==================== block 1
==> src/rtl/shift_frame_controller.sv <==
`default_nettype none
// ============================================================================
// Module      : shift_frame_controller
// Description : Serial-to-parallel frame assembler. Collects WIDTH valid
//               serial bits in a selectable bit order, presents the frame
//               on PO with a valid/ready handshake, and flags overrun when
//               serial data arrives while a completed frame is pending.
// Revision    : 1.0 - initial release
// ============================================================================
module shift_frame_controller #(
  parameter int WIDTH = 8
) (
  input  logic             C,
  input  logic             R,
  input  logic             START,
  input  logic             MSB_FIRST,
  input  logic             SI,
  input  logic             SI_VALID,
  input  logic             PO_READY,
  output logic [WIDTH-1:0] PO,
  output logic             PO_VALID,
  output logic             SHIFT_EN,
  output logic             LEFT_RIGHT,
  output logic             BUSY,
  output logic             OVERRUN
);

  localparam int CW = (WIDTH > 1) ? $clog2(WIDTH) : 1;

  localparam logic [1:0] S_IDLE  = 2'd0;
  localparam logic [1:0] S_SHIFT = 2'd1;
  localparam logic [1:0] S_DONE  = 2'd2;

  localparam logic [CW-1:0] C_LAST = CW'(WIDTH - 1);

  logic [1:0]       state_q, state_d;
  logic [CW-1:0]    cnt_q, cnt_d;
  logic [WIDTH-1:0] sr_q, sr_d;
  logic [WIDTH-1:0] po_q, po_d;
  logic             pov_q, pov_d;
  logic             lr_q, lr_d;
  logic             ovr_q, ovr_d;

  logic             w_start_acc;
  logic             w_shift;
  logic             w_last;
  logic [WIDTH-1:0] w_sr_shifted;

  // State register
  always_ff @(posedge C) begin
    if (R) begin
      state_q <= S_IDLE;
    end else begin
      state_q <= state_d;
    end
  end

  // Datapath registers: counter, shift register, frame output, flags
  always_ff @(posedge C) begin
    if (R) begin
      cnt_q <= '0;
      sr_q  <= '0;
      po_q  <= '0;
      pov_q <= 1'b0;
      lr_q  <= 1'b0;
      ovr_q <= 1'b0;
    end else begin
      cnt_q <= cnt_d;
      sr_q  <= sr_d;
      po_q  <= po_d;
      pov_q <= pov_d;
      lr_q  <= lr_d;
      ovr_q <= ovr_d;
    end
  end

  // Next-state and datapath next-value logic
  always_comb begin
    // START is honoured in IDLE and SHIFT; in DONE only together with PO_READY
    w_start_acc = START && ((state_q == S_IDLE) || (state_q == S_SHIFT) ||
                            ((state_q == S_DONE) && PO_READY));
    // START wins over a coincident data bit, so that bit is not shifted
    w_shift      = (state_q == S_SHIFT) && SI_VALID && !START;
    w_last       = w_shift && (cnt_q == C_LAST);
    w_sr_shifted = lr_q ? {SI, sr_q[WIDTH-1:1]} : {sr_q[WIDTH-2:0], SI};

    state_d = state_q;
    cnt_d   = cnt_q;
    sr_d    = sr_q;
    po_d    = po_q;
    pov_d   = pov_q;
    lr_d    = lr_q;
    ovr_d   = ovr_q;

    case (state_q)
      S_IDLE: begin
        if (w_start_acc) state_d = S_SHIFT;
      end
      S_SHIFT: begin
        if (w_start_acc) state_d = S_SHIFT;
        else if (w_last) state_d = S_DONE;
      end
      S_DONE: begin
        if (w_start_acc)   state_d = S_SHIFT;
        else if (PO_READY) state_d = S_IDLE;
        if (SI_VALID)      ovr_d   = 1'b1;
        if (PO_READY)      pov_d   = 1'b0;
      end
      default: state_d = S_IDLE;
    endcase

    if (w_start_acc) begin
      cnt_d = '0;
      sr_d  = '0;
      lr_d  = !MSB_FIRST;
      ovr_d = 1'b0;
    end else if (w_shift) begin
      sr_d  = w_sr_shifted;
      cnt_d = w_last ? '0 : cnt_q + 1'b1;
      if (w_last) begin
        po_d  = w_sr_shifted;
        pov_d = 1'b1;
      end
    end
  end

  // Outputs decoded from registered state only (SHIFT_EN also uses SI_VALID)
  always_comb begin
    PO         = po_q;
    PO_VALID   = pov_q;
    LEFT_RIGHT = lr_q;
    OVERRUN    = ovr_q;
    BUSY       = (state_q == S_SHIFT);
    SHIFT_EN   = (state_q == S_SHIFT) && SI_VALID && !START && !R;
  end

endmodule
`default_nettype wire

==> config.mk <==
export PLATFORM = sky130hd
export DESIGN_NAME = shift_frame_controller
export DESIGN_NICKNAME = d
export VERILOG_FILES = /design/src/rtl/shift_frame_controller.sv
export SDC_FILE = /design/constraint.sdc
export NUM_CORES = 1
export LEC_CHECK = 0
export ABC_AREA = 1
export CORE_UTILIZATION = 47
export DETAILED_ROUTE_END_ITERATION = 7
export PLACE_DENSITY = 0.73
export SLEW_MARGIN = 20
export SYNTH_ARGS = -nofsm -noshare
export SYNTH_HDL_FRONTEND = slang
export SYNTH_SLANG_ARGS = --single-unit
==> constraint.sdc <==
create_clock -name C -period 1.3 [get_ports C]
set_input_delay 0.26 -clock C [delete_from_list [all_inputs] [get_ports C]]
set_output_delay 0.26 -clock C [all_outputs]
set_load 0.005 [all_outputs]
==> block_1/met1.png <==
Supply wires on this layer in gray.
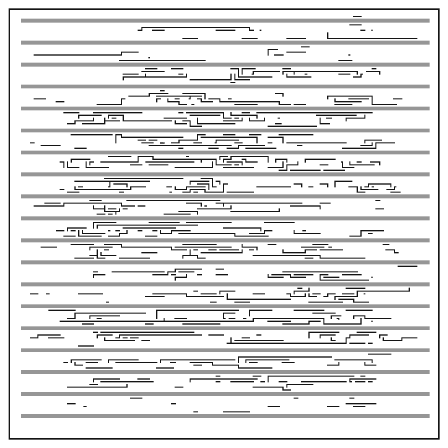
- wire length on this layer: 1260 µm
- main direction: horizontal
- share of all routed wire: 47%

==> block_1/met2.png <==
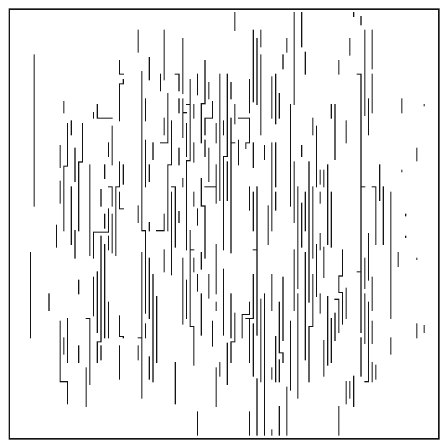
- nets with wire on the layer: 168
- wire length on this layer: 1280 µm
- share of all routed wire: 48%
- longest straight run: 32.0 µm

==> results.sh <==
# flow metrics
export IMPL_status="finished, violations left"
export IMPL_violations="setup timing"
export IMPL_yosys_area_top_type_share=0.393
export IMPL_setup_ws_ns=-0.0581
export IMPL_grt_max_degree=31
export IMPL_m1WireLength_um=1260
export IMPL_htree_levels=1
export IMPL_report_final_hold_viol_count=0
export IMPL_fp_util=0.493
export IMPL_syn2layout_area_growth_pct=32.3
export IMPL_top_area_cell="dfxtp_1"
export IMPL_setup_viol=15
export IMPL_grt_usage=0.208
export IMPL_dr_total_vias=1175
export IMPL_whs_path_depth=2
export IMPL_clockBufferDepth=2
export IMPL_cp_slowest_stage_delay_ns=0.51
export IMPL_wl_met2_um=1280
export IMPL_ir_drop_uv=494
export IMPL_syn_num_nets=198
export IMPL_io_buffers=19
export IMPL_cpLargestDelayFamily="buffers and inverters"
export IMPL_top_cells_by_area="dfxtp_1 (39%), nand2_1 (18%), inv_1 (9.8%)"
export IMPL_worst_pin_slew_ns=0.265
export IMPL_reg2reg_depth=6
export IMPL_slew_headroom=0.822
export IMPL_cts_root_buf="clkbuf_4"
export IMPL_comb_share=0.367
export IMPL_syn_area_um2=1220
export IMPL_seq_share=0.308
export IMPL_grt_setup_unrepaired="yes"
export IMPL_yosysUniqueCellTypes=19
export IMPL_worstPathRequired_ns=1.53
export IMPL_fillCellCount=226
## sequential cells by signal, indices dropped and copies added (netlist names)
register / flops
OVERRUN: 1
PO_VALID: 1
state_q: 2
sr_q: 8
LEFT_RIGHT: 1
cnt_q: 3
PO: 8
## per-stage QoR
stage / hold WS, ns / std cells / util
after floorplan: 0.329 / 189 / -
after global placement: 0.431 / 243 / 0.614
after detailed placement: 0.436 / 243 / 0.614
after CTS: 0.449 / 248 / 0.631
after global routing: 0.473 / 249 / 0.653
final: 0.448 / 249 / 0.653

==================== block 2
==> block_2/met1.png <==
Supply wires on this layer in gray.
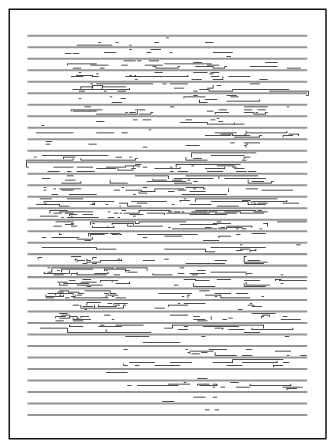
==> block_2/met2.png <==
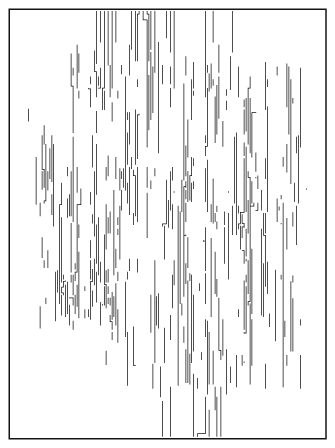
[src/rtl/seven_seg_scan_ctrl_if.sv]
// Bus between the value producer / external BCD decoder and the seven-segment scan controller.
// The slave side is the scan controller; the master side is the producer, the decoder and the pins.
interface seven_seg_scan_ctrl_if #(
   parameter int NUM_DIGITS = 4
);
   logic                      load;
   logic [4*NUM_DIGITS-1:0]   value_in;
   logic                      lz_suppress;
   logic [3:0]                bcd_out;
   logic [6:0]                seg_in;
   logic [6:0]                seg_out;
   logic [NUM_DIGITS-1:0]     an_out;
   logic                      frame_done;

   modport master (
      output load, value_in, lz_suppress, seg_in,
      input  bcd_out, seg_out, an_out, frame_done
   );

   modport slave (
      input  load, value_in, lz_suppress, seg_in,
      output bcd_out, seg_out, an_out, frame_done
   );
endinterface

[src/rtl/seven_seg_scan_ctrl.sv]
// Time-multiplexed scan controller for a common-anode seven-segment display.
// Shares one external BCD decoder, double-buffers the displayed value, blanks between slots.
module seven_seg_scan_ctrl #(
   parameter int NUM_DIGITS   = 4,
   parameter int REFRESH_DIV  = 1000,
   parameter int BLANK_CYCLES = 2
) (
   input  logic                 clk,
   input  logic                 rst,
   seven_seg_scan_ctrl_if.slave bus
);
   localparam int CNT_W = (REFRESH_DIV > 1) ? $clog2(REFRESH_DIV) : 1;
   localparam int IDX_W = (NUM_DIGITS > 1) ? $clog2(NUM_DIGITS) : 1;
   localparam logic [CNT_W-1:0] CNT_LAST  = CNT_W'(REFRESH_DIV - 1);
   localparam logic [CNT_W-1:0] BLANK_END = CNT_W'((BLANK_CYCLES > 0) ? BLANK_CYCLES - 1 : 0);
   localparam logic [IDX_W-1:0] IDX_LAST  = IDX_W'(NUM_DIGITS - 1);

   typedef enum logic {BLANK, DRIVE} state_t;

   state_t                       state_q, state_d;
   logic [CNT_W-1:0]             cnt_q, cnt_d;
   logic [IDX_W-1:0]             idx_q, idx_d;
   logic [NUM_DIGITS-1:0][3:0]   active_q, active_d;
   logic [NUM_DIGITS-1:0][3:0]   shadow_q, shadow_d;
   logic                         pend_q, pend_d;
   logic [NUM_DIGITS-1:0]        an_q, an_d;
   logic [6:0]                   seg_q, seg_d;
   logic                         fd_q, fd_d;

   logic                         last_slot, boundary, drive_en, zero_above;
   logic [NUM_DIGITS-1:0]        sup;

   assign bus.bcd_out    = active_q[idx_q];
   assign bus.an_out     = an_q;
   assign bus.seg_out    = seg_q;
   assign bus.frame_done = fd_q;

   // A digit is dark when it and every more-significant nibble are zero; digit 0 always shows.
   always_comb begin
      sup        = '0;
      zero_above = 1'b1;
      for (int k = NUM_DIGITS - 1; k >= 0; k--) begin
         zero_above = zero_above & (active_q[k] == 4'h0);
         sup[k]     = bus.lz_suppress & zero_above & (k != 0);
      end
   end

   always_comb begin
      last_slot = (cnt_q == CNT_LAST);
      boundary  = last_slot && (idx_q == IDX_LAST);

      cnt_d = last_slot ? '0 : cnt_q + 1'b1;
      idx_d = idx_q;
      if (last_slot)
         idx_d = (idx_q == IDX_LAST) ? '0 : idx_q + 1'b1;

      state_d = state_q;
      case (state_q)
         BLANK:   if (BLANK_CYCLES == 0 || cnt_q == BLANK_END) state_d = DRIVE;
         DRIVE:   if (last_slot && BLANK_CYCLES != 0) state_d = BLANK;
         default: state_d = BLANK;
      endcase

      drive_en = (state_q == DRIVE) && !sup[idx_q];
      an_d     = drive_en ? ~(NUM_DIGITS'(1) << idx_q) : '1;
      seg_d    = drive_en ? bus.seg_in : 7'h7F;
      fd_d     = boundary;

      shadow_d = shadow_q;
      pend_d   = pend_q;
      active_d = active_q;
      if (bus.load) begin
         shadow_d = bus.value_in;
         pend_d   = 1'b1;
      end
      // The displayed value only changes between frames, so a scan never mixes two values.
      if (boundary) begin
         if (bus.load)
            active_d = bus.value_in;
         else if (pend_q)
            active_d = shadow_q;
         pend_d = 1'b0;
      end
   end

   always_ff @(posedge clk or posedge rst) begin
      if (rst) begin
         state_q  <= BLANK;
         cnt_q    <= '0;
         idx_q    <= '0;
         active_q <= '0;
         shadow_q <= '0;
         pend_q   <= 1'b0;
         an_q     <= '1;
         seg_q    <= 7'h7F;
         fd_q     <= 1'b0;
      end else begin
         state_q  <= state_d;
         cnt_q    <= cnt_d;
         idx_q    <= idx_d;
         active_q <= active_d;
         shadow_q <= shadow_d;
         pend_q   <= pend_d;
         an_q     <= an_d;
         seg_q    <= seg_d;
         fd_q     <= fd_d;
      end
   end
endmodule

[src/flat_wrapper.sv]
// flat-port wrapper written by rule: the top's interface ports become plain ports
module seven_seg_scan_ctrl_flat 
#(
   parameter int NUM_DIGITS   = 4,
   parameter int REFRESH_DIV  = 1000,
   parameter int BLANK_CYCLES = 2
)
  (clk, rst, bus_load, bus_value_in, bus_lz_suppress, bus_seg_in, bus_bcd_out, bus_seg_out, bus_an_out, bus_frame_done);
  seven_seg_scan_ctrl_if #(.NUM_DIGITS(NUM_DIGITS)) bus_i ();
  input  logic clk;
  input  logic rst;
  input wire logic [$bits(bus_i.load)-1:0] bus_load;
  input wire logic [$bits(bus_i.value_in)-1:0] bus_value_in;
  input wire logic [$bits(bus_i.lz_suppress)-1:0] bus_lz_suppress;
  input wire logic [$bits(bus_i.seg_in)-1:0] bus_seg_in;
  output wire logic [$bits(bus_i.bcd_out)-1:0] bus_bcd_out;
  output wire logic [$bits(bus_i.seg_out)-1:0] bus_seg_out;
  output wire logic [$bits(bus_i.an_out)-1:0] bus_an_out;
  output wire logic [$bits(bus_i.frame_done)-1:0] bus_frame_done;
  assign bus_i.load = bus_load;
  assign bus_i.value_in = bus_value_in;
  assign bus_i.lz_suppress = bus_lz_suppress;
  assign bus_i.seg_in = bus_seg_in;
  assign bus_bcd_out = bus_i.bcd_out;
  assign bus_seg_out = bus_i.seg_out;
  assign bus_an_out = bus_i.an_out;
  assign bus_frame_done = bus_i.frame_done;
  seven_seg_scan_ctrl #(.NUM_DIGITS(NUM_DIGITS), .REFRESH_DIV(REFRESH_DIV), .BLANK_CYCLES(BLANK_CYCLES)) u_core (.clk(clk), .rst(rst), .bus(bus_i));
endmodule
[config.mk]
export PLATFORM = sky130hd
export DESIGN_NAME = seven_seg_scan_ctrl_flat
export DESIGN_NICKNAME = d
export VERILOG_FILES = /design/src/rtl/seven_seg_scan_ctrl_if.sv /design/src/rtl/seven_seg_scan_ctrl.sv /design/src/flat_wrapper.sv
export SDC_FILE = /design/constraint.sdc
export NUM_CORES = 1
export LEC_CHECK = 0
export CORE_ASPECT_RATIO = 1.4
export CORE_MARGIN = 4
export CORE_UTILIZATION = 40
export CTS_CLUSTER_DIAMETER = 30
export DETAILED_ROUTE_END_ITERATION = 6
export SLEW_MARGIN = 20
export SYNTH_ARGS = -nofsm -noshare
export SYNTH_HDL_FRONTEND = slang
export SYNTH_SLANG_ARGS = --single-unit
[constraint.sdc]
create_clock -name clk -period 3 [get_ports clk]
set_input_delay 0.6 -clock clk [delete_from_list [all_inputs] [get_ports clk]]
set_output_delay 0.6 -clock clk [all_outputs]
set_load 0.005 [all_outputs]
==> results.sh <==
# flow metrics
export IMPL_antenna_found_initial=0
export IMPL_setup_viol=0
export IMPL_endpoint_kind="output pin"
export IMPL_grtUsageMet3=0.0397
export IMPL_num_clock_buffers=13
export IMPL_clk_pin_slew_ns=0.06
export IMPL_syn2layout_area_growth_pct=28.2
export IMPL_compound_area_frac=0.0332
export IMPL_clockBufferDepth=2
export IMPL_comb_share=0.298
export IMPL_cap_violations=0
export IMPL_p_comb_frac=0.063
export IMPL_top_area_cell="dfrtp_1"
export IMPL_maxPowerGroup="registers"
export IMPL_htree_levels=3
export IMPL_grt_usage=0.142
export IMPL_p_leak_nw=1.42
export IMPL_route_met3_wl_um=252
export IMPL_die_x_um=74.6
export IMPL_io_buffers=42
export IMPL_path_buffers=1
export IMPL_syn_num_nets=209
export IMPL_synthTopLogicFamily="multiplexers"
export IMPL_clk_share=0.0624
export IMPL_core_area_um2=5950
export IMPL_setup_ws_ns=0.541
export IMPL_synthXorXnorAreaFrac=0.0141
export IMPL_whs_ns=0.449
export IMPL_cp_cell_sequence="mux4_2 > clkdlybuf4s50_1"
export IMPL_sequentialPower_w=0.000819
export IMPL_postCtsResizedCells=0
export IMPL_edf_count=0
export IMPL_status="finished, final reports clean"
export IMPL_rows=33
export IMPL_grt_setup_unrepaired="no"
export IMPL_largest_cell_class="registers"
Notes on block_2/met1.png above:
- nets with wire on the layer: 224
- share of all routed wire: 38%

Notes on block_2/met2.png above:
- main direction: vertical
- wire length on this layer: 2670 µm

[worst max-delay path by stage]
stage	depth (start not counted)	startpoint	to
final	2	u_core.idx_q[0]$_DFFE_PP0N_	bus_bcd_out[1]
after global placement	6	bus_load	u_core.active_q[9]$_DFFE_PP0P_
after floorplan	1	rst	u_core.active_q[0]$_DFFE_PP0P_
after detailed placement	6	bus_load	u_core.active_q[13]$_DFFE_PP0P_
after CTS	2	u_core.idx_q[0]$_DFFE_PP0N_	bus_bcd_out[1]
after global routing	2	u_core.idx_q[0]$_DFFE_PP0N_	bus_bcd_out[1]

==================== block 3
==> block_3/met4.png <==
Supply wires on this layer in gray.
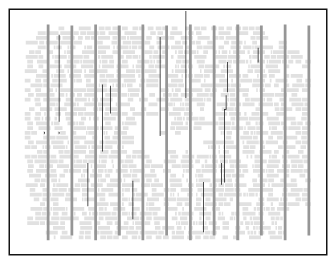
==> block_3/met3.png <==
The bar under the picture is 50 µm long.
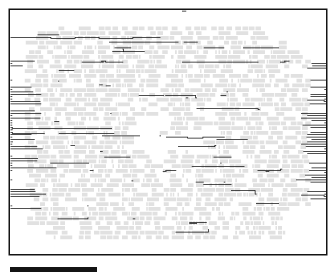
==> block_3/met1.png <==
Supply wires on this layer in gray.
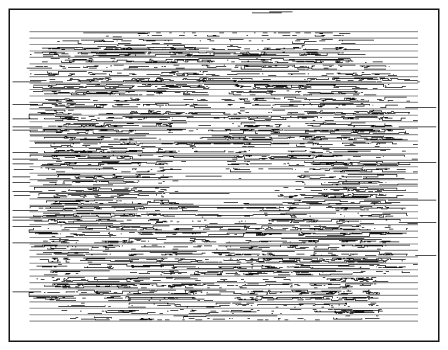
===== config.mk =====
export PLATFORM = sky130hd
export DESIGN_NAME = matmul_operand_loader
export DESIGN_NICKNAME = d
export VERILOG_FILES = /design/src/rtl/matmul_operand_loader_pkg.sv /design/src/rtl/matmul_operand_loader_operand_shift_reg.sv /design/src/rtl/matmul_operand_loader.sv
export SDC_FILE = /design/constraint.sdc
export NUM_CORES = 1
export LEC_CHECK = 0
export ABC_CLOCK_PERIOD_IN_PS = 2100
export CAP_MARGIN = 20
export CORE_ASPECT_RATIO = 0.75
export CORE_MARGIN = 8
export CORE_UTILIZATION = 50
export CTS_BUF_LIST = sky130_fd_sc_hd__clkbuf_8
export CTS_CLUSTER_DIAMETER = 40
export DETAILED_ROUTE_END_ITERATION = 8
export GPL_TIMING_DRIVEN = 0
export PLACE_DENSITY_LB_ADDON = 0.15
export SLEW_MARGIN = 10
export SYNTH_ARGS = -nofsm -noshare
export SYNTH_HDL_FRONTEND = slang
export SYNTH_HIERARCHICAL = 1
export SYNTH_SLANG_ARGS = --single-unit

===== constraint.sdc =====
create_clock -name clk -period 2.1 [get_ports clk]
set_input_delay 0.42 -clock clk [delete_from_list [all_inputs] [get_ports clk]]
set_output_delay 0.42 -clock clk [all_outputs]
set_load 0.005 [all_outputs]

===== src/rtl/matmul_operand_loader_pkg.sv =====
// Shared operand geometry for the loader and the matrix-multiply unit.
// Both sides import these constants so packing widths always agree.
// Also holds the load FSM state encoding.
package matmul_operand_loader_pkg;

  localparam int MM_DATA_WIDTH = 8;
  localparam int MM_ROW_LEN1   = 3;
  localparam int MM_COL_LEN1   = 3;
  localparam int MM_ROW_LEN2   = 3;
  localparam int MM_COL_LEN2   = 3;
  localparam int MM_MAT1_SIZE  = MM_ROW_LEN1 * MM_COL_LEN1 * MM_DATA_WIDTH;
  localparam int MM_MAT2_SIZE  = MM_ROW_LEN2 * MM_COL_LEN2 * MM_DATA_WIDTH;

  typedef enum logic [1:0] {
    LOAD_A = 2'd0,
    LOAD_B = 2'd1,
    FULL   = 2'd2
  } load_state_e;

endpackage


===== src/rtl/matmul_operand_loader_operand_shift_reg.sv =====
// Shift-in shadow register: each enabled edge pushes one element into the LSBs.
// Latency: one edge per element; the first element ends up in the MSBs.
// No backpressure; the caller gates shift_en.
module operand_shift_reg #(
  parameter int DATA_WIDTH = 8,
  parameter int DEPTH      = 9
) (
  input  logic                        clk,
  input  logic                        clr,
  input  logic                        shift_en,
  input  logic [DATA_WIDTH-1:0]       din,
  output logic [DATA_WIDTH*DEPTH-1:0] dout
);

  localparam int W = DATA_WIDTH * DEPTH;

  logic [W-1:0] data_q;
  logic [W-1:0] data_d;

  // Next value: shift left by one element and insert din at the bottom.
  always_comb begin
    data_d = data_q;
    if (shift_en) begin
      data_d = W'({data_q, din});
    end
  end

  // Storage with synchronous clear.
  always_ff @(posedge clk) begin
    if (clr) begin
      data_q <= '0;
    end else begin
      data_q <= data_d;
    end
  end

  assign dout = data_q;

endmodule


===== src/rtl/matmul_operand_loader.sv =====
// Collects streamed elements into double-buffered operand registers for the multiplier.
// Latency: commit one edge after the last accepted element (if no hold), start pulses for one cycle.
// in_ready drops once a full shadow set is waiting on the hold window.
module matmul_operand_loader
  import matmul_operand_loader_pkg::*;
#(
  parameter int DATA_WIDTH  = MM_DATA_WIDTH,
  parameter int ROW_LEN1    = MM_ROW_LEN1,
  parameter int COL_LEN1    = MM_COL_LEN1,
  parameter int ROW_LEN2    = MM_ROW_LEN2,
  parameter int COL_LEN2    = MM_COL_LEN2,
  parameter int HOLD_CYCLES = 4,
  parameter int MAT1_SIZE   = ROW_LEN1 * COL_LEN1 * DATA_WIDTH,
  parameter int MAT2_SIZE   = ROW_LEN2 * COL_LEN2 * DATA_WIDTH
) (
  input  logic                  clk,
  input  logic                  reset,
  input  logic                  clear,
  input  logic                  in_valid,
  output logic                  in_ready,
  input  logic [DATA_WIDTH-1:0] in_data,
  output logic [MAT1_SIZE-1:0]  Mat1_out,
  output logic [MAT2_SIZE-1:0]  Mat2_out,
  output logic                  start,
  output logic                  busy
);

  localparam int N1 = ROW_LEN1 * COL_LEN1;
  localparam int N2 = ROW_LEN2 * COL_LEN2;
  localparam int NT = N1 + N2;
  localparam int CW = $clog2(NT + 1);
  localparam int HW = $clog2(HOLD_CYCLES + 1);

  load_state_e    state_q, state_d;
  logic [CW-1:0]  cnt_q, cnt_d;
  logic [HW-1:0]  hold_q, hold_d;
  logic [MAT1_SIZE-1:0] mat1_q, mat1_d;
  logic [MAT2_SIZE-1:0] mat2_q, mat2_d;
  logic           start_q, start_d;
  logic           busy_q, busy_d;

  logic full, accept, commit, shift_a, shift_b;
  logic [MAT1_SIZE-1:0] shadow1;
  logic [MAT2_SIZE-1:0] shadow2;

  assign full     = (state_q == FULL);
  assign in_ready = !full && !reset;
  assign accept   = in_valid && in_ready;
  assign commit   = full && (hold_q == '0) && !clear;
  // A clear on the same edge drops the element, so it must not reach the shadows.
  assign shift_a  = accept && !clear && (state_q == LOAD_A);
  assign shift_b  = accept && !clear && (state_q == LOAD_B);

  operand_shift_reg #(.DATA_WIDTH(DATA_WIDTH), .DEPTH(N1)) u_shadow1 (
    .clk      (clk),
    .clr      (reset),
    .shift_en (shift_a),
    .din      (in_data),
    .dout     (shadow1)
  );

  operand_shift_reg #(.DATA_WIDTH(DATA_WIDTH), .DEPTH(N2)) u_shadow2 (
    .clk      (clk),
    .clr      (reset),
    .shift_en (shift_b),
    .din      (in_data),
    .dout     (shadow2)
  );

  // Next-state: clear beats commit beats element acceptance; hold counts down independently.
  always_comb begin
    state_d = state_q;
    cnt_d   = cnt_q;
    hold_d  = hold_q;
    mat1_d  = mat1_q;
    mat2_d  = mat2_q;
    start_d = 1'b0;
    if (hold_q != '0) begin
      hold_d = hold_q - HW'(1);
    end
    if (clear) begin
      state_d = LOAD_A;
      cnt_d   = '0;
    end else if (commit) begin
      mat1_d  = shadow1;
      mat2_d  = shadow2;
      start_d = 1'b1;
      hold_d  = HW'(HOLD_CYCLES);
      cnt_d   = '0;
      state_d = LOAD_A;
    end else if (accept) begin
      cnt_d = cnt_q + CW'(1);
      if (state_q == LOAD_A && cnt_q == CW'(N1 - 1)) begin
        state_d = LOAD_B;
      end
      if (state_q == LOAD_B && cnt_q == CW'(NT - 1)) begin
        state_d = FULL;
      end
    end
    busy_d = (hold_d != '0);
  end

  // Register all state and outputs; reset aborts any load or hold in progress.
  always_ff @(posedge clk) begin
    if (reset) begin
      state_q <= LOAD_A;
      cnt_q   <= '0;
      hold_q  <= '0;
      mat1_q  <= '0;
      mat2_q  <= '0;
      start_q <= 1'b0;
      busy_q  <= 1'b0;
    end else begin
      state_q <= state_d;
      cnt_q   <= cnt_d;
      hold_q  <= hold_d;
      mat1_q  <= mat1_d;
      mat2_q  <= mat2_d;
      start_q <= start_d;
      busy_q  <= busy_d;
    end
  end

  assign Mat1_out = mat1_q;
  assign Mat2_out = mat2_q;
  assign start    = start_q;
  assign busy     = busy_q;

endmodule


==> results.sh <==
# flow metrics
export IMPL_status="finished, final reports clean"
export IMPL_p_comb_frac=0.038
export IMPL_first_pass_iters=5
export IMPL_timing_max_transition_violations_final=0
export IMPL_ff2ff_setup_slack_ns=0.17
export IMPL_syn_num_nets=878
export IMPL_drive_gt1_frac=0.117
export IMPL_synthMuxAreaShare=0.142
export IMPL_layout_nonclk_buf_frac=0.161
export IMPL_grt_usage=0.189
export IMPL_cts_tree="yes"
export IMPL_postCtsResizedCells=5
export IMPL_stage_log_warnings=29
export IMPL_crit_slowest_cell="nor4b_1"
export IMPL_nNetsFinal=1083
export IMPL_p_sw_w=0.00246
export IMPL_sequentialPower_w=0.00577
export IMPL_flops=300
export IMPL_cp_start_kind="input pin"
export IMPL_yosysUniqueCellTypes=34
export IMPL_internal_power_w=0.00883
export IMPL_clk_pin_slew_ns=0.06
export IMPL_finish_utilization=0.653
export IMPL_maxPowerGroup="registers"
export IMPL_die_h_um=140
export IMPL_clk_share=0.0768
export IMPL_nNonClkInverters=8
export IMPL_period_minus_slack_ns=2.02
export IMPL_setup_ws_ns=0.0846
export IMPL_fin_setup_tns_ns=0
export IMPL_grt_overflow=0
export IMPL_drt_wl_total_um=24400
export IMPL_clockBufferDepth=3
export IMPL_dp_cells=1276
export IMPL_grt_pass1_vias=7090
export IMPL_yosys_area_um2=10200
export IMPL_top_layer_used="met5"
export IMPL_final_cell_area_um2=13100
About block_3/met4.png:
- main direction: vertical
- nets with wire on the layer: 8

About block_3/met3.png:
- wire length on this layer: 1500 µm
- main direction: horizontal

About block_3/met1.png:
- longest straight run: 48.8 µm
- share of all routed wire: 52%
- nets with wire on the layer: 1008
- main direction: horizontal

-- cell usage after synthesis, drive strengths merged, types with 4 or more instances --
master | number | share of area
nand3 | 4 | 0.0020
buf | 59 | 0.049
o31ai | 4 | 0.0029
nand2 | 4 | 0.0015
inv | 7 | 0.0026
clkbuf | 8 | 0.0032
a21oi | 7 | 0.0034
dfxtp | 300 | 0.59
a22o | 144 | 0.12
mux2i | 145 | 0.14
ha | 5 | 0.0061
nor2 | 146 | 0.054

==================== block 4
[src/rtl/btn_pkg.sv]
// Shared constants, per-channel event bundle and counter-width helper for the
// multi-channel button debouncer.
package btn_pkg;

  localparam int DEF_N_CH       = 4;
  localparam int DEF_STABLE_CNT = 10000;
  localparam int DEF_LONG_CNT   = 1000000;

  typedef struct packed {
    logic level;
    logic press;
    logic rel;
    logic longPress;
  } chEvents_t;

  // Bits needed to hold 0..maxVal; a counter of this width never wraps.
  function automatic int cntWidth(input int maxVal);
    return (maxVal < 1) ? 1 : $clog2(maxVal + 1);
  endfunction

endpackage

[src/rtl/btn_debounce_multi_if.sv]
// Button pins in, debounced levels and event pulses out; the slave side is the
// debouncer, the master side is whoever owns the pins and consumes the events.
interface btn_debounce_multi_if #(
  parameter int N_CH = 4
);

  logic [N_CH-1:0] btn_in_i;
  logic [N_CH-1:0] level_o;
  logic [N_CH-1:0] press_o;
  logic [N_CH-1:0] release_o;
  logic [N_CH-1:0] long_press_o;

  modport master (
    output btn_in_i,
    input  level_o,
    input  press_o,
    input  release_o,
    input  long_press_o
  );

  modport slave (
    input  btn_in_i,
    output level_o,
    output press_o,
    output release_o,
    output long_press_o
  );

endinterface

[src/rtl/debounce_ch.sv]
// One debounce channel: 2-flop synchronizer, symmetric stability counter,
// press/release pulses and, with BTN_DEBOUNCE_LONG_PRESS_EN, a long-press pulse.
module debounce_ch
  import btn_pkg::*;
#(
  parameter int STABLE_CNT = DEF_STABLE_CNT,
  parameter int LONG_CNT   = DEF_LONG_CNT,
  parameter int ACTIVE_LOW = 0
) (
  input  logic      clk,
  input  logic      rstn,
  input  logic      btn_i,
  output chEvents_t evt_o
);

  localparam int             CW   = cntWidth(STABLE_CNT);
  localparam logic [CW-1:0]  LAST = CW'(STABLE_CNT - 1);

  logic          rawBtn;
  logic [1:0]    sync_q;
  logic          syncBtn;
  logic [CW-1:0] cnt_q, cnt_d;
  logic          level_q, level_d;
  logic          press_q, press_d;
  logic          release_q, release_d;
  logic          longPress;

  // Normalise to pressed = 1 before synchronizing so reset means "not pressed".
  assign rawBtn  = (ACTIVE_LOW != 0) ? ~btn_i : btn_i;
  assign syncBtn = sync_q[1];

  always_ff @(posedge clk or negedge rstn) begin
    if (!rstn) begin
      sync_q <= 2'b00;
    end else begin
      sync_q <= {sync_q[0], rawBtn};
    end
  end

  always_comb begin
    cnt_d     = '0;
    level_d   = level_q;
    press_d   = 1'b0;
    release_d = 1'b0;
    if (syncBtn != level_q) begin
      if (cnt_q == LAST) begin
        level_d   = ~level_q;
        press_d   = ~level_q;
        release_d = level_q;
      end else begin
        cnt_d = cnt_q + CW'(1);
      end
    end
  end

  always_ff @(posedge clk or negedge rstn) begin
    if (!rstn) begin
      cnt_q     <= '0;
      level_q   <= 1'b0;
      press_q   <= 1'b0;
      release_q <= 1'b0;
    end else begin
      cnt_q     <= cnt_d;
      level_q   <= level_d;
      press_q   <= press_d;
      release_q <= release_d;
    end
  end

`ifdef BTN_DEBOUNCE_LONG_PRESS_EN
  localparam int            LW    = cntWidth(LONG_CNT);
  localparam logic [LW-1:0] LFIRE = LW'(LONG_CNT - 1);
  localparam logic [LW-1:0] LSAT  = LW'(LONG_CNT);

  logic [LW-1:0] longCnt_q, longCnt_d;
  logic          longPress_q, longPress_d;

  // Counter parks at LONG_CNT after firing so the pulse cannot repeat.
  always_comb begin
    longCnt_d   = '0;
    longPress_d = 1'b0;
    if (level_q) begin
      longCnt_d   = (longCnt_q == LSAT) ? LSAT : longCnt_q + LW'(1);
      longPress_d = (longCnt_q == LFIRE);
    end
  end

  always_ff @(posedge clk or negedge rstn) begin
    if (!rstn) begin
      longCnt_q   <= '0;
      longPress_q <= 1'b0;
    end else begin
      longCnt_q   <= longCnt_d;
      longPress_q <= longPress_d;
    end
  end

  assign longPress = longPress_q;
`else
  localparam int unusedLongCnt = LONG_CNT;
  assign longPress = 1'b0;
`endif

  assign evt_o.level     = level_q;
  assign evt_o.press     = press_q;
  assign evt_o.rel       = release_q;
  assign evt_o.longPress = longPress;

endmodule

[src/rtl/btn_debounce_multi.sv]
// N_CH independent debounce channels behind one interface port.
// Long-press detection is built only when BTN_DEBOUNCE_LONG_PRESS_EN is defined.
module btn_debounce_multi
  import btn_pkg::*;
#(
  parameter int N_CH       = DEF_N_CH,
  parameter int STABLE_CNT = DEF_STABLE_CNT,
  parameter int ACTIVE_LOW = 0,
  parameter int LONG_CNT   = DEF_LONG_CNT
) (
  input  logic                  clk,
  input  logic                  rstn,
  btn_debounce_multi_if.slave   bus
);

  chEvents_t       evt [N_CH];
  logic [N_CH-1:0] levelVec;
  logic [N_CH-1:0] pressVec;
  logic [N_CH-1:0] releaseVec;
  logic [N_CH-1:0] longVec;

  for (genvar g = 0; g < N_CH; g++) begin : g_ch
    debounce_ch #(
      .STABLE_CNT (STABLE_CNT),
      .LONG_CNT   (LONG_CNT),
      .ACTIVE_LOW (ACTIVE_LOW)
    ) u_ch (
      .clk   (clk),
      .rstn  (rstn),
      .btn_i (bus.btn_in_i[g]),
      .evt_o (evt[g])
    );

    assign levelVec[g]   = evt[g].level;
    assign pressVec[g]   = evt[g].press;
    assign releaseVec[g] = evt[g].rel;
    assign longVec[g]    = evt[g].longPress;
  end

  assign bus.level_o      = levelVec;
  assign bus.press_o      = pressVec;
  assign bus.release_o    = releaseVec;
  assign bus.long_press_o = longVec;

endmodule

[src/flat_wrapper.sv]
// flat-port wrapper written by rule: the top's interface ports become plain ports
module btn_debounce_multi_flat import btn_pkg::*;
#(
  parameter int N_CH       = DEF_N_CH,
  parameter int STABLE_CNT = DEF_STABLE_CNT,
  parameter int ACTIVE_LOW = 0,
  parameter int LONG_CNT   = DEF_LONG_CNT
)
  (clk, rstn, bus_btn_in_i, bus_level_o, bus_press_o, bus_release_o, bus_long_press_o);
  btn_debounce_multi_if #(.N_CH(N_CH)) bus_i ();
  input  logic clk;
  input  logic rstn;
  input wire logic [$bits(bus_i.btn_in_i)-1:0] bus_btn_in_i;
  output wire logic [$bits(bus_i.level_o)-1:0] bus_level_o;
  output wire logic [$bits(bus_i.press_o)-1:0] bus_press_o;
  output wire logic [$bits(bus_i.release_o)-1:0] bus_release_o;
  output wire logic [$bits(bus_i.long_press_o)-1:0] bus_long_press_o;
  assign bus_i.btn_in_i = bus_btn_in_i;
  assign bus_level_o = bus_i.level_o;
  assign bus_press_o = bus_i.press_o;
  assign bus_release_o = bus_i.release_o;
  assign bus_long_press_o = bus_i.long_press_o;
  btn_debounce_multi #(.N_CH(N_CH), .STABLE_CNT(STABLE_CNT), .ACTIVE_LOW(ACTIVE_LOW), .LONG_CNT(LONG_CNT)) u_core (.clk(clk), .rstn(rstn), .bus(bus_i));
endmodule
[config.mk]
export PLATFORM = sky130hd
export DESIGN_NAME = btn_debounce_multi_flat
export DESIGN_NICKNAME = d
export VERILOG_FILES = /design/src/rtl/btn_pkg.sv /design/src/rtl/btn_debounce_multi_if.sv /design/src/rtl/debounce_ch.sv /design/src/rtl/btn_debounce_multi.sv /design/src/flat_wrapper.sv
export SDC_FILE = /design/constraint.sdc
export NUM_CORES = 1
export LEC_CHECK = 0
export ABC_AREA = 1
export CORE_MARGIN = 4
export CORE_UTILIZATION = 60
export DETAILED_ROUTE_END_ITERATION = 8
export HOLD_SLACK_MARGIN = 0.02
export PLACE_DENSITY_LB_ADDON = 0.08
export SETUP_SLACK_MARGIN = 0.05
export SLEW_MARGIN = 30
export SYNTH_ARGS = -nofsm -noshare
export SYNTH_HDL_FRONTEND = slang
export SYNTH_SLANG_ARGS = --single-unit
[constraint.sdc]
create_clock -name clk -period 1.91 [get_ports clk]
set_clock_uncertainty 0.15 [all_clocks]
set_input_delay 0.2865 -clock clk [delete_from_list [all_inputs] [get_ports clk]]
set_output_delay 0.2865 -clock clk [all_outputs]
set_load 0.02 [all_outputs]
==> block_4/met1.png <==
Supply wires on this layer in gray.
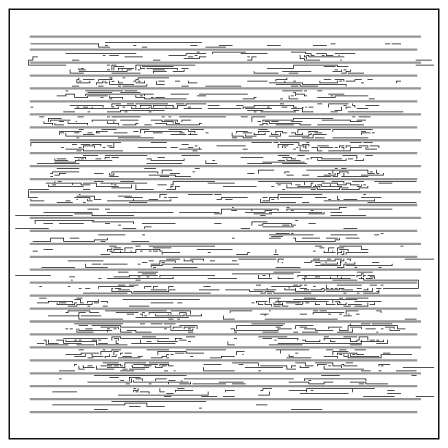
- share of all routed wire: 49%
- nets with wire on the layer: 478

==> block_4/met2.png <==
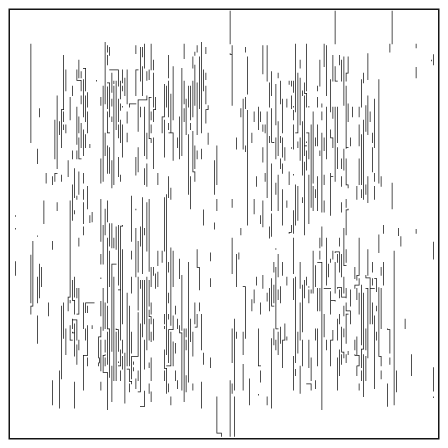
- longest straight run: 33.7 µm
- nets with wire on the layer: 393
- wire length on this layer: 3330 µm
- main direction: vertical

==> block_4/met3.png <==
The bar under the picture is 20 µm long.
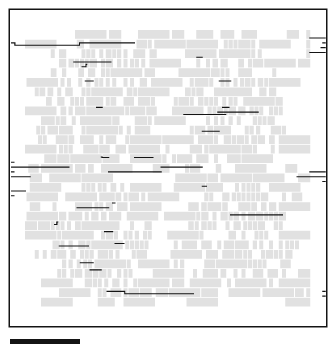
- longest straight run: 19.6 µm
- main direction: horizontal

==> worst register-to-register path: stages (launching register included) <==
cell and delay [ns]:
dfrtp_1 0.42, ha_1 0.21, nand3_1 0.17, nor2_2 0.20
nand2_2 0.15, nand3_1 0.13, nor2_1 0.05
==> routing by layer <==
layer	up-vias	wire, µm	global-route usage	share of wire
met1	1426	3550	0.265	0.49
met5	-	0	0	0
li1	1522	-	-	-
met3	14	246	0.0442	0.034
met2	54	3330	0.307	0.46
met4	0	133	0.0918	0.018
==> results.sh <==
# flow metrics
export IMPL_die_area_um2=8090
export IMPL_status="finished, final reports clean"
export IMPL_drive_gt1_frac=0.147
export IMPL_synthTopCellsByCount="nor2_1 (104), nand2_1 (77), dfrtp_1 (76)"
export IMPL_hpwl_um=5180
export IMPL_ys_seq_frac=0.472
export IMPL_ir_drop_uv=549
export IMPL_seq_power_share=0.510
export IMPL_cp_depth=1
export IMPL_cts_tree="yes"
export IMPL_critical_path_startpoint="u_core.g_ch[3].u_ch.press_q$_DFF_PN0_"
export IMPL_fillCellCount=520
export IMPL_syn_avg_cell_area_um2=8.36
export IMPL_dp_cells=564
export IMPL_postCtsSetupRepairBufs=0
export IMPL_avgViaCountPerCell=5.19
export IMPL_drtIter0Drc=142
export IMPL_period_used=0.911
export IMPL_seq_share=0.427
export IMPL_ys_sh_adder=0.0249
export IMPL_power_combinational_w=0.000141
export IMPL_clk_power_w=0.00147
export IMPL_fin_setup_tns_ns=0
export IMPL_routedWlPerCell_um=12.5
export IMPL_crit_slowest_cell="clkdlybuf4s50_1"
export IMPL_ys_cells=482
export IMPL_grt_usage=0.197
export IMPL_dp_slack_ns=0.403
export IMPL_top_cells_by_area="dfrtp_1 (47%), nor2_1 (9.7%), nand2_1 (7.2%)"
export IMPL_first_pass_iters=5
export IMPL_largest_register_ffs=56
export IMPL_fp_util=0.627
export IMPL_yosys_area_um2=4030
export IMPL_rows=29
export IMPL_ant_nets=0
export IMPL_critPathMaxFanout=1
export IMPL_largest_cell_class="registers"
export IMPL_flops=76
export IMPL_r2r_start="u_core.g_ch[3].u_ch.cnt_q[0]$_DFF_PN0_"
export IMPL_path_buffers=1
export IMPL_grt_first_pass_wirelength_um=13100
export IMPL_sequentialPower_w=0.00167
export IMPL_endpoint_kind="output pin"
export IMPL_grt_max_degree=42
export IMPL_synthSimpleGateAreaFrac=0.335

==================== block 5
==> block_5/met1.png <==
Supply wires on this layer in gray.
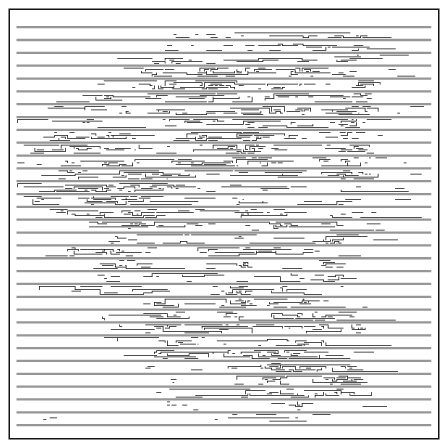
==> block_5/final_clocks.png <==
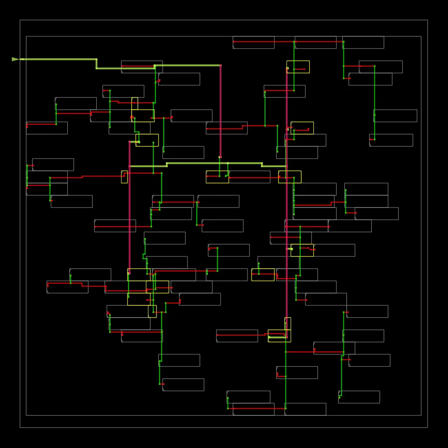
$ cat config.mk
export PLATFORM = sky130hd
export DESIGN_NAME = seg_display_mux
export DESIGN_NICKNAME = d
export VERILOG_FILES = /design/src/rtl/seg_pkg.sv /design/src/rtl/bcd_to_seg.sv /design/src/rtl/seg_display_mux.sv
export SDC_FILE = /design/constraint.sdc
export NUM_CORES = 1
export LEC_CHECK = 0
export CAP_MARGIN = 10
export CORE_UTILIZATION = 45
export CTS_BUF_LIST = sky130_fd_sc_hd__clkbuf_8
export DETAILED_ROUTE_END_ITERATION = 16
export GPL_ROUTABILITY_DRIVEN = 1
export GPL_TIMING_DRIVEN = 0
export PLACE_DENSITY = 0.74
export SYNTH_ARGS = -nofsm -noshare
export SYNTH_HDL_FRONTEND = slang
export SYNTH_SLANG_ARGS = --single-unit
$ cat constraint.sdc
create_clock -name clk -period 5.5 [get_ports clk]
set_input_delay 1.65 -clock clk [delete_from_list [all_inputs] [get_ports clk]]
set_output_delay 1.65 -clock clk [all_outputs]
set_load 0.02 [all_outputs]
$ cat src/rtl/seg_pkg.sv
// rtl/seg_pkg.sv - shared segment/anode constants for the 7-segment display mux
package seg_pkg;

  // Segment patterns are {g,f,e,d,c,b,a}, active-low
  localparam logic [6:0] SEG_0     = 7'h40;
  localparam logic [6:0] SEG_1     = 7'h79;
  localparam logic [6:0] SEG_2     = 7'h24;
  localparam logic [6:0] SEG_3     = 7'h30;
  localparam logic [6:0] SEG_4     = 7'h19;
  localparam logic [6:0] SEG_5     = 7'h12;
  localparam logic [6:0] SEG_6     = 7'h02;
  localparam logic [6:0] SEG_7     = 7'h78;
  localparam logic [6:0] SEG_8     = 7'h00;
  localparam logic [6:0] SEG_9     = 7'h10;
  localparam logic [6:0] SEG_DASH  = 7'h3F;
  localparam logic [6:0] SEG_BLANK = 7'h7F;

  localparam logic [3:0] AN_OFF    = 4'hF;

endpackage

$ cat src/rtl/bcd_to_seg.sv
// rtl/bcd_to_seg.sv - BCD digit to active-low 7-segment pattern, dash for non-BCD codes
module bcd_to_seg
  import seg_pkg::*;
(
  input  logic [3:0] bcd,
  output logic [6:0] seg
);

  always_comb begin
    seg = SEG_DASH;
    case (bcd)
      4'd0: seg = SEG_0;
      4'd1: seg = SEG_1;
      4'd2: seg = SEG_2;
      4'd3: seg = SEG_3;
      4'd4: seg = SEG_4;
      4'd5: seg = SEG_5;
      4'd6: seg = SEG_6;
      4'd7: seg = SEG_7;
      4'd8: seg = SEG_8;
      4'd9: seg = SEG_9;
      default: seg = SEG_DASH;
    endcase
  end

endmodule

$ cat src/rtl/seg_display_mux.sv
// rtl/seg_display_mux.sv - four-digit multiplexed HH:MM display driver with blanking,
// per-frame snapshot, leading-zero suppression and blinking colon
module seg_display_mux
  import seg_pkg::*;
#(
  parameter int DIGIT_TICKS = 50000,
  parameter int BLANK_TICKS = 500,
  parameter int BLINK_TICKS = 25000000
) (
  input  logic       clk,
  input  logic       rst,
  input  logic [1:0] hour1,
  input  logic [3:0] hour0,
  input  logic [2:0] min1,
  input  logic [3:0] min0,
  input  logic       blank_lead,
  input  logic       colon_blink,
  output logic [3:0] an,
  output logic [6:0] seg,
  output logic       dp
);

  localparam int TW = $clog2(DIGIT_TICKS);
  localparam int BW = (BLINK_TICKS > 1) ? $clog2(BLINK_TICKS) : 1;
  localparam logic [TW-1:0] TICK_MAX  = TW'(DIGIT_TICKS - 1);
  localparam logic [TW-1:0] TICK_SHOW = TW'(BLANK_TICKS);
  localparam logic [BW-1:0] BLINK_MAX = BW'(BLINK_TICKS - 1);

  logic [1:0]    idx;
  logic [TW-1:0] tick;
  logic [BW-1:0] blink_cnt;
  logic          colon_on;

  logic [1:0] snap_h1;
  logic [3:0] snap_h0;
  logic [2:0] snap_m1;
  logic [3:0] snap_m0;

  logic       frame_start;
  logic       show;
  logic [1:0] cur_h1;
  logic [3:0] cur_h0;
  logic [2:0] cur_m1;
  logic [3:0] cur_m0;
  logic [3:0] digit;
  logic [6:0] enc;
  logic       lead_off;

  // On the snapshot edge the registers still hold the old frame, so use the
  // live inputs directly; otherwise a zero-length blank would show stale data.
  always_comb begin
    frame_start = (idx == 2'd0) && (tick == '0);
    show        = (tick >= TICK_SHOW);
    cur_h1      = frame_start ? hour1 : snap_h1;
    cur_h0      = frame_start ? hour0 : snap_h0;
    cur_m1      = frame_start ? min1  : snap_m1;
    cur_m0      = frame_start ? min0  : snap_m0;
    digit       = cur_m0;
    case (idx)
      2'd0: digit = cur_m0;
      2'd1: digit = {1'b0, cur_m1};
      2'd2: digit = cur_h0;
      2'd3: digit = {2'b00, cur_h1};
      default: digit = cur_m0;
    endcase
    lead_off = (idx == 2'd3) && blank_lead && (cur_h1 == 2'd0);
  end

  bcd_to_seg u_bcd_to_seg (
    .bcd (digit),
    .seg (enc)
  );

  always_ff @(posedge clk or negedge rst) begin
    if (!rst) begin
      idx       <= 2'd0;
      tick      <= '0;
      blink_cnt <= '0;
      colon_on  <= 1'b1;
      snap_h1   <= '0;
      snap_h0   <= '0;
      snap_m1   <= '0;
      snap_m0   <= '0;
      an        <= AN_OFF;
      seg       <= SEG_BLANK;
      dp        <= 1'b1;
    end else begin
      if (tick == TICK_MAX) begin
        tick <= '0;
        idx  <= idx + 2'd1;
      end else begin
        tick <= tick + 1'b1;
      end

      if (frame_start) begin
        snap_h1 <= hour1;
        snap_h0 <= hour0;
        snap_m1 <= min1;
        snap_m0 <= min0;
      end

      if (!colon_blink) begin
        blink_cnt <= '0;
        colon_on  <= 1'b1;
      end else if (blink_cnt == BLINK_MAX) begin
        blink_cnt <= '0;
        colon_on  <= ~colon_on;
      end else begin
        blink_cnt <= blink_cnt + 1'b1;
      end

      if (show) begin
        an  <= ~(4'b0001 << idx);
        seg <= lead_off ? SEG_BLANK : enc;
        dp  <= ~((idx == 2'd2) && colon_on);
      end else begin
        an  <= AN_OFF;
        seg <= SEG_BLANK;
        dp  <= 1'b1;
      end
    end
  end

endmodule

==> results.sh <==
# flow metrics
export IMPL_ant_nets=0
export IMPL_synth_flops=69
export IMPL_cpLargestDelayFamily="simple AND/OR/NAND/NOR gates"
export IMPL_drc=0
export IMPL_cts_buffers=9
export IMPL_min_path_type="register to register"
export IMPL_clk_share=0.0440
export IMPL_largest_cell_class="registers"
export IMPL_pwr_share_clk=0.395
export IMPL_place_congestion=0.854
export IMPL_status="finished, final reports clean"
export IMPL_route_met3_wl_um=164
export IMPL_internal_power_w=0.000731
export IMPL_top_layer_used="met4"
export IMPL_largest_register_ffs=25
export IMPL_signal_buffers=36
export IMPL_stdcell_count=493
Notes on block_5/met1.png above:
- longest straight run: 24.4 µm
- share of all routed wire: 49%
- main direction: horizontal

Notes on block_5/final_clocks.png above:
flop count: 69
Clock Power: 0.000371 W

[layout by cell type, fill, tap and decap left out, types with 9 or more instances in the layout]
| cell | n |
|---|---|
| xnor2_1 | 18 |
| nand3_1 | 26 |
| xor2_1 | 21 |
| o21ai_0 | 9 |
| clkbuf_8 | 13 |
| dfstp_2 | 13 |
| dfrtp_1 | 56 |
| ha_1 | 14 |
| clkdlybuf4s50_1 | 27 |
| inv_1 | 18 |
| nor2_1 | 43 |
| nand2_1 | 42 |
| nor3_1 | 10 |
| and3_1 | 12 |

==================== block 6
<file path="src/rtl/alu_issue_ctrl.sv">
// Issue controller: sequences 8-bit instructions through a 4-entry register file into an external combinational ALU.
// Optional macro ALU_ISSUE_STICKY_OVF_EN makes overflow_flag sticky until reset.
module alu_issue_ctrl #(
  parameter int WIDTH = 8,
  parameter int NREGS = 4
) (
  input  logic             clk,
  input  logic             rst_n,
  input  logic             instr_valid,
  input  logic [7:0]       instr,
  output logic             instr_ready,
  output logic [2:0]       alu_opcode,
  output logic [WIDTH-1:0] alu_a,
  output logic [WIDTH-1:0] alu_b,
  input  logic [WIDTH-1:0] alu_res,
  input  logic             alu_zero,
  input  logic             alu_overflow,
  output logic             wb_valid,
  output logic [1:0]       wb_addr,
  output logic [WIDTH-1:0] wb_data,
  output logic             zero_flag,
  output logic             overflow_flag,
  input  logic [1:0]       dbg_addr,
  output logic [WIDTH-1:0] dbg_data
);

  localparam logic [2:0] OP_LDI = 3'b111;

  typedef enum logic [2:0] {IDLE, READ, EXEC, WB, IMM} state_e;

  state_e           state_q, state_d;
  logic [2:0]       op_q;
  logic [1:0]       rd_q, rs_q;
  logic [WIDTH-1:0] a_q, b_q, res_q;
  logic             rz_q, rv_q;
  logic [WIDTH-1:0] regs_q [NREGS];
  logic             wb_valid_q;
  logic [1:0]       wb_addr_q;
  logic [WIDTH-1:0] wb_data_q;
  logic             zero_q, ovf_q;
  logic             ovf_d;
  logic             xfer;

  assign xfer = instr_valid && instr_ready;

`ifdef ALU_ISSUE_STICKY_OVF_EN
  assign ovf_d = ovf_q | rv_q;
`else
  assign ovf_d = rv_q;
`endif

  always_ff @(posedge clk or negedge rst_n) begin
    if (!rst_n) state_q <= IDLE;
    else        state_q <= state_d;
  end

  always_comb begin
    state_d     = state_q;
    instr_ready = 1'b0;
    alu_opcode  = 3'b000;
    alu_a       = '0;
    alu_b       = '0;
    case (state_q)
      IDLE: begin
        instr_ready = 1'b1;
        if (instr_valid) state_d = (instr[7:5] == OP_LDI) ? IMM : READ;
      end
      READ: state_d = EXEC;
      EXEC: begin
        alu_opcode = op_q;
        alu_a      = a_q;
        alu_b      = b_q;
        state_d    = WB;
      end
      WB:   state_d = IDLE;
      IMM: begin
        instr_ready = 1'b1;
        if (instr_valid) state_d = WB;
      end
      default: state_d = IDLE;
    endcase
  end

  always_ff @(posedge clk or negedge rst_n) begin
    if (!rst_n) begin
      op_q       <= '0;
      rd_q       <= '0;
      rs_q       <= '0;
      a_q        <= '0;
      b_q        <= '0;
      res_q      <= '0;
      rz_q       <= 1'b0;
      rv_q       <= 1'b0;
      wb_valid_q <= 1'b0;
      wb_addr_q  <= '0;
      wb_data_q  <= '0;
      zero_q     <= 1'b0;
      ovf_q      <= 1'b0;
      for (int i = 0; i < NREGS; i++) regs_q[i] <= '0;
    end else begin
      wb_valid_q <= 1'b0;
      case (state_q)
        IDLE: if (xfer) begin
          op_q <= instr[7:5];
          rd_q <= instr[4:3];
          rs_q <= instr[2:1];
        end
        // Operands are snapshotted here, so rd==rs sees the pre-write value.
        READ: begin
          a_q <= regs_q[rd_q];
          b_q <= regs_q[rs_q];
        end
        EXEC: begin
          res_q <= alu_res;
          rz_q  <= alu_zero;
          rv_q  <= alu_overflow;
        end
        IMM: if (xfer) begin
          res_q <= WIDTH'(instr);
          rz_q  <= (instr == 8'h00);
          rv_q  <= 1'b0;
        end
        WB: begin
          regs_q[rd_q] <= res_q;
          wb_valid_q   <= 1'b1;
          wb_addr_q    <= rd_q;
          wb_data_q    <= res_q;
          zero_q       <= rz_q;
          ovf_q        <= ovf_d;
        end
        default: ;
      endcase
    end
  end

  assign wb_valid      = wb_valid_q;
  assign wb_addr       = wb_addr_q;
  assign wb_data       = wb_data_q;
  assign zero_flag     = zero_q;
  assign overflow_flag = ovf_q;
  assign dbg_data      = regs_q[dbg_addr];

endmodule

</file>
<file path="config.mk">
export PLATFORM = sky130hd
export DESIGN_NAME = alu_issue_ctrl
export DESIGN_NICKNAME = d
export VERILOG_FILES = /design/src/rtl/alu_issue_ctrl.sv
export SDC_FILE = /design/constraint.sdc
export NUM_CORES = 1
export LEC_CHECK = 0
export ABC_AREA = 1
export ABC_CLOCK_PERIOD_IN_PS = 3800
export CORE_MARGIN = 3
export CORE_UTILIZATION = 25
export CTS_CLUSTER_DIAMETER = 200
export CTS_CLUSTER_SIZE = 8
export DETAILED_ROUTE_END_ITERATION = 7
export PLACE_DENSITY = 0.49
export SETUP_SLACK_MARGIN = 0.05
export SLEW_MARGIN = 25
export SYNTH_ARGS = -nofsm -noshare
export SYNTH_HDL_FRONTEND = slang
export SYNTH_SLANG_ARGS = --single-unit
</file>
<file path="constraint.sdc">
create_clock -name clk -period 3.8 [get_ports clk]
set_input_delay 0.95 -clock clk [delete_from_list [all_inputs] [get_ports clk]]
set_output_delay 0.95 -clock clk [all_outputs]
set_load 0.02 [all_outputs]
</file>
==> block_6/met2.png <==
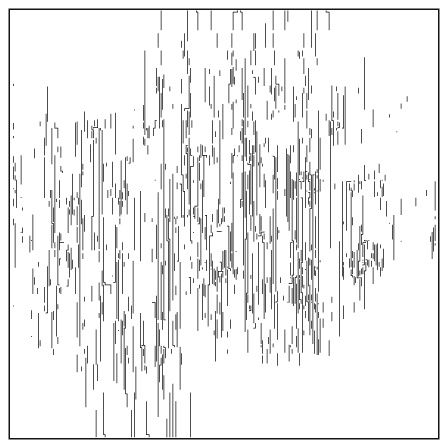
- share of all routed wire: 44%
- wire length on this layer: 5070 µm
- nets with wire on the layer: 459

==> block_6/met3.png <==
The bar under the picture is 50 µm long.
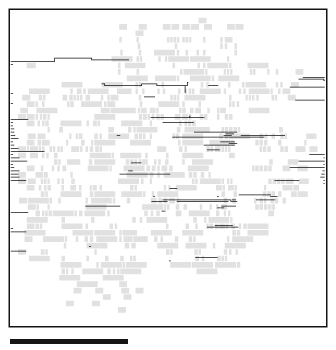
- longest straight run: 38.6 µm
- share of all routed wire: 5.1%

==> results.sh <==
# flow metrics
export IMPL_swShare=0.426
export IMPL_report_final_hold_viol_count=0
export IMPL_fp_util=0.256
export IMPL_clk_pin_slew_ns=0.06
export IMPL_die_x_um=134
export IMPL_largest_register_ffs=32
export IMPL_synthSimpleGateAreaFrac=0.206
export IMPL_nMultiInputCombCells=354
export IMPL_p_comb_frac=0.397
export IMPL_lay_top_count="nand2_1"
export IMPL_ff2ff_setup_slack_ns=2.09
export IMPL_cp_start_kind="input pin"
export IMPL_grt_max_degree=82
export IMPL_yosys_area_top_type_share=0.498
export IMPL_status="finished, final reports clean"
export IMPL_worstPathArrival_ns=2.74
export IMPL_worstReg2RegEnd="regs_q[28]$_DFFE_PN0P_"
export IMPL_compound_area_frac=0.201
export IMPL_edf_count=0
export IMPL_synth_flops=81
==> block_6/met4.png <==
Supply wires on this layer in gray.
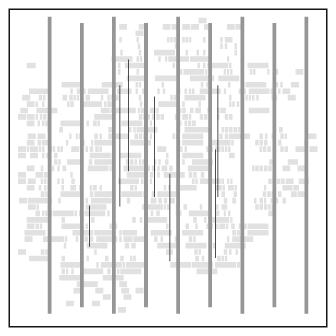
- share of all routed wire: 2.5%
- wire length on this layer: 286 µm
- main direction: vertical

## timing repair
action                     CTS  global route
gates resized                0             8
buffers inserted             0             0
hold buffers                 0             0
setup endpoints to repair    0             7
## power by group through the flow
stage	logic, W	clock network, W	registers (W)
3_3_place_gp	0.00169	0	0.00170
5_1_grt	0.00195	0.000976	0.00173
6_report	0.00171	0.000921	0.00167
3_5_place_dp	0.00174	0	0.00167
2_1_floorplan	0.00121	0	0.00150
4_1_cts	0.00175	0.000943	0.00166

==================== block 7
==> block_7/met3.png <==
The bar under the picture is 20 µm long.
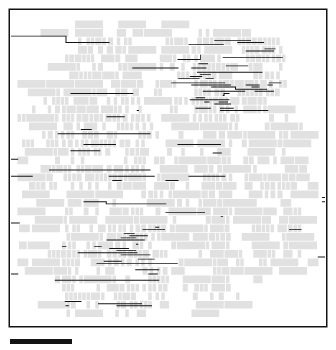
==> block_7/final_clocks.png <==
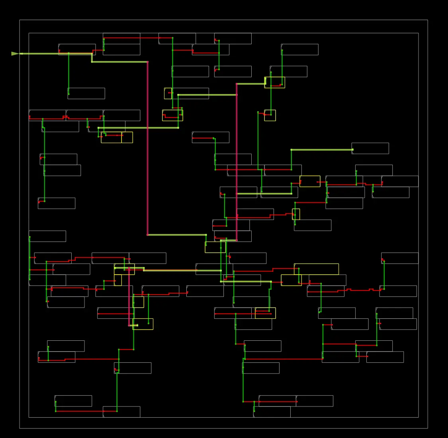
[config.mk]
export PLATFORM = sky130hd
export DESIGN_NAME = rgb_fader
export DESIGN_NICKNAME = d
export VERILOG_FILES = /design/src/rtl/rgb_fader_pkg.sv /design/src/rtl/fade_channel.sv /design/src/rtl/rgb_fader.sv
export SDC_FILE = /design/constraint.sdc
export NUM_CORES = 1
export LEC_CHECK = 0
export ABC_AREA = 1
export CORE_MARGIN = 2
export CORE_UTILIZATION = 55
export DETAILED_ROUTE_END_ITERATION = 8
export PLACE_DENSITY_LB_ADDON = 0.3
export SLEW_MARGIN = 30
export SYNTH_ARGS = -nofsm -noshare
export SYNTH_HDL_FRONTEND = slang
export SYNTH_SLANG_ARGS = --single-unit
[constraint.sdc]
create_clock -name i_clk -period 2.6 [get_ports i_clk]
set_input_delay 0.78 -clock i_clk [delete_from_list [all_inputs] [get_ports i_clk]]
set_output_delay 0.78 -clock i_clk [all_outputs]
set_load 0.02 [all_outputs]
[src/rtl/rgb_fader_pkg.sv]
// rgb_fader_pkg: shared state encoding and default parameters for the RGB fader.
package rgb_fader_pkg;

    typedef enum logic [1:0] {
        ST_OFF  = 2'd0,
        ST_UP   = 2'd1,
        ST_ON   = 2'd2,
        ST_DOWN = 2'd3
    } fade_state_e;

    localparam int DEF_PWM_BITS = 8;
    localparam int DEF_STEP_DIV = 1024;

endpackage

[src/rtl/fade_channel.sv]
// fade_channel: one colour channel -- saturating level ramp, fade state, duty latch and PWM compare.
// Ports: i_clk/i_rst clock and async active-high reset; i_tgt registered target level;
//        i_tick fade step strobe; i_wrap last cycle of the PWM period; i_pwm_cnt shared PWM counter;
//        o_pwm registered PWM drive; o_busy channel is ramping (state UP or DOWN).
module fade_channel
    import rgb_fader_pkg::*;
#(
    parameter int p_pwm_bits = DEF_PWM_BITS
) (
    input  logic                  i_clk,
    input  logic                  i_rst,
    input  logic                  i_tgt,
    input  logic                  i_tick,
    input  logic                  i_wrap,
    input  logic [p_pwm_bits-1:0] i_pwm_cnt,
    output logic                  o_pwm,
    output logic                  o_busy
);

    localparam logic [p_pwm_bits-1:0] MAX = '1;

    logic [p_pwm_bits-1:0] level_q, level_d;
    logic [p_pwm_bits-1:0] duty_q, duty_d;
    fade_state_e           state_q, state_d;
    logic                  pwm_q, pwm_d;

    always_comb begin
        level_d = level_q;
        if (i_tick && i_tgt && level_q != MAX)
            level_d = level_q + 1'b1;
        else if (i_tick && !i_tgt && level_q != '0)
            level_d = level_q - 1'b1;
        state_d = i_tgt ? ((level_d == MAX) ? ST_ON : ST_UP)
                        : ((level_d == '0) ? ST_OFF : ST_DOWN);
        // Latch the pre-update level so a tick coinciding with wrap shows up one period later.
        duty_d  = i_wrap ? level_q : duty_q;
        // Strict compare: full level still leaves one low cycle per period.
        pwm_d   = duty_q > i_pwm_cnt;
    end

    always_ff @(posedge i_clk or posedge i_rst) begin
        if (i_rst) begin
            level_q <= '0;
            duty_q  <= '0;
            state_q <= ST_OFF;
            pwm_q   <= 1'b0;
        end else begin
            level_q <= level_d;
            duty_q  <= duty_d;
            state_q <= state_d;
            pwm_q   <= pwm_d;
        end
    end

    assign o_pwm  = pwm_q;
    assign o_busy = (state_q == ST_UP) || (state_q == ST_DOWN);

endmodule

[src/rtl/rgb_fader.sv]
// rgb_fader: turns three hard on/off LED levels into PWM outputs that fade linearly up and down.
// Ports: i_clk/i_rst clock and async active-high reset; i_led_r/g/b target levels from blink;
//        o_pwm_r/g/b PWM LED drive; o_busy any channel ramping (registered).
module rgb_fader
    import rgb_fader_pkg::*;
#(
    parameter int p_pwm_bits = DEF_PWM_BITS,
    parameter int p_step_div = DEF_STEP_DIV
) (
    input  logic i_clk,
    input  logic i_rst,
    input  logic i_led_r,
    input  logic i_led_g,
    input  logic i_led_b,
    output logic o_pwm_r,
    output logic o_pwm_g,
    output logic o_pwm_b,
    output logic o_busy
);

    localparam int              DW       = $clog2(p_step_div);
    localparam logic [DW-1:0]   DIV_LAST = DW'(p_step_div - 1);

    logic [2:0]            tgt_q, tgt_d;
    logic [DW-1:0]         div_q, div_d;
    logic [p_pwm_bits-1:0] pwm_cnt_q, pwm_cnt_d;
    logic                  busy_q, busy_d;
    logic                  tick, wrap;
    logic [2:0]            ch_busy;

    always_comb begin
        tick      = div_q == DIV_LAST;
        wrap      = &pwm_cnt_q;
        tgt_d     = {i_led_b, i_led_g, i_led_r};
        div_d     = tick ? '0 : div_q + 1'b1;
        pwm_cnt_d = pwm_cnt_q + 1'b1;
        busy_d    = |ch_busy;
    end

    always_ff @(posedge i_clk or posedge i_rst) begin
        if (i_rst) begin
            tgt_q     <= '0;
            div_q     <= '0;
            pwm_cnt_q <= '0;
            busy_q    <= 1'b0;
        end else begin
            tgt_q     <= tgt_d;
            div_q     <= div_d;
            pwm_cnt_q <= pwm_cnt_d;
            busy_q    <= busy_d;
        end
    end

    fade_channel #(.p_pwm_bits(p_pwm_bits)) u_r (
        .i_clk(i_clk), .i_rst(i_rst), .i_tgt(tgt_q[0]), .i_tick(tick), .i_wrap(wrap),
        .i_pwm_cnt(pwm_cnt_q), .o_pwm(o_pwm_r), .o_busy(ch_busy[0])
    );

    fade_channel #(.p_pwm_bits(p_pwm_bits)) u_g (
        .i_clk(i_clk), .i_rst(i_rst), .i_tgt(tgt_q[1]), .i_tick(tick), .i_wrap(wrap),
        .i_pwm_cnt(pwm_cnt_q), .o_pwm(o_pwm_g), .o_busy(ch_busy[1])
    );

    fade_channel #(.p_pwm_bits(p_pwm_bits)) u_b (
        .i_clk(i_clk), .i_rst(i_rst), .i_tgt(tgt_q[2]), .i_tick(tick), .i_wrap(wrap),
        .i_pwm_cnt(pwm_cnt_q), .o_pwm(o_pwm_b), .o_busy(ch_busy[2])
    );

    assign o_busy = busy_q;

endmodule

==> results.sh <==
# flow metrics
export IMPL_synth_main_ff_cell="dfrtp_1"
export IMPL_setup_viol=0
export IMPL_dp_cells=834
export IMPL_drtIter0Drc=248
export IMPL_grt_busiest_layer="met2"
export IMPL_top_cells_by_area="dfrtp_1 (37%), nand2_1 (18%), ha_1 (8.4%)"
export IMPL_nNonClkInverters=77
export IMPL_n_antenna_cell=0
export IMPL_seq_power_share=0.562
export IMPL_finClkSkew_ns=0.00994
export IMPL_placedInstanceArea_um2=5370
export IMPL_cp_start_kind="register"
export IMPL_gr_usage_met1=0.347
export IMPL_yosys_warnings=0
export IMPL_grt_first_pass_wirelength_um=19800
export IMPL_status="finished, final reports clean"
export IMPL_internal_power_w=0.00163
export IMPL_comb_area_um2=2930
export IMPL_rows=35
export IMPL_syn2layout_area_growth_pct=7.13
export IMPL_drive_gt1_frac=0.0771
export IMPL_fin_setup_tns_ns=0
export IMPL_syn_avg_cell_area_um2=7.14
export IMPL_ys_sh_adder=0.0843
export IMPL_whs_ns=0.447
export IMPL_p_comb_frac=0.020
About block_7/met3.png:
- longest straight run: 33.1 µm
- main direction: horizontal
- nets with wire on the layer: 68
- share of all routed wire: 6.3%

About block_7/final_clocks.png:
Clock Power: 0.000886 W
clk ins delay skew pair: 0.36 ns
flop count: 76
Sink Count: 76
clkbuf count: 9

layout by cell type, fill, tap and decap left out, types with 3 or more instances in the layout:
master,count
xor2_1,27
a31oi_1,3
nand3b_1,3
clkinv_2,5
nor2_4,6
inv_1,70
dfrtp_1,76
xnor2_1,3
nand4_1,10
o21ai_0,32
inv_2,4
clkinvlp_4,4
nand2_1,253
clkdlybuf4s50_1,8
ha_1,35
clkbuf_8,9
a21oi_1,11
nor3_1,8
nor2_1,74
nand2_2,8
nand3_1,62
nand3_2,3
nor2_2,5

==================== block 8
==> block_8/met1.png <==
Supply wires on this layer in gray.
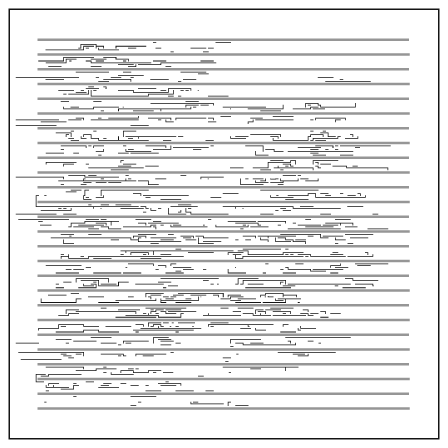
==> block_8/met2.png <==
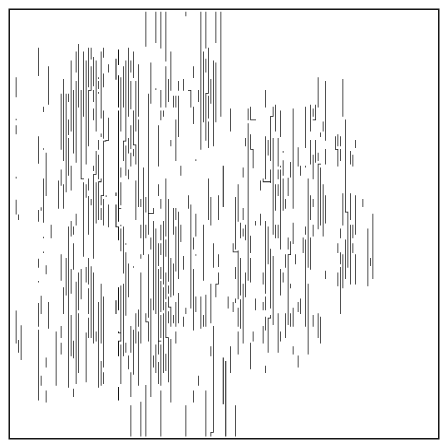
### src/rtl/ps2_pkg.sv
// ps2_pkg: shared state encoding and PS/2 device response/command bytes
package ps2_pkg;
  typedef enum logic [1:0] {IDLE, LOAD, WAIT_TX, WAIT_ACK} state_t;
  localparam logic [7:0] PS2_ACK      = 8'hFA;
  localparam logic [7:0] PS2_RESEND   = 8'hFE;
  localparam logic [7:0] PS2_ERROR    = 8'hFC;
  localparam logic [7:0] PS2_SET_LEDS = 8'hED;
  function automatic logic is_response(input logic [7:0] b);
    return b == PS2_ACK || b == PS2_RESEND || b == PS2_ERROR;
  endfunction
endpackage

### src/rtl/ps2_ack_timer.sv
// ps2_ack_timer: saturating response-wait counter with clear/enable and expired flag
module ps2_ack_timer #(
  parameter int ACK_TIMEOUT = 2_000_000
) (
  input  logic clk,
  input  logic reset,
  input  logic clear,
  input  logic enable,
  output logic expired
);
  localparam int W = ACK_TIMEOUT > 1 ? $clog2(ACK_TIMEOUT) : 1;
  localparam logic [W-1:0] LAST = W'(ACK_TIMEOUT - 1);
  logic [W-1:0] count;
  assign expired = count == LAST;
  // count up while enabled, holding at the last value so it never wraps
  always_ff @(posedge clk)
    count <= (reset || clear) ? '0 : (enable && !expired) ? count + 1'b1 : count;
endmodule

### src/rtl/ps2_cmd_sequencer.sv
// ps2_cmd_sequencer: sends opcode (+ optional argument) to a PS/2 device, awaits ACK per byte; optional resend via PS2_CMD_RETRY_EN
module ps2_cmd_sequencer
  import ps2_pkg::*;
#(
  parameter int ACK_TIMEOUT = 2_000_000,
  parameter int MAX_RETRY   = 3
) (
  input  logic       clk,
  input  logic       reset,
  input  logic       cmd_valid,
  output logic       cmd_ready,
  input  logic [7:0] cmd_byte,
  input  logic       cmd_has_arg,
  input  logic [7:0] arg_byte,
  output logic       w_enable,
  output logic [7:0] data,
  input  logic       tx_finished,
  input  logic       rx_done_tick,
  input  logic [7:0] rx_byte,
  output logic       scan_valid,
  output logic [7:0] scan_code,
  output logic       cmd_done,
  output logic       cmd_err,
  output logic       busy
);
  state_t     state;
  logic [7:0] cmd_q, arg_q;
  logic       has_arg_q, phase, expired, fwd;
`ifdef PS2_CMD_RETRY_EN
  localparam int RW = MAX_RETRY > 0 ? $clog2(MAX_RETRY + 1) : 1;
  logic [RW-1:0] retries;
`endif
  assign cmd_ready = state == IDLE;
  assign busy      = ~cmd_ready;
  assign fwd       = rx_done_tick && (state != WAIT_ACK || !is_response(rx_byte));
  ps2_ack_timer #(.ACK_TIMEOUT(ACK_TIMEOUT)) u_timer (
    .clk(clk),
    .reset(reset),
    .clear(state == WAIT_TX && tx_finished),
    .enable(state == WAIT_ACK),
    .expired(expired)
  );
  // command FSM; w_enable/data are set on entry to LOAD so the strobe spans exactly the LOAD cycle
  always_ff @(posedge clk) begin
    if (reset) begin
      state      <= IDLE;
      w_enable   <= 1'b0;
      data       <= '0;
      scan_valid <= 1'b0;
      scan_code  <= '0;
      cmd_done   <= 1'b0;
      cmd_err    <= 1'b0;
      cmd_q      <= '0;
      arg_q      <= '0;
      has_arg_q  <= 1'b0;
      phase      <= 1'b0;
`ifdef PS2_CMD_RETRY_EN
      retries    <= '0;
`endif
    end else begin
      w_enable   <= 1'b0;
      cmd_done   <= 1'b0;
      cmd_err    <= 1'b0;
      scan_valid <= fwd;
      if (fwd) scan_code <= rx_byte;
      case (state)
        IDLE: if (cmd_valid) begin
          cmd_q     <= cmd_byte;
          arg_q     <= arg_byte;
          has_arg_q <= cmd_has_arg;
          phase     <= 1'b0;
`ifdef PS2_CMD_RETRY_EN
          retries   <= '0;
`endif
          data      <= cmd_byte;
          w_enable  <= 1'b1;
          state     <= LOAD;
        end
        LOAD: state <= WAIT_TX;
        WAIT_TX: if (tx_finished) state <= WAIT_ACK;
        WAIT_ACK: begin
          if (rx_done_tick && rx_byte == PS2_ACK) begin
            if (!phase && has_arg_q) begin
              phase    <= 1'b1;
`ifdef PS2_CMD_RETRY_EN
              retries  <= '0;
`endif
              data     <= arg_q;
              w_enable <= 1'b1;
              state    <= LOAD;
            end else begin
              cmd_done <= 1'b1;
              state    <= IDLE;
            end
          end else if (rx_done_tick && rx_byte == PS2_RESEND) begin
`ifdef PS2_CMD_RETRY_EN
            if (retries < RW'(MAX_RETRY)) begin
              retries  <= retries + 1'b1;
              data     <= phase ? arg_q : cmd_q;
              w_enable <= 1'b1;
              state    <= LOAD;
            end else begin
              cmd_err <= 1'b1;
              state   <= IDLE;
            end
`else
            cmd_err <= 1'b1;
            state   <= IDLE;
`endif
          end else if ((rx_done_tick && rx_byte == PS2_ERROR) || expired) begin
            cmd_err <= 1'b1;
            state   <= IDLE;
          end
        end
        default: state <= IDLE;
      endcase
    end
  end
endmodule

### config.mk
export PLATFORM = sky130hd
export DESIGN_NAME = ps2_cmd_sequencer
export DESIGN_NICKNAME = d
export VERILOG_FILES = /design/src/rtl/ps2_pkg.sv /design/src/rtl/ps2_ack_timer.sv /design/src/rtl/ps2_cmd_sequencer.sv
export SDC_FILE = /design/constraint.sdc
export NUM_CORES = 1
export LEC_CHECK = 0
export CAP_MARGIN = 20
export CORE_MARGIN = 5
export CORE_UTILIZATION = 50
export CTS_CLUSTER_SIZE = 40
export DETAILED_ROUTE_END_ITERATION = 16
export GPL_TIMING_DRIVEN = 0
export HOLD_SLACK_MARGIN = 0.1
export PLACE_DENSITY = 0.9
export RECOVER_POWER = 100
export REMOVE_ABC_BUFFERS = 1
export SLEW_MARGIN = 20
export SYNTH_ARGS = -nofsm -noshare
export SYNTH_HDL_FRONTEND = slang
export SYNTH_SLANG_ARGS = --single-unit
### constraint.sdc
create_clock -name clk -period 3.7 [get_ports clk]
set_input_delay 0.74 -clock clk [delete_from_list [all_inputs] [get_ports clk]]
set_output_delay 0.74 -clock clk [all_outputs]
set_load 0.005 [all_outputs]
==> results.sh <==
# flow metrics
export IMPL_status="finished, final reports clean"
export IMPL_n_antenna_cell=0
export IMPL_ff_latch_area_um2=1060
export IMPL_seq_power_share=0.457
export IMPL_cts_root_buf="clkbuf_8"
export IMPL_ir_drop_uv=399
export IMPL_p_comb_frac=0.317
export IMPL_total_power_w=0.00148
export IMPL_synthTopCellsByCount="dfxtp_1 (53), nor2_1 (48), nand2_1 (35)"
export IMPL_dp_slack_ns=0.700
export IMPL_clk_pin_slew_ns=0.10
export IMPL_yosys_area_top_type_share=0.447
export IMPL_syn_avg_cell_area_um2=9.00
export IMPL_ys_cells=264
export IMPL_yosys_warnings=0
export IMPL_finClkSkew_ns=0.0109
export IMPL_ios=52
export IMPL_largest_register_ffs=21
export IMPL_cpLargestDelayFamily="adder cells"
export IMPL_grt_busiest_layer="met2"
export IMPL_rows=25
export IMPL_drc=0
export IMPL_antenna_found_initial=0
export IMPL_sequentialPower_w=0.000675
export IMPL_clock_sinks=53
export IMPL_grt_usage=0.170
export IMPL_stdcell_count=367
export IMPL_clk_power_w=0.000332
export IMPL_min_path_type="register to register"
export IMPL_crit_type="register to register"
export IMPL_synthSimpleGateAreaFrac=0.225
export IMPL_drt_wl_total_um=5000
export IMPL_max_freq_ghz=0.345
export IMPL_cts_buffers=5
export IMPL_synth_main_ff_cell="dfxtp_1"
export IMPL_place_congestion=0.740
Notes on block_8/met1.png above:
- share of all routed wire: 41%
- nets with wire on the layer: 310
- longest straight run: 20.7 µm
- main direction: horizontal

Notes on block_8/met2.png above:
- longest straight run: 29.6 µm
- share of all routed wire: 49%
- main direction: vertical

final timing paths:
kind                                                   to  slack, ns                   from  cells past startpoint
worst max-delay path            scan_code[0]$_SDFFE_PP0P_       0.80  state[0]$_SDFFE_PP0P_                      6
worst min-delay path                arg_q[2]$_SDFFE_PP0P_       0.47  arg_q[2]$_SDFFE_PP0P_                      2
worst min register to register      arg_q[2]$_SDFFE_PP0P_       0.47  arg_q[2]$_SDFFE_PP0P_                      2
worst max register to register  scan_code[0]$_SDFFE_PP0P_       0.80  state[0]$_SDFFE_PP0P_                      6

==================== block 9
==> block_9/met1.png <==
Supply wires on this layer in gray.
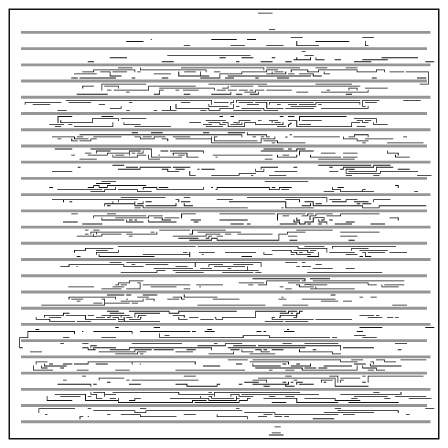
==> block_9/met2.png <==
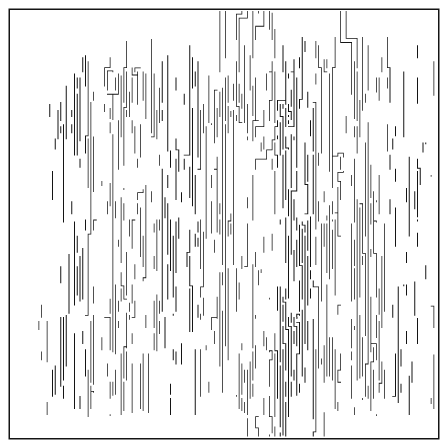
==> block_9/met3.png <==
The bar under the picture is 20 µm long.
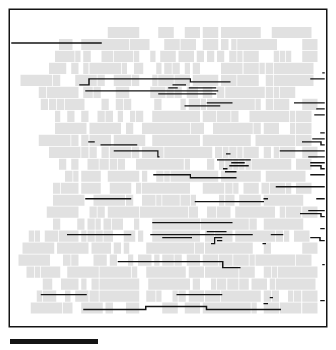
## config.mk

```make
export PLATFORM = sky130hd
export DESIGN_NAME = tube_bcd_feeder
export DESIGN_NICKNAME = d
export VERILOG_FILES = /design/src/rtl/tube_bcd_feeder.sv
export SDC_FILE = /design/constraint.sdc
export NUM_CORES = 1
export LEC_CHECK = 0
export CAP_MARGIN = 15
export CORE_MARGIN = 1.5
export CORE_UTILIZATION = 58
export CTS_CLUSTER_DIAMETER = 120
export DETAILED_ROUTE_END_ITERATION = 7
export HOLD_SLACK_MARGIN = 0.1
export PLACE_DENSITY = 0.84
export SLEW_MARGIN = 30
export SYNTH_ARGS = -nofsm -noshare
export SYNTH_HDL_FRONTEND = slang
export SYNTH_SLANG_ARGS = --single-unit
```

## constraint.sdc

```tcl
create_clock -name clk -period 4.9 [get_ports clk]
set_clock_uncertainty 0.2 [all_clocks]
set_input_delay 0.49 -clock clk [delete_from_list [all_inputs] [get_ports clk]]
set_output_delay 0.49 -clock clk [all_outputs]
set_load 0.05 [all_outputs]
```

## src/rtl/tube_bcd_feeder.sv

```systemverilog
// Feeder for the 4-digit seven-segment tube driver. It passes hex words straight through,
// or converts them to 4-digit BCD by sequential double-dabble with saturation at DEC_MAX.
module tube_bcd_feeder #(
    parameter int BIN_W   = 16,
    parameter int DEC_MAX = 9999
) (
    input  logic             clk,
    input  logic             rst_n,
    input  logic             in_valid,
    output logic             in_ready,
    input  logic [BIN_W-1:0] in_data,
    input  logic             in_hex,
    output logic [15:0]      value,
    output logic             set,
    output logic             busy,
    output logic             ovf
);

    localparam int                 CNT_W = (BIN_W > 1) ? $clog2(BIN_W) : 1;
    localparam logic [BIN_W-1:0]   SAT   = BIN_W'(DEC_MAX);
    localparam logic [CNT_W-1:0]   LAST  = CNT_W'(BIN_W - 1);

    typedef enum logic [1:0] {
        IDLE  = 2'd0,
        SHIFT = 2'd1,
        DONE  = 2'd2
    } state_t;

    state_t           state_q;
    logic             ready_q;
    logic             busy_q;
    logic             set_q;
    logic             ovf_q;
    logic [15:0]      value_q;

    logic [15:0]      bcd_q, bcd_d;
    logic [BIN_W-1:0] bin_q, bin_d;
    logic [CNT_W-1:0] cnt_q, cnt_d;
    logic [15+BIN_W:0] step_w;
    logic             accept;

    // Double-dabble correction: any digit that will reach 10+ after the shift gets +3 first.
    function automatic logic [15:0] bcd_adjust(input logic [15:0] b);
        logic [15:0] r;
        r = b;
        for (int i = 0; i < 4; i++) begin
            if (r[4*i +: 4] >= 4'd5) begin
                r[4*i +: 4] = r[4*i +: 4] + 4'd3;
            end
        end
        return r;
    endfunction

    function automatic logic [BIN_W-1:0] saturate(input logic [BIN_W-1:0] d);
        return (d > SAT) ? SAT : d;
    endfunction

    assign accept = in_valid & ready_q;

    always_comb begin
        step_w = {bcd_adjust(bcd_q), bin_q} << 1;
        bcd_d  = bcd_q;
        bin_d  = bin_q;
        cnt_d  = cnt_q;
        if (state_q == IDLE && accept && !in_hex) begin
            bcd_d = '0;
            bin_d = saturate(in_data);
            cnt_d = '0;
        end else if (state_q == SHIFT) begin
            bcd_d = step_w[15+BIN_W:BIN_W];
            bin_d = step_w[BIN_W-1:0];
            cnt_d = cnt_q + 1'b1;
        end
    end

    // Conversion datapath carries no reset; it is always reloaded before use.
    always_ff @(posedge clk) begin
        bcd_q <= bcd_d;
        bin_q <= bin_d;
        cnt_q <= cnt_d;
    end

    always_ff @(posedge clk or negedge rst_n) begin
        if (!rst_n) begin
            state_q <= IDLE;
            ready_q <= 1'b1;
            busy_q  <= 1'b0;
            set_q   <= 1'b0;
            ovf_q   <= 1'b0;
            value_q <= 16'h0000;
        end else begin
            set_q <= 1'b0;
            case (state_q)
                IDLE: begin
                    if (accept) begin
                        if (in_hex) begin
                            value_q <= 16'(in_data);
                            set_q   <= 1'b1;
                        end else begin
                            ovf_q   <= (in_data > SAT);
                            state_q <= SHIFT;
                            ready_q <= 1'b0;
                            busy_q  <= 1'b1;
                        end
                    end
                end
                SHIFT: begin
                    if (cnt_q == LAST) begin
                        state_q <= DONE;
                        busy_q  <= 1'b0;
                    end
                end
                DONE: begin
                    value_q <= bcd_q;
                    set_q   <= 1'b1;
                    ready_q <= 1'b1;
                    state_q <= IDLE;
                end
                default: begin
                    state_q <= IDLE;
                    ready_q <= 1'b1;
                    busy_q  <= 1'b0;
                end
            endcase
        end
    end

    assign in_ready = ready_q;
    assign busy     = busy_q;
    assign set      = set_q;
    assign ovf      = ovf_q;
    assign value    = value_q;

endmodule

```

==> results.sh <==
# flow metrics
export IMPL_ios=40
export IMPL_grt_setup_unrepaired="no"
export IMPL_min_path_type="register to register"
export IMPL_grt_usage=0.258
export IMPL_clk_power_w=0.000512
export IMPL_clk_pin_slew_ns=0.06
export IMPL_worstPathArrival_ns=2.30
export IMPL_p_comb_frac=0.429
export IMPL_fp_util=0.617
export IMPL_synthTopCellsByCount="nand2_1 (38), o21ai_0 (26), dfrtp_1 (21)"
export IMPL_n_antenna_cell=0
export IMPL_m1WireLength_um=2730
export IMPL_htree_levels=3
export IMPL_nNonClkInverters=9
export IMPL_gr_usage_met1=0.334
export IMPL_worstPathRequired_ns=4.67
export IMPL_drt_wl_total_um=6190
export IMPL_cpLargestDelayFamily="simple AND/OR/NAND/NOR gates"
export IMPL_setup_ws_ns=2.38
export IMPL_period_minus_slack_ns=2.52
export IMPL_grt_max_degree=34
export IMPL_die_area_um2=5150
export IMPL_cp_slowest_stage_delay_ns=0.75
export IMPL_async_flop_share=0.379
export IMPL_layout_nonclk_buf_frac=0.120
export IMPL_cts_root_buf="clkbuf_8"
export IMPL_routedWlPerCell_um=16.5
export IMPL_route_met3_wl_um=448
export IMPL_violations="DRC"
export IMPL_status="finished, violations left"
export IMPL_drc=4
export IMPL_stdcell_count=375
export IMPL_nMultiInputCombCells=199
export IMPL_grt_pass1_vias=2059
export IMPL_critical_path_startpoint="in_hex"
## Picture notes: block_9/met1.png
- nets with wire on the layer: 323
- longest straight run: 27.1 µm
- share of all routed wire: 44%

## Picture notes: block_9/met2.png
- wire length on this layer: 2900 µm
- nets with wire on the layer: 295
- main direction: vertical
- longest straight run: 40.5 µm

## Picture notes: block_9/met3.png
- longest straight run: 29.9 µm
- nets with wire on the layer: 47
- wire length on this layer: 449 µm
- main direction: horizontal

==> sequential cells by signal, indices dropped and copies added (netlist names) <==
signal    flops
state_q       2
busy          1
ovf           1
bin_q        16
value        16
cnt_q         4
bcd_q        16
set           1
in_ready      1
==> worst min-delay path: cells and delay by family, from the launching register on <==
| kind | cells | cell delay (ns) |
|---|---|---|
| compound gates | 1 | 0.05 |
| flops | 1 | 0.31 |
| simple gates | 1 | 0.06 |

==================== block 10
==> block_10/met1.png <==
Supply wires on this layer in gray.
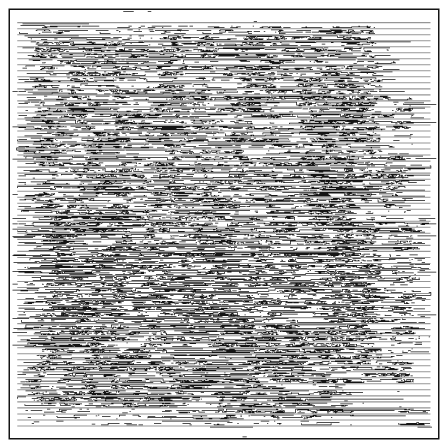
==> block_10/met2.png <==
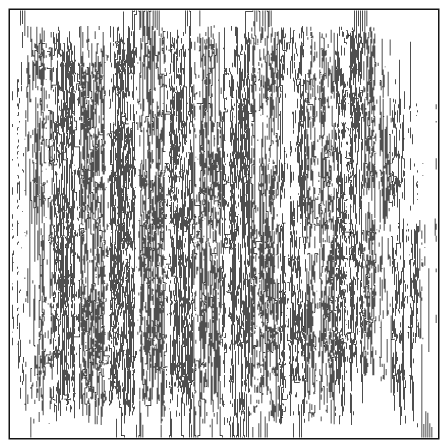
$ cat src/rtl/alu_divmod_pkg.sv
// alu_divmod_pkg
//   Shared definitions for the sequential eBPF DIV/MOD unit: datapath width,
//   op encodings, FSM state type and the single restoring-division step.
package alu_divmod_pkg;

    localparam int unsigned DATA_W = 64;

    // in_op encoding
    localparam logic OP_DIV = 1'b0;
    localparam logic OP_MOD = 1'b1;

    // Iteration counts per operand class
    localparam logic [6:0] ITER_64 = 7'd64;
    localparam logic [6:0] ITER_32 = 7'd32;

    typedef enum logic [1:0] {
        IDLE = 2'd0,
        RUN  = 2'd1,
        DONE = 2'd2
    } state_t;

    typedef struct packed {
        logic [DATA_W-1:0] rem;
        logic              q_bit;
    } step_t;

    // One restoring-division step: shift the next dividend bit into the
    // partial remainder and keep the trial difference when it does not borrow.
    // The trial is one bit wider than the data so the borrow is visible; since
    // rem < b on entry, the kept remainder always fits back into DATA_W bits.
    function automatic step_t div_step(
        input logic [DATA_W-1:0] rem,
        input logic              a_bit,
        input logic [DATA_W-1:0] b
    );
        logic [DATA_W:0] shifted;
        logic [DATA_W:0] trial;
        step_t           r;
        shifted = {rem, a_bit};
        trial   = shifted - {1'b0, b};
        if (trial[DATA_W]) begin
            r.rem   = shifted[DATA_W-1:0];
            r.q_bit = 1'b0;
        end else begin
            r.rem   = trial[DATA_W-1:0];
            r.q_bit = 1'b1;
        end
        return r;
    endfunction

endpackage

$ cat src/rtl/alu_divmod_seq.sv
// alu_divmod_seq
//   Sequential unsigned divide / modulo for eBPF ALU32 and ALU64 classes.
//   Restoring division, one quotient bit per clock, MSB first.
//   A zero effective divisor skips iteration: DIV yields 0, MOD yields dst.
// Ports
//   clk, rst_n          clock, asynchronous active-low reset
//   in_valid/in_ready   operand handshake (ready only when idle)
//   in_a, in_b          dividend (dst), divisor (src/imm)
//   in_op               0 = DIV, 1 = MOD
//   in_is32             1 = ALU32 (low 32 bits, zero-extended result)
//   out_valid/out_ready result handshake
//   out_result          quotient or remainder, held while out_valid && !out_ready
module alu_divmod_seq #(
    parameter int unsigned DATA_W = alu_divmod_pkg::DATA_W
) (
    input  logic              clk,
    input  logic              rst_n,
    input  logic              in_valid,
    output logic              in_ready,
    input  logic [DATA_W-1:0] in_a,
    input  logic [DATA_W-1:0] in_b,
    input  logic              in_op,
    input  logic              in_is32,
    output logic              out_valid,
    input  logic              out_ready,
    output logic [DATA_W-1:0] out_result
);
    import alu_divmod_pkg::*;

    localparam int unsigned HALF_W = DATA_W / 2;

    state_t            state;
    logic [6:0]        cnt;
    logic [DATA_W-1:0] a_q;       // dividend, shifted left once per iteration
    logic [DATA_W-1:0] b_q;
    logic [DATA_W-1:0] q_q;
    logic [DATA_W-1:0] rem_q;
    logic [DATA_W-1:0] result_q;
    logic              op_q;
    logic              is32_q;

    logic [DATA_W-1:0] eff_a;
    logic [DATA_W-1:0] eff_b;
    logic [DATA_W-1:0] load_a;
    logic [DATA_W-1:0] q_next;
    logic [DATA_W-1:0] fin_result;
    step_t             step;

    always_comb begin
        eff_a = in_is32 ? {{(DATA_W-HALF_W){1'b0}}, in_a[HALF_W-1:0]} : in_a;
        eff_b = in_is32 ? {{(DATA_W-HALF_W){1'b0}}, in_b[HALF_W-1:0]} : in_b;
        // ALU32 dividend is left-aligned so the MSB-first loop needs only 32 steps.
        load_a = in_is32 ? {in_a[HALF_W-1:0], {(DATA_W-HALF_W){1'b0}}} : in_a;
    end

    always_comb begin
        step   = div_step(rem_q, a_q[DATA_W-1], b_q);
        q_next = {q_q[DATA_W-2:0], step.q_bit};
        fin_result = (op_q == OP_MOD) ? step.rem : q_next;
        if (is32_q) begin
            fin_result[DATA_W-1:HALF_W] = '0;
        end
    end

    always_ff @(posedge clk or negedge rst_n) begin
        if (!rst_n) begin
            state    <= IDLE;
            cnt      <= '0;
            a_q      <= '0;
            b_q      <= '0;
            q_q      <= '0;
            rem_q    <= '0;
            result_q <= '0;
            op_q     <= 1'b0;
            is32_q   <= 1'b0;
        end else begin
            case (state)
                IDLE: begin
                    if (in_valid) begin
                        a_q    <= load_a;
                        b_q    <= eff_b;
                        q_q    <= '0;
                        rem_q  <= '0;
                        op_q   <= in_op;
                        is32_q <= in_is32;
                        if (eff_b == '0) begin
                            cnt      <= '0;
                            result_q <= (in_op == OP_MOD) ? eff_a : '0;
                            state    <= DONE;
                        end else begin
                            cnt   <= in_is32 ? ITER_32 : ITER_64;
                            state <= RUN;
                        end
                    end
                end
                RUN: begin
                    rem_q <= step.rem;
                    q_q   <= q_next;
                    a_q   <= {a_q[DATA_W-2:0], 1'b0};
                    cnt   <= cnt - 7'd1;
                    if (cnt == 7'd1) begin
                        result_q <= fin_result;
                        state    <= DONE;
                    end
                end
                DONE: begin
                    if (out_ready) begin
                        state <= IDLE;
                    end
                end
                default: state <= IDLE;
            endcase
        end
    end

    assign in_ready   = (state == IDLE);
    assign out_valid  = (state == DONE);
    assign out_result = result_q;

endmodule

$ cat config.mk
export PLATFORM = sky130hd
export DESIGN_NAME = alu_divmod_seq
export DESIGN_NICKNAME = d
export VERILOG_FILES = /design/src/rtl/alu_divmod_pkg.sv /design/src/rtl/alu_divmod_seq.sv
export SDC_FILE = /design/constraint.sdc
export NUM_CORES = 1
export LEC_CHECK = 0
export ABC_CLOCK_PERIOD_IN_PS = 3800
export CAP_MARGIN = 0
export CORE_MARGIN = 3
export CORE_UTILIZATION = 55
export CTS_CLUSTER_DIAMETER = 200
export DETAILED_ROUTE_END_ITERATION = 8
export GPL_TIMING_DRIVEN = 0
export PLACE_DENSITY = 0.85
export RECOVER_POWER = 25
export SYNTH_ARGS = -nofsm -noshare
export SYNTH_HDL_FRONTEND = slang
export SYNTH_SLANG_ARGS = --single-unit
$ cat constraint.sdc
create_clock -name clk -period 3.8 [get_ports clk]
set_clock_uncertainty 0.05 [all_clocks]
set_input_delay 0.38 -clock clk [delete_from_list [all_inputs] [get_ports clk]]
set_output_delay 0.38 -clock clk [all_outputs]
set_load 0.005 [all_outputs]
==> results.sh <==
# flow metrics
export IMPL_syn_num_nets=2501
export IMPL_fillCellCount=2684
export IMPL_whs_path_depth=3
export IMPL_timing_max_transition_violations_final=135
export IMPL_endpoint_kind="register"
export IMPL_top_layer_used="met5"
export IMPL_dp_cells=2950
export IMPL_ys_seq_frac=0.428
export IMPL_synth_flops=330
export IMPL_antenna_found_initial=1
export IMPL_fin_setup_tns_ns=0
export IMPL_cap_violations=2
export IMPL_dp_slack_ns=-0.842
export IMPL_top_area_cell="dfrtp_1"
export IMPL_cts_buffers=37
export IMPL_worstReg2RegEnd="out_result[10]$_DFFE_PN0P_"
export IMPL_r2r_start="rem_q[58]$_DFFE_PN0P_"
export IMPL_grt_max_degree=104
export IMPL_status="finished, violations left"
export IMPL_postCtsResizedCells=81
export IMPL_first_pass_iters=8
export IMPL_yosys_warnings=0
export IMPL_place_congestion=1.03
export IMPL_cts_tree="yes"
export IMPL_grt_usage=0.374
export IMPL_critical_path_startpoint="rem_q[58]$_DFFE_PN0P_"
export IMPL_violations="capacitance limit, slew limit"
export IMPL_clk_share=0.0504
export IMPL_cp_cell_sequence="ha_1 > buf_2 > nand2_1 > o21ai_2 > a221o_1 > a21oi_2 > mux2_2 > a31oi_2 > o211a_1 > buf_8 > buf_6 > mux2i_2 > a21oi_1 > a211o_1"
export IMPL_rows=67
export IMPL_grt_busiest_layer="met2"
export IMPL_max_freq_ghz=0.264
export IMPL_comb_share=0.443
export IMPL_crit_slowest_cell="dfrtp_1"
export IMPL_yosysMostFrequentCell="nand2_1"
## Picture notes: block_10/met1.png
- nets with wire on the layer: 2566
- wire length on this layer: 28.8 mm
- longest straight run: 77.7 µm
- share of all routed wire: 40%

## Picture notes: block_10/met2.png
- nets with wire on the layer: 2349
- wire length on this layer: 31.1 mm
- main direction: vertical
- share of all routed wire: 43%

==> state kept, by name, indices dropped and copies added, names as in the netlist <==
name        flops
state           2
a_q            64
q_q            63
b_q            64
cnt             7
out_result     64
rem_q          64
op_q            1
is32_q          1

==================== block 11
==> block_11/met2.png <==
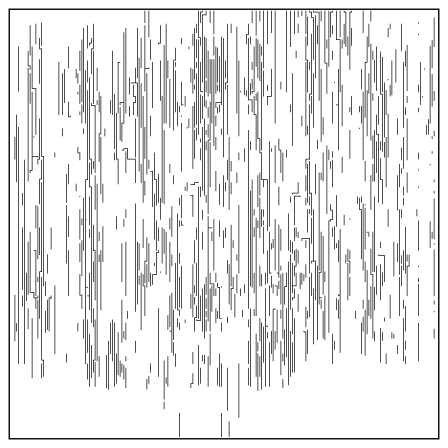
==> block_11/final_clocks.png <==
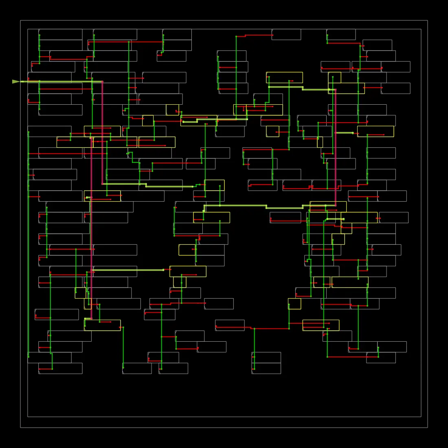
<file path="src/rtl/fv_bank_streamer.sv">
// Feature-vector bank streamer: queues node requests, reads two FVs per bank word and
// emits sos/eos-framed packets that issue back-to-back once launched.
module fv_bank_streamer #(
    parameter int FV_SIZE    = 16,
    parameter int MAX_FV_NUM = 16,
    parameter int NODE_ID_W  = 8,
    parameter int REQ_DEPTH  = 4,
    parameter int BEAT_W     = $clog2(MAX_FV_NUM/2)
) (
    input  logic                            clk,
    input  logic                            reset,
    input  logic                            req_valid,
    output logic                            req_ready,
    input  logic [NODE_ID_W-1:0]            req_node_id,
    input  logic [$clog2(MAX_FV_NUM):0]     req_fv_num,
    input  logic                            rs_available,
    output logic                            mem_rd_en,
    output logic [NODE_ID_W+BEAT_W-1:0]     mem_rd_addr,
    input  logic [2*FV_SIZE-1:0]            mem_rd_data,
    output logic                            out_valid,
    output logic                            out_sos,
    output logic                            out_eos,
    output logic [NODE_ID_W-1:0]            out_node_id,
    output logic [FV_SIZE-1:0]              out_fv0,
    output logic [FV_SIZE-1:0]              out_fv1,
    output logic                            busy
);
    localparam int FNW   = $clog2(MAX_FV_NUM) + 1;
    localparam int CNT_W = BEAT_W + 1;
    localparam int PTR_W = $clog2(REQ_DEPTH);

    typedef enum logic [1:0] {IDLE, READ, DRAIN, GAP} state_t;

    // request FIFO (fv_num stored already clamped)
    logic [NODE_ID_W-1:0] fifo_id [REQ_DEPTH];
    logic [FNW-1:0]       fifo_n  [REQ_DEPTH];
    logic [PTR_W:0]       wr_ptr, rd_ptr;
    logic                 full, empty, push;
    logic [FNW-1:0]       req_n_clamped;

    assign empty = (wr_ptr == rd_ptr);
    assign full  = (wr_ptr[PTR_W] != rd_ptr[PTR_W]) &&
                   (wr_ptr[PTR_W-1:0] == rd_ptr[PTR_W-1:0]);
    assign req_ready = !full;
    // zero-length requests complete the handshake but never enter the queue
    assign push = req_valid && !full && (req_fv_num != '0);
    assign req_n_clamped = (req_fv_num > FNW'(MAX_FV_NUM)) ? FNW'(MAX_FV_NUM) : req_fv_num;

    always_ff @(posedge clk) begin
        if (push) begin
            fifo_id[wr_ptr[PTR_W-1:0]] <= req_node_id;
            fifo_n[wr_ptr[PTR_W-1:0]]  <= req_n_clamped;
        end
    end

    // head-of-queue packet geometry: R real reads, B >= 2 beats
    logic [NODE_ID_W-1:0] head_id;
    logic [FNW-1:0]       head_n, head_half;
    logic [CNT_W-1:0]     head_r, head_b;

    assign head_id   = fifo_id[rd_ptr[PTR_W-1:0]];
    assign head_n    = fifo_n[rd_ptr[PTR_W-1:0]];
    assign head_half = (head_n + FNW'(1)) >> 1;
    assign head_r    = CNT_W'(head_half);
    assign head_b    = (head_r < CNT_W'(2)) ? CNT_W'(2) : head_r;

    state_t               state;
    logic [NODE_ID_W-1:0] cur_id;
    logic [CNT_W-1:0]     cur_r, cur_b, beat;
    logic                 cur_odd;
    logic                 launch, rd_in_read;

    // stage 1: beat launched last cycle, aligned with mem_rd_data
    logic s1_valid, s1_sos, s1_eos, s1_real, s1_lo_only;

    assign launch     = !reset && (state == IDLE) && !empty && rs_available;
    assign rd_in_read = !reset && (state == READ) && (beat < cur_r);
    assign mem_rd_en  = launch || rd_in_read;

    always_comb begin
        mem_rd_addr = '0;
        if (launch)
            mem_rd_addr = {head_id, BEAT_W'(0)};
        else if (rd_in_read)
            mem_rd_addr = {cur_id, beat[BEAT_W-1:0]};
    end

    assign busy = (state != IDLE) || !empty;

    always_ff @(posedge clk) begin
        if (reset) begin
            state      <= IDLE;
            wr_ptr     <= '0;
            rd_ptr     <= '0;
            cur_id     <= '0;
            cur_r      <= '0;
            cur_b      <= '0;
            cur_odd    <= 1'b0;
            beat       <= '0;
            s1_valid   <= 1'b0;
            s1_sos     <= 1'b0;
            s1_eos     <= 1'b0;
            s1_real    <= 1'b0;
            s1_lo_only <= 1'b0;
        end else begin
            if (push)
                wr_ptr <= wr_ptr + 1'b1;
            s1_valid   <= 1'b0;
            s1_sos     <= 1'b0;
            s1_eos     <= 1'b0;
            s1_real    <= 1'b0;
            s1_lo_only <= 1'b0;
            case (state)
                IDLE: begin
                    if (launch) begin
                        rd_ptr     <= rd_ptr + 1'b1;
                        cur_id     <= head_id;
                        cur_r      <= head_r;
                        cur_b      <= head_b;
                        cur_odd    <= head_n[0];
                        beat       <= CNT_W'(1);
                        s1_valid   <= 1'b1;
                        s1_sos     <= 1'b1;
                        s1_real    <= 1'b1;
                        s1_lo_only <= (head_r == CNT_W'(1)) && head_n[0];
                        state      <= READ;
                    end
                end
                READ: begin
                    s1_valid   <= 1'b1;
                    s1_eos     <= (beat == cur_b - CNT_W'(1));
                    s1_real    <= (beat < cur_r);
                    s1_lo_only <= cur_odd && (beat == cur_r - CNT_W'(1));
                    beat       <= beat + CNT_W'(1);
                    if (beat == cur_b - CNT_W'(1))
                        state <= DRAIN;
                end
                DRAIN: begin
                    if (s1_valid && s1_eos)
                        state <= GAP;
                end
                GAP: state <= IDLE;
                default: state <= IDLE;
            endcase
        end
    end

    // output register: everything zero outside valid beats
    always_ff @(posedge clk) begin
        if (reset) begin
            out_valid   <= 1'b0;
            out_sos     <= 1'b0;
            out_eos     <= 1'b0;
            out_node_id <= '0;
            out_fv0     <= '0;
            out_fv1     <= '0;
        end else begin
            out_valid   <= s1_valid;
            out_sos     <= s1_valid && s1_sos;
            out_eos     <= s1_valid && s1_eos;
            out_node_id <= s1_valid ? cur_id : '0;
            out_fv0     <= (s1_valid && s1_real) ? mem_rd_data[FV_SIZE-1:0] : '0;
            out_fv1     <= (s1_valid && s1_real && !s1_lo_only) ?
                           mem_rd_data[2*FV_SIZE-1:FV_SIZE] : '0;
        end
    end
endmodule

</file>
<file path="config.mk">
export PLATFORM = sky130hd
export DESIGN_NAME = fv_bank_streamer
export DESIGN_NICKNAME = d
export VERILOG_FILES = /design/src/rtl/fv_bank_streamer.sv
export SDC_FILE = /design/constraint.sdc
export NUM_CORES = 1
export LEC_CHECK = 0
export CAP_MARGIN = 20
export CORE_MARGIN = 1.5
export CORE_UTILIZATION = 51
export CTS_BUF_LIST = sky130_fd_sc_hd__clkbuf_4 sky130_fd_sc_hd__clkbuf_8 sky130_fd_sc_hd__clkbuf_16
export DETAILED_ROUTE_END_ITERATION = 6
export PLACE_DENSITY = 0.8
export SLEW_MARGIN = 10
export SYNTH_ARGS = -nofsm -noshare
export SYNTH_HDL_FRONTEND = slang
export SYNTH_SLANG_ARGS = --single-unit
</file>
<file path="constraint.sdc">
create_clock -name clk -period 2.95 [get_ports clk]
set_input_delay 0.59 -clock clk [delete_from_list [all_inputs] [get_ports clk]]
set_output_delay 0.59 -clock clk [all_outputs]
set_load 0.03 [all_outputs]
</file>
==> results.sh <==
# flow metrics
export IMPL_synth_main_ff_cell="dfxtp_1"
export IMPL_ys_cells=396
export IMPL_grt_pass1_vias=3404
export IMPL_cp_start_kind="register"
export IMPL_status="finished, violations left"
export IMPL_use_met2=0.384
export IMPL_pwr_share_clk=0.379
export IMPL_dp_slack_ns=0.148
export IMPL_worst_pin_slew_ns=0.751
export IMPL_antenna_found_initial=0
export IMPL_setup_ws_ns=-0.00549
export IMPL_yosys_area_top_type_share=0.311
export IMPL_report_final_hold_viol_count=0
export IMPL_p_comb_frac=0.206
export IMPL_violations="setup timing"
export IMPL_fillCellCount=642
export IMPL_internal_power_w=0.00366
export IMPL_grt_first_pass_wirelength_um=16400
export IMPL_n_antenna_cell=0
export IMPL_cts_hold_buffers=0
export IMPL_synthMuxAreaShare=0.0679
export IMPL_crit_slowest_cell="a2111oi_4"
export IMPL_ys_sh_adder=0.0418
export IMPL_setup_viol=3
export IMPL_wl_met2_um=5690
export IMPL_cts_root_buf="clkbuf_8"
export IMPL_hold_end="out_sos$_SDFF_PP0_"
Notes on block_11/met2.png above:
- nets with wire on the layer: 519
- wire length on this layer: 5690 µm

Notes on block_11/final_clocks.png above:
Sink Count: 131
CTS Buf Count: 17
clk ins delay skew pair: 0.52 ns

flip-flops by register name, summed over array words and instances (netlist names), 8 cells and up, named ones only:
signal and count:
fifo_n 20, out_fv0 16, cur_id 8, out_fv1 16
fifo_id 32, out_node_id 8
layout make-up:
type | count | share of cell area
inverter | 19 | 0.0105
timing repair buffer | 126 | 0.177
clock buffer | 17 | 0.0588
multi-input combinational | 231 | 0.262
tap | 133 | 0.0236
sequential | 131 | 0.448
clock inverter | 15 | 0.0206

==================== block 12
===== src/rtl/cpu_run_ctrl.sv =====
// Run/step/halt controller for a soft CPU: synchronizes and debounces front-panel
// buttons, sequences CPU reset, and stops execution on a breakpoint address match.
module cpu_run_ctrl #(
    parameter int unsigned DEBOUNCE_CYCLES   = 16,
    parameter int unsigned RESET_HOLD_CYCLES = 8
) (
    input  logic        CLK100MHZ,
    input  logic        RST_N,
    input  logic        BTN_RUN,
    input  logic        BTN_STEP,
    input  logic        BTN_HALT,
    input  logic        SW_RESET,
    input  logic        SW_BP_EN,
    input  logic [31:0] BP_ADDR,
    input  logic [31:0] IMEM_ADDR,
    output logic        CPU_RST_N,
    output logic        CPU_HALT,
    output logic [1:0]  STATE,
    output logic [15:0] CYCLE_COUNT,
    output logic        BP_HIT
);
    localparam int unsigned DBW = $clog2(DEBOUNCE_CYCLES + 1);
    localparam int unsigned HW  = $clog2(RESET_HOLD_CYCLES + 1);

    typedef enum logic [1:0] {
        S_RESET_HOLD = 2'b00,
        S_HALTED     = 2'b01,
        S_RUN        = 2'b10,
        S_STEP       = 2'b11
    } state_t;

    // Bit order: {bp_en, sw_reset, halt, step, run}
    logic [4:0] sync1, sync2;

    always_ff @(posedge CLK100MHZ or negedge RST_N) begin
        if (!RST_N) begin
            sync1 <= '0;
            sync2 <= '0;
        end else begin
            sync1 <= {SW_BP_EN, SW_RESET, BTN_HALT, BTN_STEP, BTN_RUN};
            sync2 <= sync1;
        end
    end

    logic [2:0] btn_press;

    for (genvar g = 0; g < 3; g++) begin : g_debounce
        logic           deb;
        logic           pulse;
        logic [DBW-1:0] cnt;

        always_ff @(posedge CLK100MHZ or negedge RST_N) begin
            if (!RST_N) begin
                deb   <= 1'b0;
                pulse <= 1'b0;
                cnt   <= '0;
            end else begin
                pulse <= 1'b0;
                if (sync2[g] == deb) begin
                    cnt <= '0;
                end else if (cnt == DBW'(DEBOUNCE_CYCLES - 1)) begin
                    deb   <= sync2[g];
                    pulse <= sync2[g];
                    cnt   <= '0;
                end else begin
                    cnt <= cnt + 1'b1;
                end
            end
        end

        assign btn_press[g] = pulse;
    end

    state_t        state, state_nx;
    logic [HW-1:0] hold_cnt, hold_nx;
    logic          first_run;
    logic          bp_match;
    logic          bp_hit_nx;

    always_comb begin
        state_nx  = state;
        hold_nx   = hold_cnt;
        bp_hit_nx = BP_HIT;
        bp_match  = sync2[4] && (IMEM_ADDR == BP_ADDR) && !first_run;

        if (sync2[3]) begin
            state_nx = S_RESET_HOLD;
            hold_nx  = '0;
        end else begin
            case (state)
                S_RESET_HOLD: begin
                    if (hold_cnt == HW'(RESET_HOLD_CYCLES - 1)) begin
                        state_nx = S_HALTED;
                        hold_nx  = '0;
                    end else begin
                        hold_nx = hold_cnt + 1'b1;
                    end
                end
                S_HALTED: begin
                    if (btn_press[1])      state_nx = S_STEP;
                    else if (btn_press[0]) state_nx = S_RUN;
                end
                S_RUN: begin
                    if (bp_match) begin
                        state_nx  = S_HALTED;
                        bp_hit_nx = 1'b1;
                    end else if (btn_press[2]) begin
                        state_nx = S_HALTED;
                    end
                end
                default: state_nx = S_HALTED;
            endcase
        end

        if (state_nx == S_RESET_HOLD ||
            (state != S_RUN && (state_nx == S_RUN || state_nx == S_STEP)))
            bp_hit_nx = 1'b0;
    end

    // Output flops are loaded from the next state so STATE/CPU_RST_N/CPU_HALT always agree.
    always_ff @(posedge CLK100MHZ or negedge RST_N) begin
        if (!RST_N) begin
            state       <= S_RESET_HOLD;
            hold_cnt    <= '0;
            first_run   <= 1'b0;
            CPU_RST_N   <= 1'b0;
            CPU_HALT    <= 1'b1;
            CYCLE_COUNT <= '0;
            BP_HIT      <= 1'b0;
        end else begin
            state     <= state_nx;
            hold_cnt  <= hold_nx;
            first_run <= (state_nx == S_RUN) && (state != S_RUN);
            CPU_RST_N <= (state_nx != S_RESET_HOLD);
            CPU_HALT  <= !(state_nx == S_RUN || state_nx == S_STEP);
            BP_HIT    <= bp_hit_nx;
            if (state_nx == S_RESET_HOLD)
                CYCLE_COUNT <= '0;
            else if (!CPU_HALT)
                CYCLE_COUNT <= CYCLE_COUNT + 16'd1;
        end
    end

    assign STATE = state;

endmodule


===== config.mk =====
export PLATFORM = sky130hd
export DESIGN_NAME = cpu_run_ctrl
export DESIGN_NICKNAME = d
export VERILOG_FILES = /design/src/rtl/cpu_run_ctrl.sv
export SDC_FILE = /design/constraint.sdc
export NUM_CORES = 1
export LEC_CHECK = 0
export CORE_UTILIZATION = 45
export DETAILED_ROUTE_END_ITERATION = 12
export PLACE_DENSITY = 0.79
export SLEW_MARGIN = 20
export SYNTH_ARGS = -nofsm -noshare
export SYNTH_HDL_FRONTEND = slang
export SYNTH_SLANG_ARGS = --single-unit

===== constraint.sdc =====
create_clock -name CLK100MHZ -period 1.9 [get_ports CLK100MHZ]
set_clock_uncertainty 0.2 [all_clocks]
set_input_delay 0.38 -clock CLK100MHZ [delete_from_list [all_inputs] [get_ports CLK100MHZ]]
set_output_delay 0.38 -clock CLK100MHZ [all_outputs]
set_load 0.01 [all_outputs]

==> block_12/met1.png <==
Supply wires on this layer in gray.
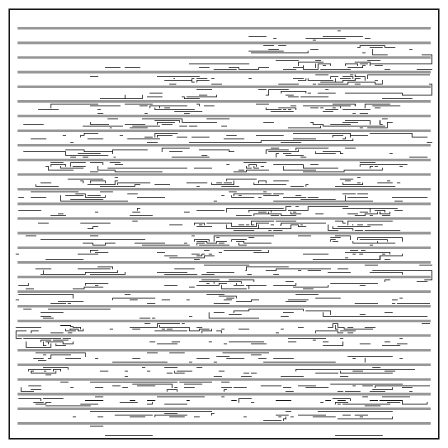
- nets with wire on the layer: 387
- longest straight run: 22.5 µm

==> results.sh <==
# flow metrics
export IMPL_status="finished, final reports clean"
export IMPL_setup_viol=0
export IMPL_synthMuxAreaShare=0.0162
export IMPL_core_area_um2=5640
export IMPL_netlist_instances=246
export IMPL_grt_pass1_vias=2156
export IMPL_cpLargestDelayFamily="buffers and inverters"
export IMPL_synthSimpleGateAreaFrac=0.194
export IMPL_nMultiInputCombCells=179
export IMPL_finish_utilization=0.717
export IMPL_report_final_hold_viol_count=0
export IMPL_htree_levels=3
export IMPL_syn_avg_cell_area_um2=11.0
export IMPL_p_sw_w=0.000622
export IMPL_grt_max_degree=24
export IMPL_routedWlPerCell_um=14.0
export IMPL_endpoint_kind="output pin"
export IMPL_path_buffers=1
export IMPL_ys_seq_frac=0.528
export IMPL_ff2ff_setup_slack_ns=0.12
export IMPL_cp_slowest_stage_delay_ns=0.55
export IMPL_n_tap_cell=72
export IMPL_cts_root_buf="clkbuf_8"
export IMPL_setup_ws_ns=0.0428
export IMPL_clk_pin_slew_ns=0.07
export IMPL_ys_sh_adder=0.0231
export IMPL_synthXorXnorAreaFrac=0.172
export IMPL_power_density_nw_per_um2=636
export IMPL_whs_ns=0.147
export IMPL_cts_hold_buffers=1
export IMPL_placedInstanceArea_um2=3730
export IMPL_worst_pin_slew_ns=0.451
export IMPL_whs_path_depth=0
export IMPL_postCtsResizedCells=10
export IMPL_final_cell_area_um2=4050
export IMPL_internal_power_w=0.00195
export IMPL_period_used=0.977
export IMPL_fp_util=0.480
==> block_12/met2.png <==
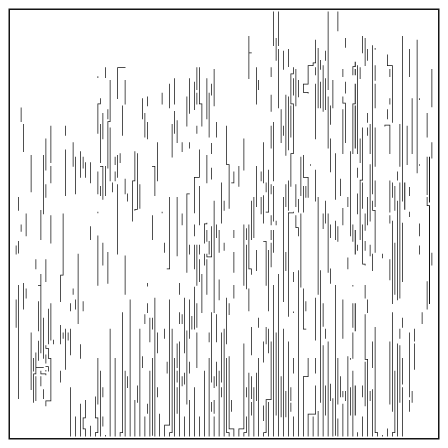
- nets with wire on the layer: 370
- share of all routed wire: 52%

cells in the final DEF (no fill, tap or decap), types with 6 or more instances in the layout:
cell | netlist | layout
clkdlybuf4s50_1 | 0 | 60
a21oi_1 | 9 | 9
clkbuf_8 | 0 | 10
nand4_1 | 11 | 11
xnor2_1 | 39 | 38
dlymetal6s2s_1 | 0 | 23
inv_1 | 6 | 6
o21ai_0 | 8 | 8
nand2_1 | 11 | 11
buf_4 | 0 | 8
dfrtp_1 | 56 | 54
nor2_1 | 28 | 28
dlygate4sd2_1 | 0 | 7
xor2_1 | 14 | 14
nand3_1 | 8 | 7

==================== block 13
## config.mk

```make
export PLATFORM = sky130hd
export DESIGN_NAME = multiplicador_seq_datapath_flat
export DESIGN_NICKNAME = d
export VERILOG_FILES = /design/src/rtl/multiplicador_seq_datapath_pkg.sv /design/src/rtl/multiplicador_seq_datapath_if.sv /design/src/rtl/multiplicador_seq_datapath_somador_passo.sv /design/src/rtl/multiplicador_seq_datapath.sv /design/src/flat_wrapper.sv
export SDC_FILE = /design/constraint.sdc
export NUM_CORES = 1
export LEC_CHECK = 0
export ABC_CLOCK_PERIOD_IN_PS = 3800
export CORE_MARGIN = 1
export CORE_UTILIZATION = 40
export CTS_BUF_LIST = sky130_fd_sc_hd__clkbuf_16
export CTS_CLUSTER_DIAMETER = 60
export DETAILED_ROUTE_END_ITERATION = 10
export PLACE_DENSITY = 0.73
export REMOVE_ABC_BUFFERS = 1
export SETUP_SLACK_MARGIN = 0.4
export SYNTH_ARGS = -nofsm -noshare
export SYNTH_HDL_FRONTEND = slang
export SYNTH_SLANG_ARGS = --single-unit
```

## constraint.sdc

```tcl
create_clock -name clk -period 3.8 [get_ports clk]
set_input_delay 0.76 -clock clk [delete_from_list [all_inputs] [get_ports clk]]
set_output_delay 0.76 -clock clk [all_outputs]
set_load 0.05 [all_outputs]
```

## src/rtl/multiplicador_seq_datapath_pkg.sv

```systemverilog
`default_nettype none
// +----------------------------------------------------------------------------+
// | Module      : multiplicador_seq_datapath_pkg                               |
// | Description : Shared constants and mode decode for the sequential          |
// |               multiplier datapath and its control decoder.                 |
// | Revision    : 1.0 - initial release                                        |
// +----------------------------------------------------------------------------+
package multiplicador_seq_datapath_pkg;

  localparam int LARGURA = 8;
  localparam int CNT_W   = 4;

  localparam logic [CNT_W-1:0] CNT_LOAD = '0;
  localparam logic [CNT_W-1:0] CNT_DONE = CNT_W'(LARGURA + 1);

  typedef enum logic [1:0] {
    MODO_LOAD     = 2'd0,
    MODO_CALC     = 2'd1,
    MODO_DONE     = 2'd2,
    MODO_INVALIDO = 2'd3
  } modo_t;

  // Mode the decoder is expected to announce for a given counter value.
  function automatic modo_t modo_esperado(input logic [CNT_W-1:0] cnt);
    modo_t modo;
    if (cnt == CNT_LOAD)     modo = MODO_LOAD;
    else if (cnt == CNT_DONE) modo = MODO_DONE;
    else if (cnt < CNT_DONE)  modo = MODO_CALC;
    else                      modo = MODO_INVALIDO;
    return modo;
  endfunction

endpackage
`default_nettype wire

```

## src/rtl/multiplicador_seq_datapath_if.sv

```systemverilog
`default_nettype none
// +----------------------------------------------------------------------------+
// | Module      : multiplicador_seq_datapath_if                                |
// | Description : Operand/result bus between the ALU operand stack, the        |
// |               multiplier datapath and the result mux.                      |
// | Revision    : 1.0 - initial release                                        |
// +----------------------------------------------------------------------------+
interface multiplicador_seq_datapath_if;
  import multiplicador_seq_datapath_pkg::*;

  logic                   start;
  logic [LARGURA-1:0]     operando_a;
  logic [LARGURA-1:0]     operando_b;
  logic [2*LARGURA-1:0]   produto;
  logic                   busy;
  logic                   pronto;
  logic                   erro_seq;

  // Requesting side (operand stack / result consumer).
  modport master (
    output start, operando_a, operando_b,
    input  produto, busy, pronto, erro_seq
  );

  // Multiplier datapath side.
  modport slave (
    input  start, operando_a, operando_b,
    output produto, busy, pronto, erro_seq
  );

endinterface
`default_nettype wire

```

## src/rtl/multiplicador_seq_datapath_somador_passo.sv

```systemverilog
`default_nettype none
// +----------------------------------------------------------------------------+
// | Module      : somador_passo                                                |
// | Description : One shift-add step: hi + (lo[0] ? mcand : 0), then the       |
// |               {carry,hi,lo} word shifted right by one.                     |
// | Revision    : 1.0 - initial release                                        |
// +----------------------------------------------------------------------------+
module somador_passo
  import multiplicador_seq_datapath_pkg::*;
(
  input  wire logic [LARGURA-1:0]   i_mcand,
  input  wire logic [LARGURA-1:0]   i_hi,
  input  wire logic [LARGURA-1:0]   i_lo,
  output logic      [2*LARGURA-1:0] o_p_next
);

  logic [LARGURA-1:0] w_parcela;
  logic [LARGURA:0]   w_soma;

  // The multiplier bit currently at P[0] gates the multiplicand into the sum.
  assign w_parcela = i_lo[0] ? i_mcand : '0;
  assign w_soma    = {1'b0, i_hi} + {1'b0, w_parcela};

  // Carry becomes the new MSB; lo[0] has been consumed and drops off.
  assign o_p_next  = {w_soma, i_lo[LARGURA-1:1]};

endmodule
`default_nettype wire

```

## src/rtl/multiplicador_seq_datapath.sv

```systemverilog
`default_nettype none
// +----------------------------------------------------------------------------+
// | Module      : multiplicador_seq_datapath                                   |
// | Description : Unsigned shift-add multiplier datapath with step counter,    |
// |               driven by external decoder strobes, with sequence checking.  |
// | Revision    : 1.0 - initial release                                        |
// +----------------------------------------------------------------------------+
module multiplicador_seq_datapath
  import multiplicador_seq_datapath_pkg::*;
(
  input  wire logic             clk,
  input  wire logic             rst_n,
  multiplicador_seq_datapath_if.slave bus,
  input  wire logic             load_signal,
  input  wire logic             calc_signal,
  input  wire logic             done_signal,
  output logic      [CNT_W-1:0] contagem
);

  logic [CNT_W-1:0]       r_contagem;
  logic [LARGURA-1:0]     r_mcand;
  logic [2*LARGURA-1:0]   r_p;
  logic [2*LARGURA-1:0]   r_produto;
  logic                   r_pronto;
  logic                   r_erro_seq;

  logic [2*LARGURA-1:0]   w_p_next;
  logic [2:0]             w_strobes;
  logic [2:0]             w_strobes_esperados;
  logic                   w_coerente;

  somador_passo u_somador_passo (
    .i_mcand  (r_mcand),
    .i_hi     (r_p[2*LARGURA-1:LARGURA]),
    .i_lo     (r_p[LARGURA-1:0]),
    .o_p_next (w_p_next)
  );

  assign w_strobes = {load_signal, calc_signal, done_signal};

  // Strobe pattern the decoder must present for the current count; an
  // out-of-range count maps to a pattern no decoder can legally produce.
  always_comb begin
    w_strobes_esperados = 3'b000;
    case (modo_esperado(r_contagem))
      MODO_LOAD: w_strobes_esperados = 3'b100;
      MODO_CALC: w_strobes_esperados = 3'b010;
      MODO_DONE: w_strobes_esperados = 3'b001;
      default:   w_strobes_esperados = 3'b000;
    endcase
  end

  assign w_coerente = (w_strobes == w_strobes_esperados) && (w_strobes_esperados != 3'b000);

  // Counter, operand/partial-product registers, result and status flags.
  always_ff @(posedge clk or negedge rst_n) begin
    if (!rst_n) begin
      r_contagem <= CNT_LOAD;
      r_mcand    <= '0;
      r_p        <= '0;
      r_produto  <= '0;
      r_pronto   <= 1'b0;
      r_erro_seq <= 1'b0;
    end else begin
      r_pronto <= 1'b0;
      if (!w_coerente) begin
        // Sequence fault: abort back to LOAD, keep the previous result.
        r_erro_seq <= 1'b1;
        r_contagem <= CNT_LOAD;
      end else if (load_signal) begin
        if (bus.start) begin
          r_mcand    <= bus.operando_a;
          r_p        <= {{LARGURA{1'b0}}, bus.operando_b};
          r_contagem <= CNT_W'(1);
          r_erro_seq <= 1'b0;
        end
      end else if (calc_signal) begin
        r_p        <= w_p_next;
        r_contagem <= r_contagem + CNT_W'(1);
      end else begin
        r_produto  <= r_p;
        r_pronto   <= 1'b1;
        r_contagem <= CNT_LOAD;
      end
    end
  end

  assign contagem     = r_contagem;
  assign bus.produto  = r_produto;
  assign bus.pronto   = r_pronto;
  assign bus.erro_seq = r_erro_seq;
  assign bus.busy     = (r_contagem != CNT_LOAD);

endmodule
`default_nettype wire

```

## src/flat_wrapper.sv

```systemverilog
// flat-port wrapper written by rule: the top's interface ports become plain ports
module multiplicador_seq_datapath_flat import multiplicador_seq_datapath_pkg::*;
  (clk, rst_n, load_signal, calc_signal, done_signal, contagem, bus_start, bus_operando_a, bus_operando_b, bus_produto, bus_busy, bus_pronto, bus_erro_seq);
  multiplicador_seq_datapath_if bus_i ();
  input  wire logic clk;
  input  wire logic rst_n;
  input  wire logic load_signal;
  input  wire logic calc_signal;
  input  wire logic done_signal;
  output logic      [CNT_W-1:0] contagem;
  input wire logic [$bits(bus_i.start)-1:0] bus_start;
  input wire logic [$bits(bus_i.operando_a)-1:0] bus_operando_a;
  input wire logic [$bits(bus_i.operando_b)-1:0] bus_operando_b;
  output wire logic [$bits(bus_i.produto)-1:0] bus_produto;
  output wire logic [$bits(bus_i.busy)-1:0] bus_busy;
  output wire logic [$bits(bus_i.pronto)-1:0] bus_pronto;
  output wire logic [$bits(bus_i.erro_seq)-1:0] bus_erro_seq;
  assign bus_i.start = bus_start;
  assign bus_i.operando_a = bus_operando_a;
  assign bus_i.operando_b = bus_operando_b;
  assign bus_produto = bus_i.produto;
  assign bus_busy = bus_i.busy;
  assign bus_pronto = bus_i.pronto;
  assign bus_erro_seq = bus_i.erro_seq;
  multiplicador_seq_datapath u_core (.clk(clk), .rst_n(rst_n), .bus(bus_i), .load_signal(load_signal), .calc_signal(calc_signal), .done_signal(done_signal), .contagem(contagem));
endmodule
```

==> block_13/met1.png <==
Supply wires on this layer in gray.
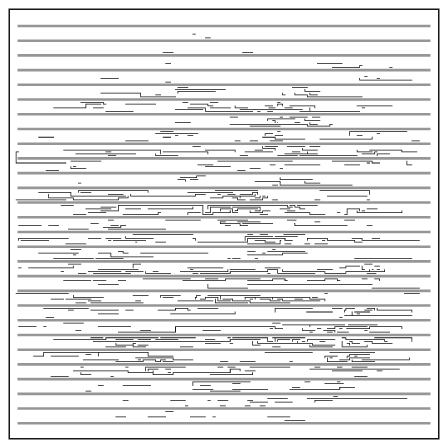
- longest straight run: 25.3 µm
- share of all routed wire: 48%
- nets with wire on the layer: 226

==> block_13/met2.png <==
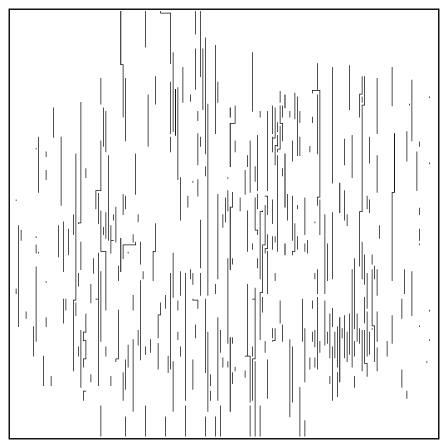
- share of all routed wire: 46%
- nets with wire on the layer: 224

worst max-delay path by stage:
stage                                         to  depth (start not counted)
6_report                                bus_busy                          4
5_1_grt                                 bus_busy                          4
4_1_cts                                 bus_busy                          4
3_5_place_dp       u_core.r_mcand[5]$_DFFE_PN0P_                          7
3_3_place_gp       u_core.r_mcand[6]$_DFFE_PN0P_                          7
2_1_floorplan  u_core.bus.produto[0]$_DFFE_PN0P_                          7
registers in the layout, summed over array words and instances (netlist names):
name,flops
u_core.r_mcand,8
u_core.r_p,16
u_core.bus.pronto,1
u_core.bus.produto,16
u_core.contagem,4
u_core.bus.erro_seq,1
==> results.sh <==
# flow metrics
export IMPL_ys_sh_adder=0.0663
export IMPL_crit_slowest_cell="clkdlybuf4s50_1"
export IMPL_synthSimpleGateAreaFrac=0.0784
export IMPL_fin_setup_tns_ns=0
export IMPL_nNonClkInverters=8
export IMPL_setup_ws_ns=1.06
export IMPL_drt_wl_total_um=4360
export IMPL_avgViaCountPerCell=5.04
export IMPL_ff_latch_area_um2=1150
export IMPL_cts_buffers=5
export IMPL_pwr_share_clk=0.250
export IMPL_report_final_hold_viol_count=0
export IMPL_maxPowerGroup="registers"
export IMPL_max_freq_ghz=0.365
export IMPL_yosys_warnings=0
export IMPL_num_clock_buffers=5
export IMPL_clk_pin_slew_ns=0.06
export IMPL_hpwl_um=3190
export IMPL_netlist_instances=181
export IMPL_status="finished, final reports clean"
export IMPL_hold_end="u_core.r_mcand[7]$_DFFE_PN0P_"
export IMPL_lay_top_count="dfrtp_1"
export IMPL_timing_max_transition_violations_final=0
export IMPL_clk_share=0.0493
export IMPL_grt_max_degree=47
export IMPL_io_buffers=44
export IMPL_die_x_um=79.1
export IMPL_n_antenna_cell=0
export IMPL_syn_area_um2=2380
export IMPL_postCtsSetupRepairBufs=0
export IMPL_worstPathArrival_ns=1.98
export IMPL_ys_seq_frac=0.484
export IMPL_r2r_start="u_core.contagem[0]$_DFFE_PN0P_"


==> layout pictures side by side <==
The metal 2 layer.
image #1
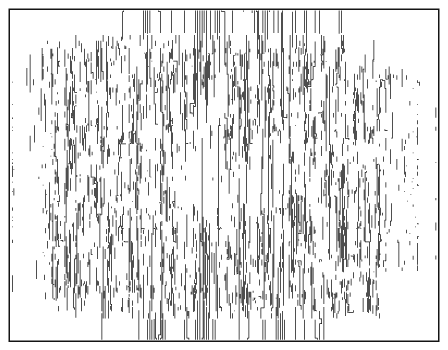
image #2
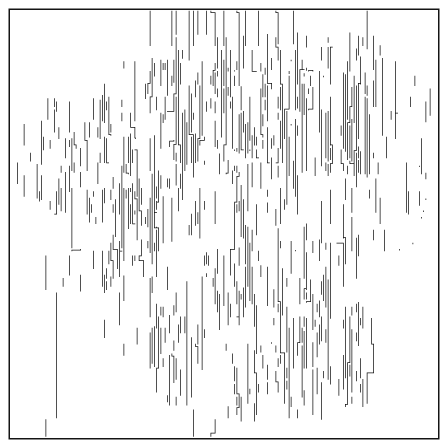
image #3
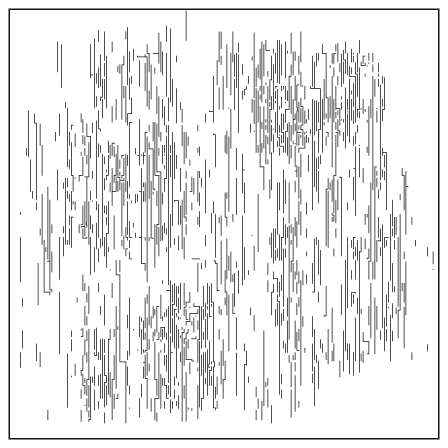
Image #1 is block 3.
Image #3 is block 7.
Image #2 is block 5.

Key to image #2:
- share of all routed wire: 47%
- wire length on this layer: 3030 µm
- longest straight run: 26.5 µm
- nets with wire on the layer: 334


==> screenshots <==
Gate families picked out.
picture 1
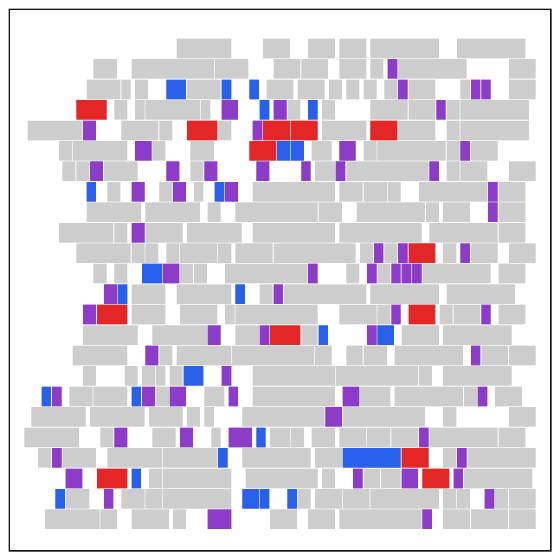
picture 2
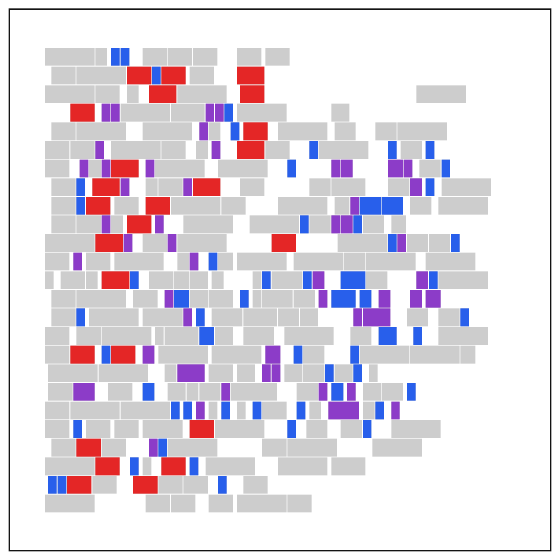
picture 3
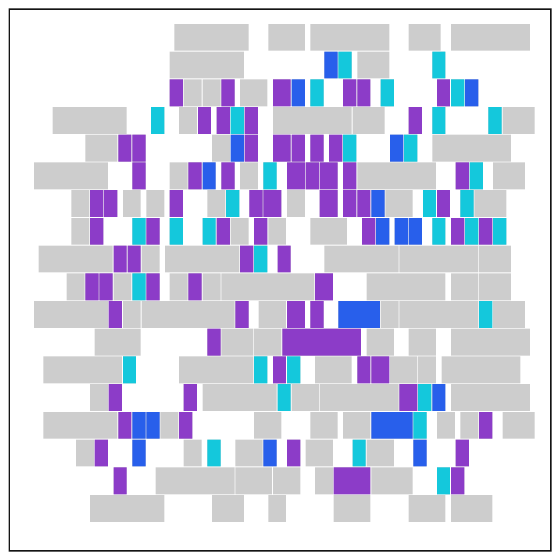
picture 4
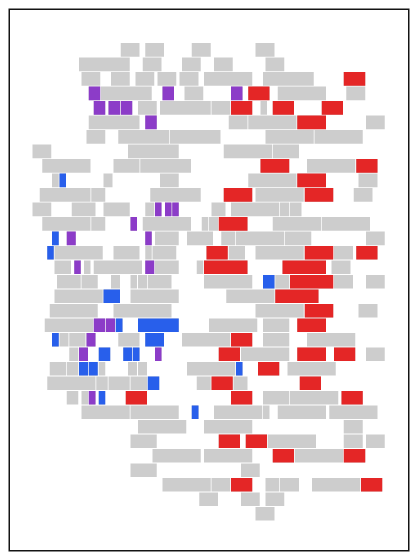
picture 5
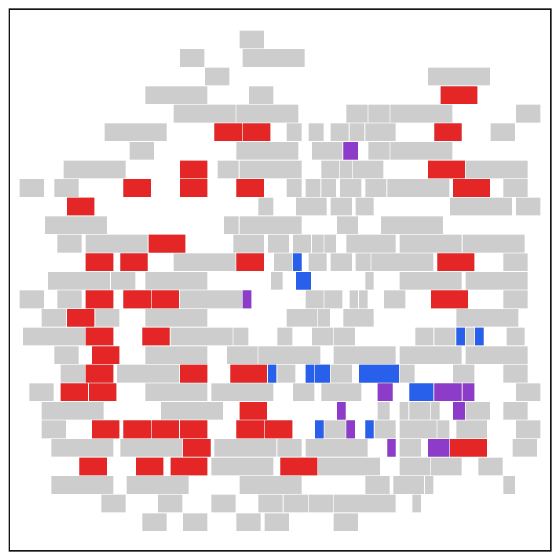
- block 9 = picture 1
- block 1 = picture 3
- block 2 = picture 4
- block 8 = picture 2
- block 13 = picture 5

Key to picture 3:
- cyan: inverters (cells 34; most used inv_1)
- blue: NOR gates (cells 18; most used nor2_1)
- purple: NAND gates (cells 71; most used nand2_1)

Power and IR drop assume default switching activity.
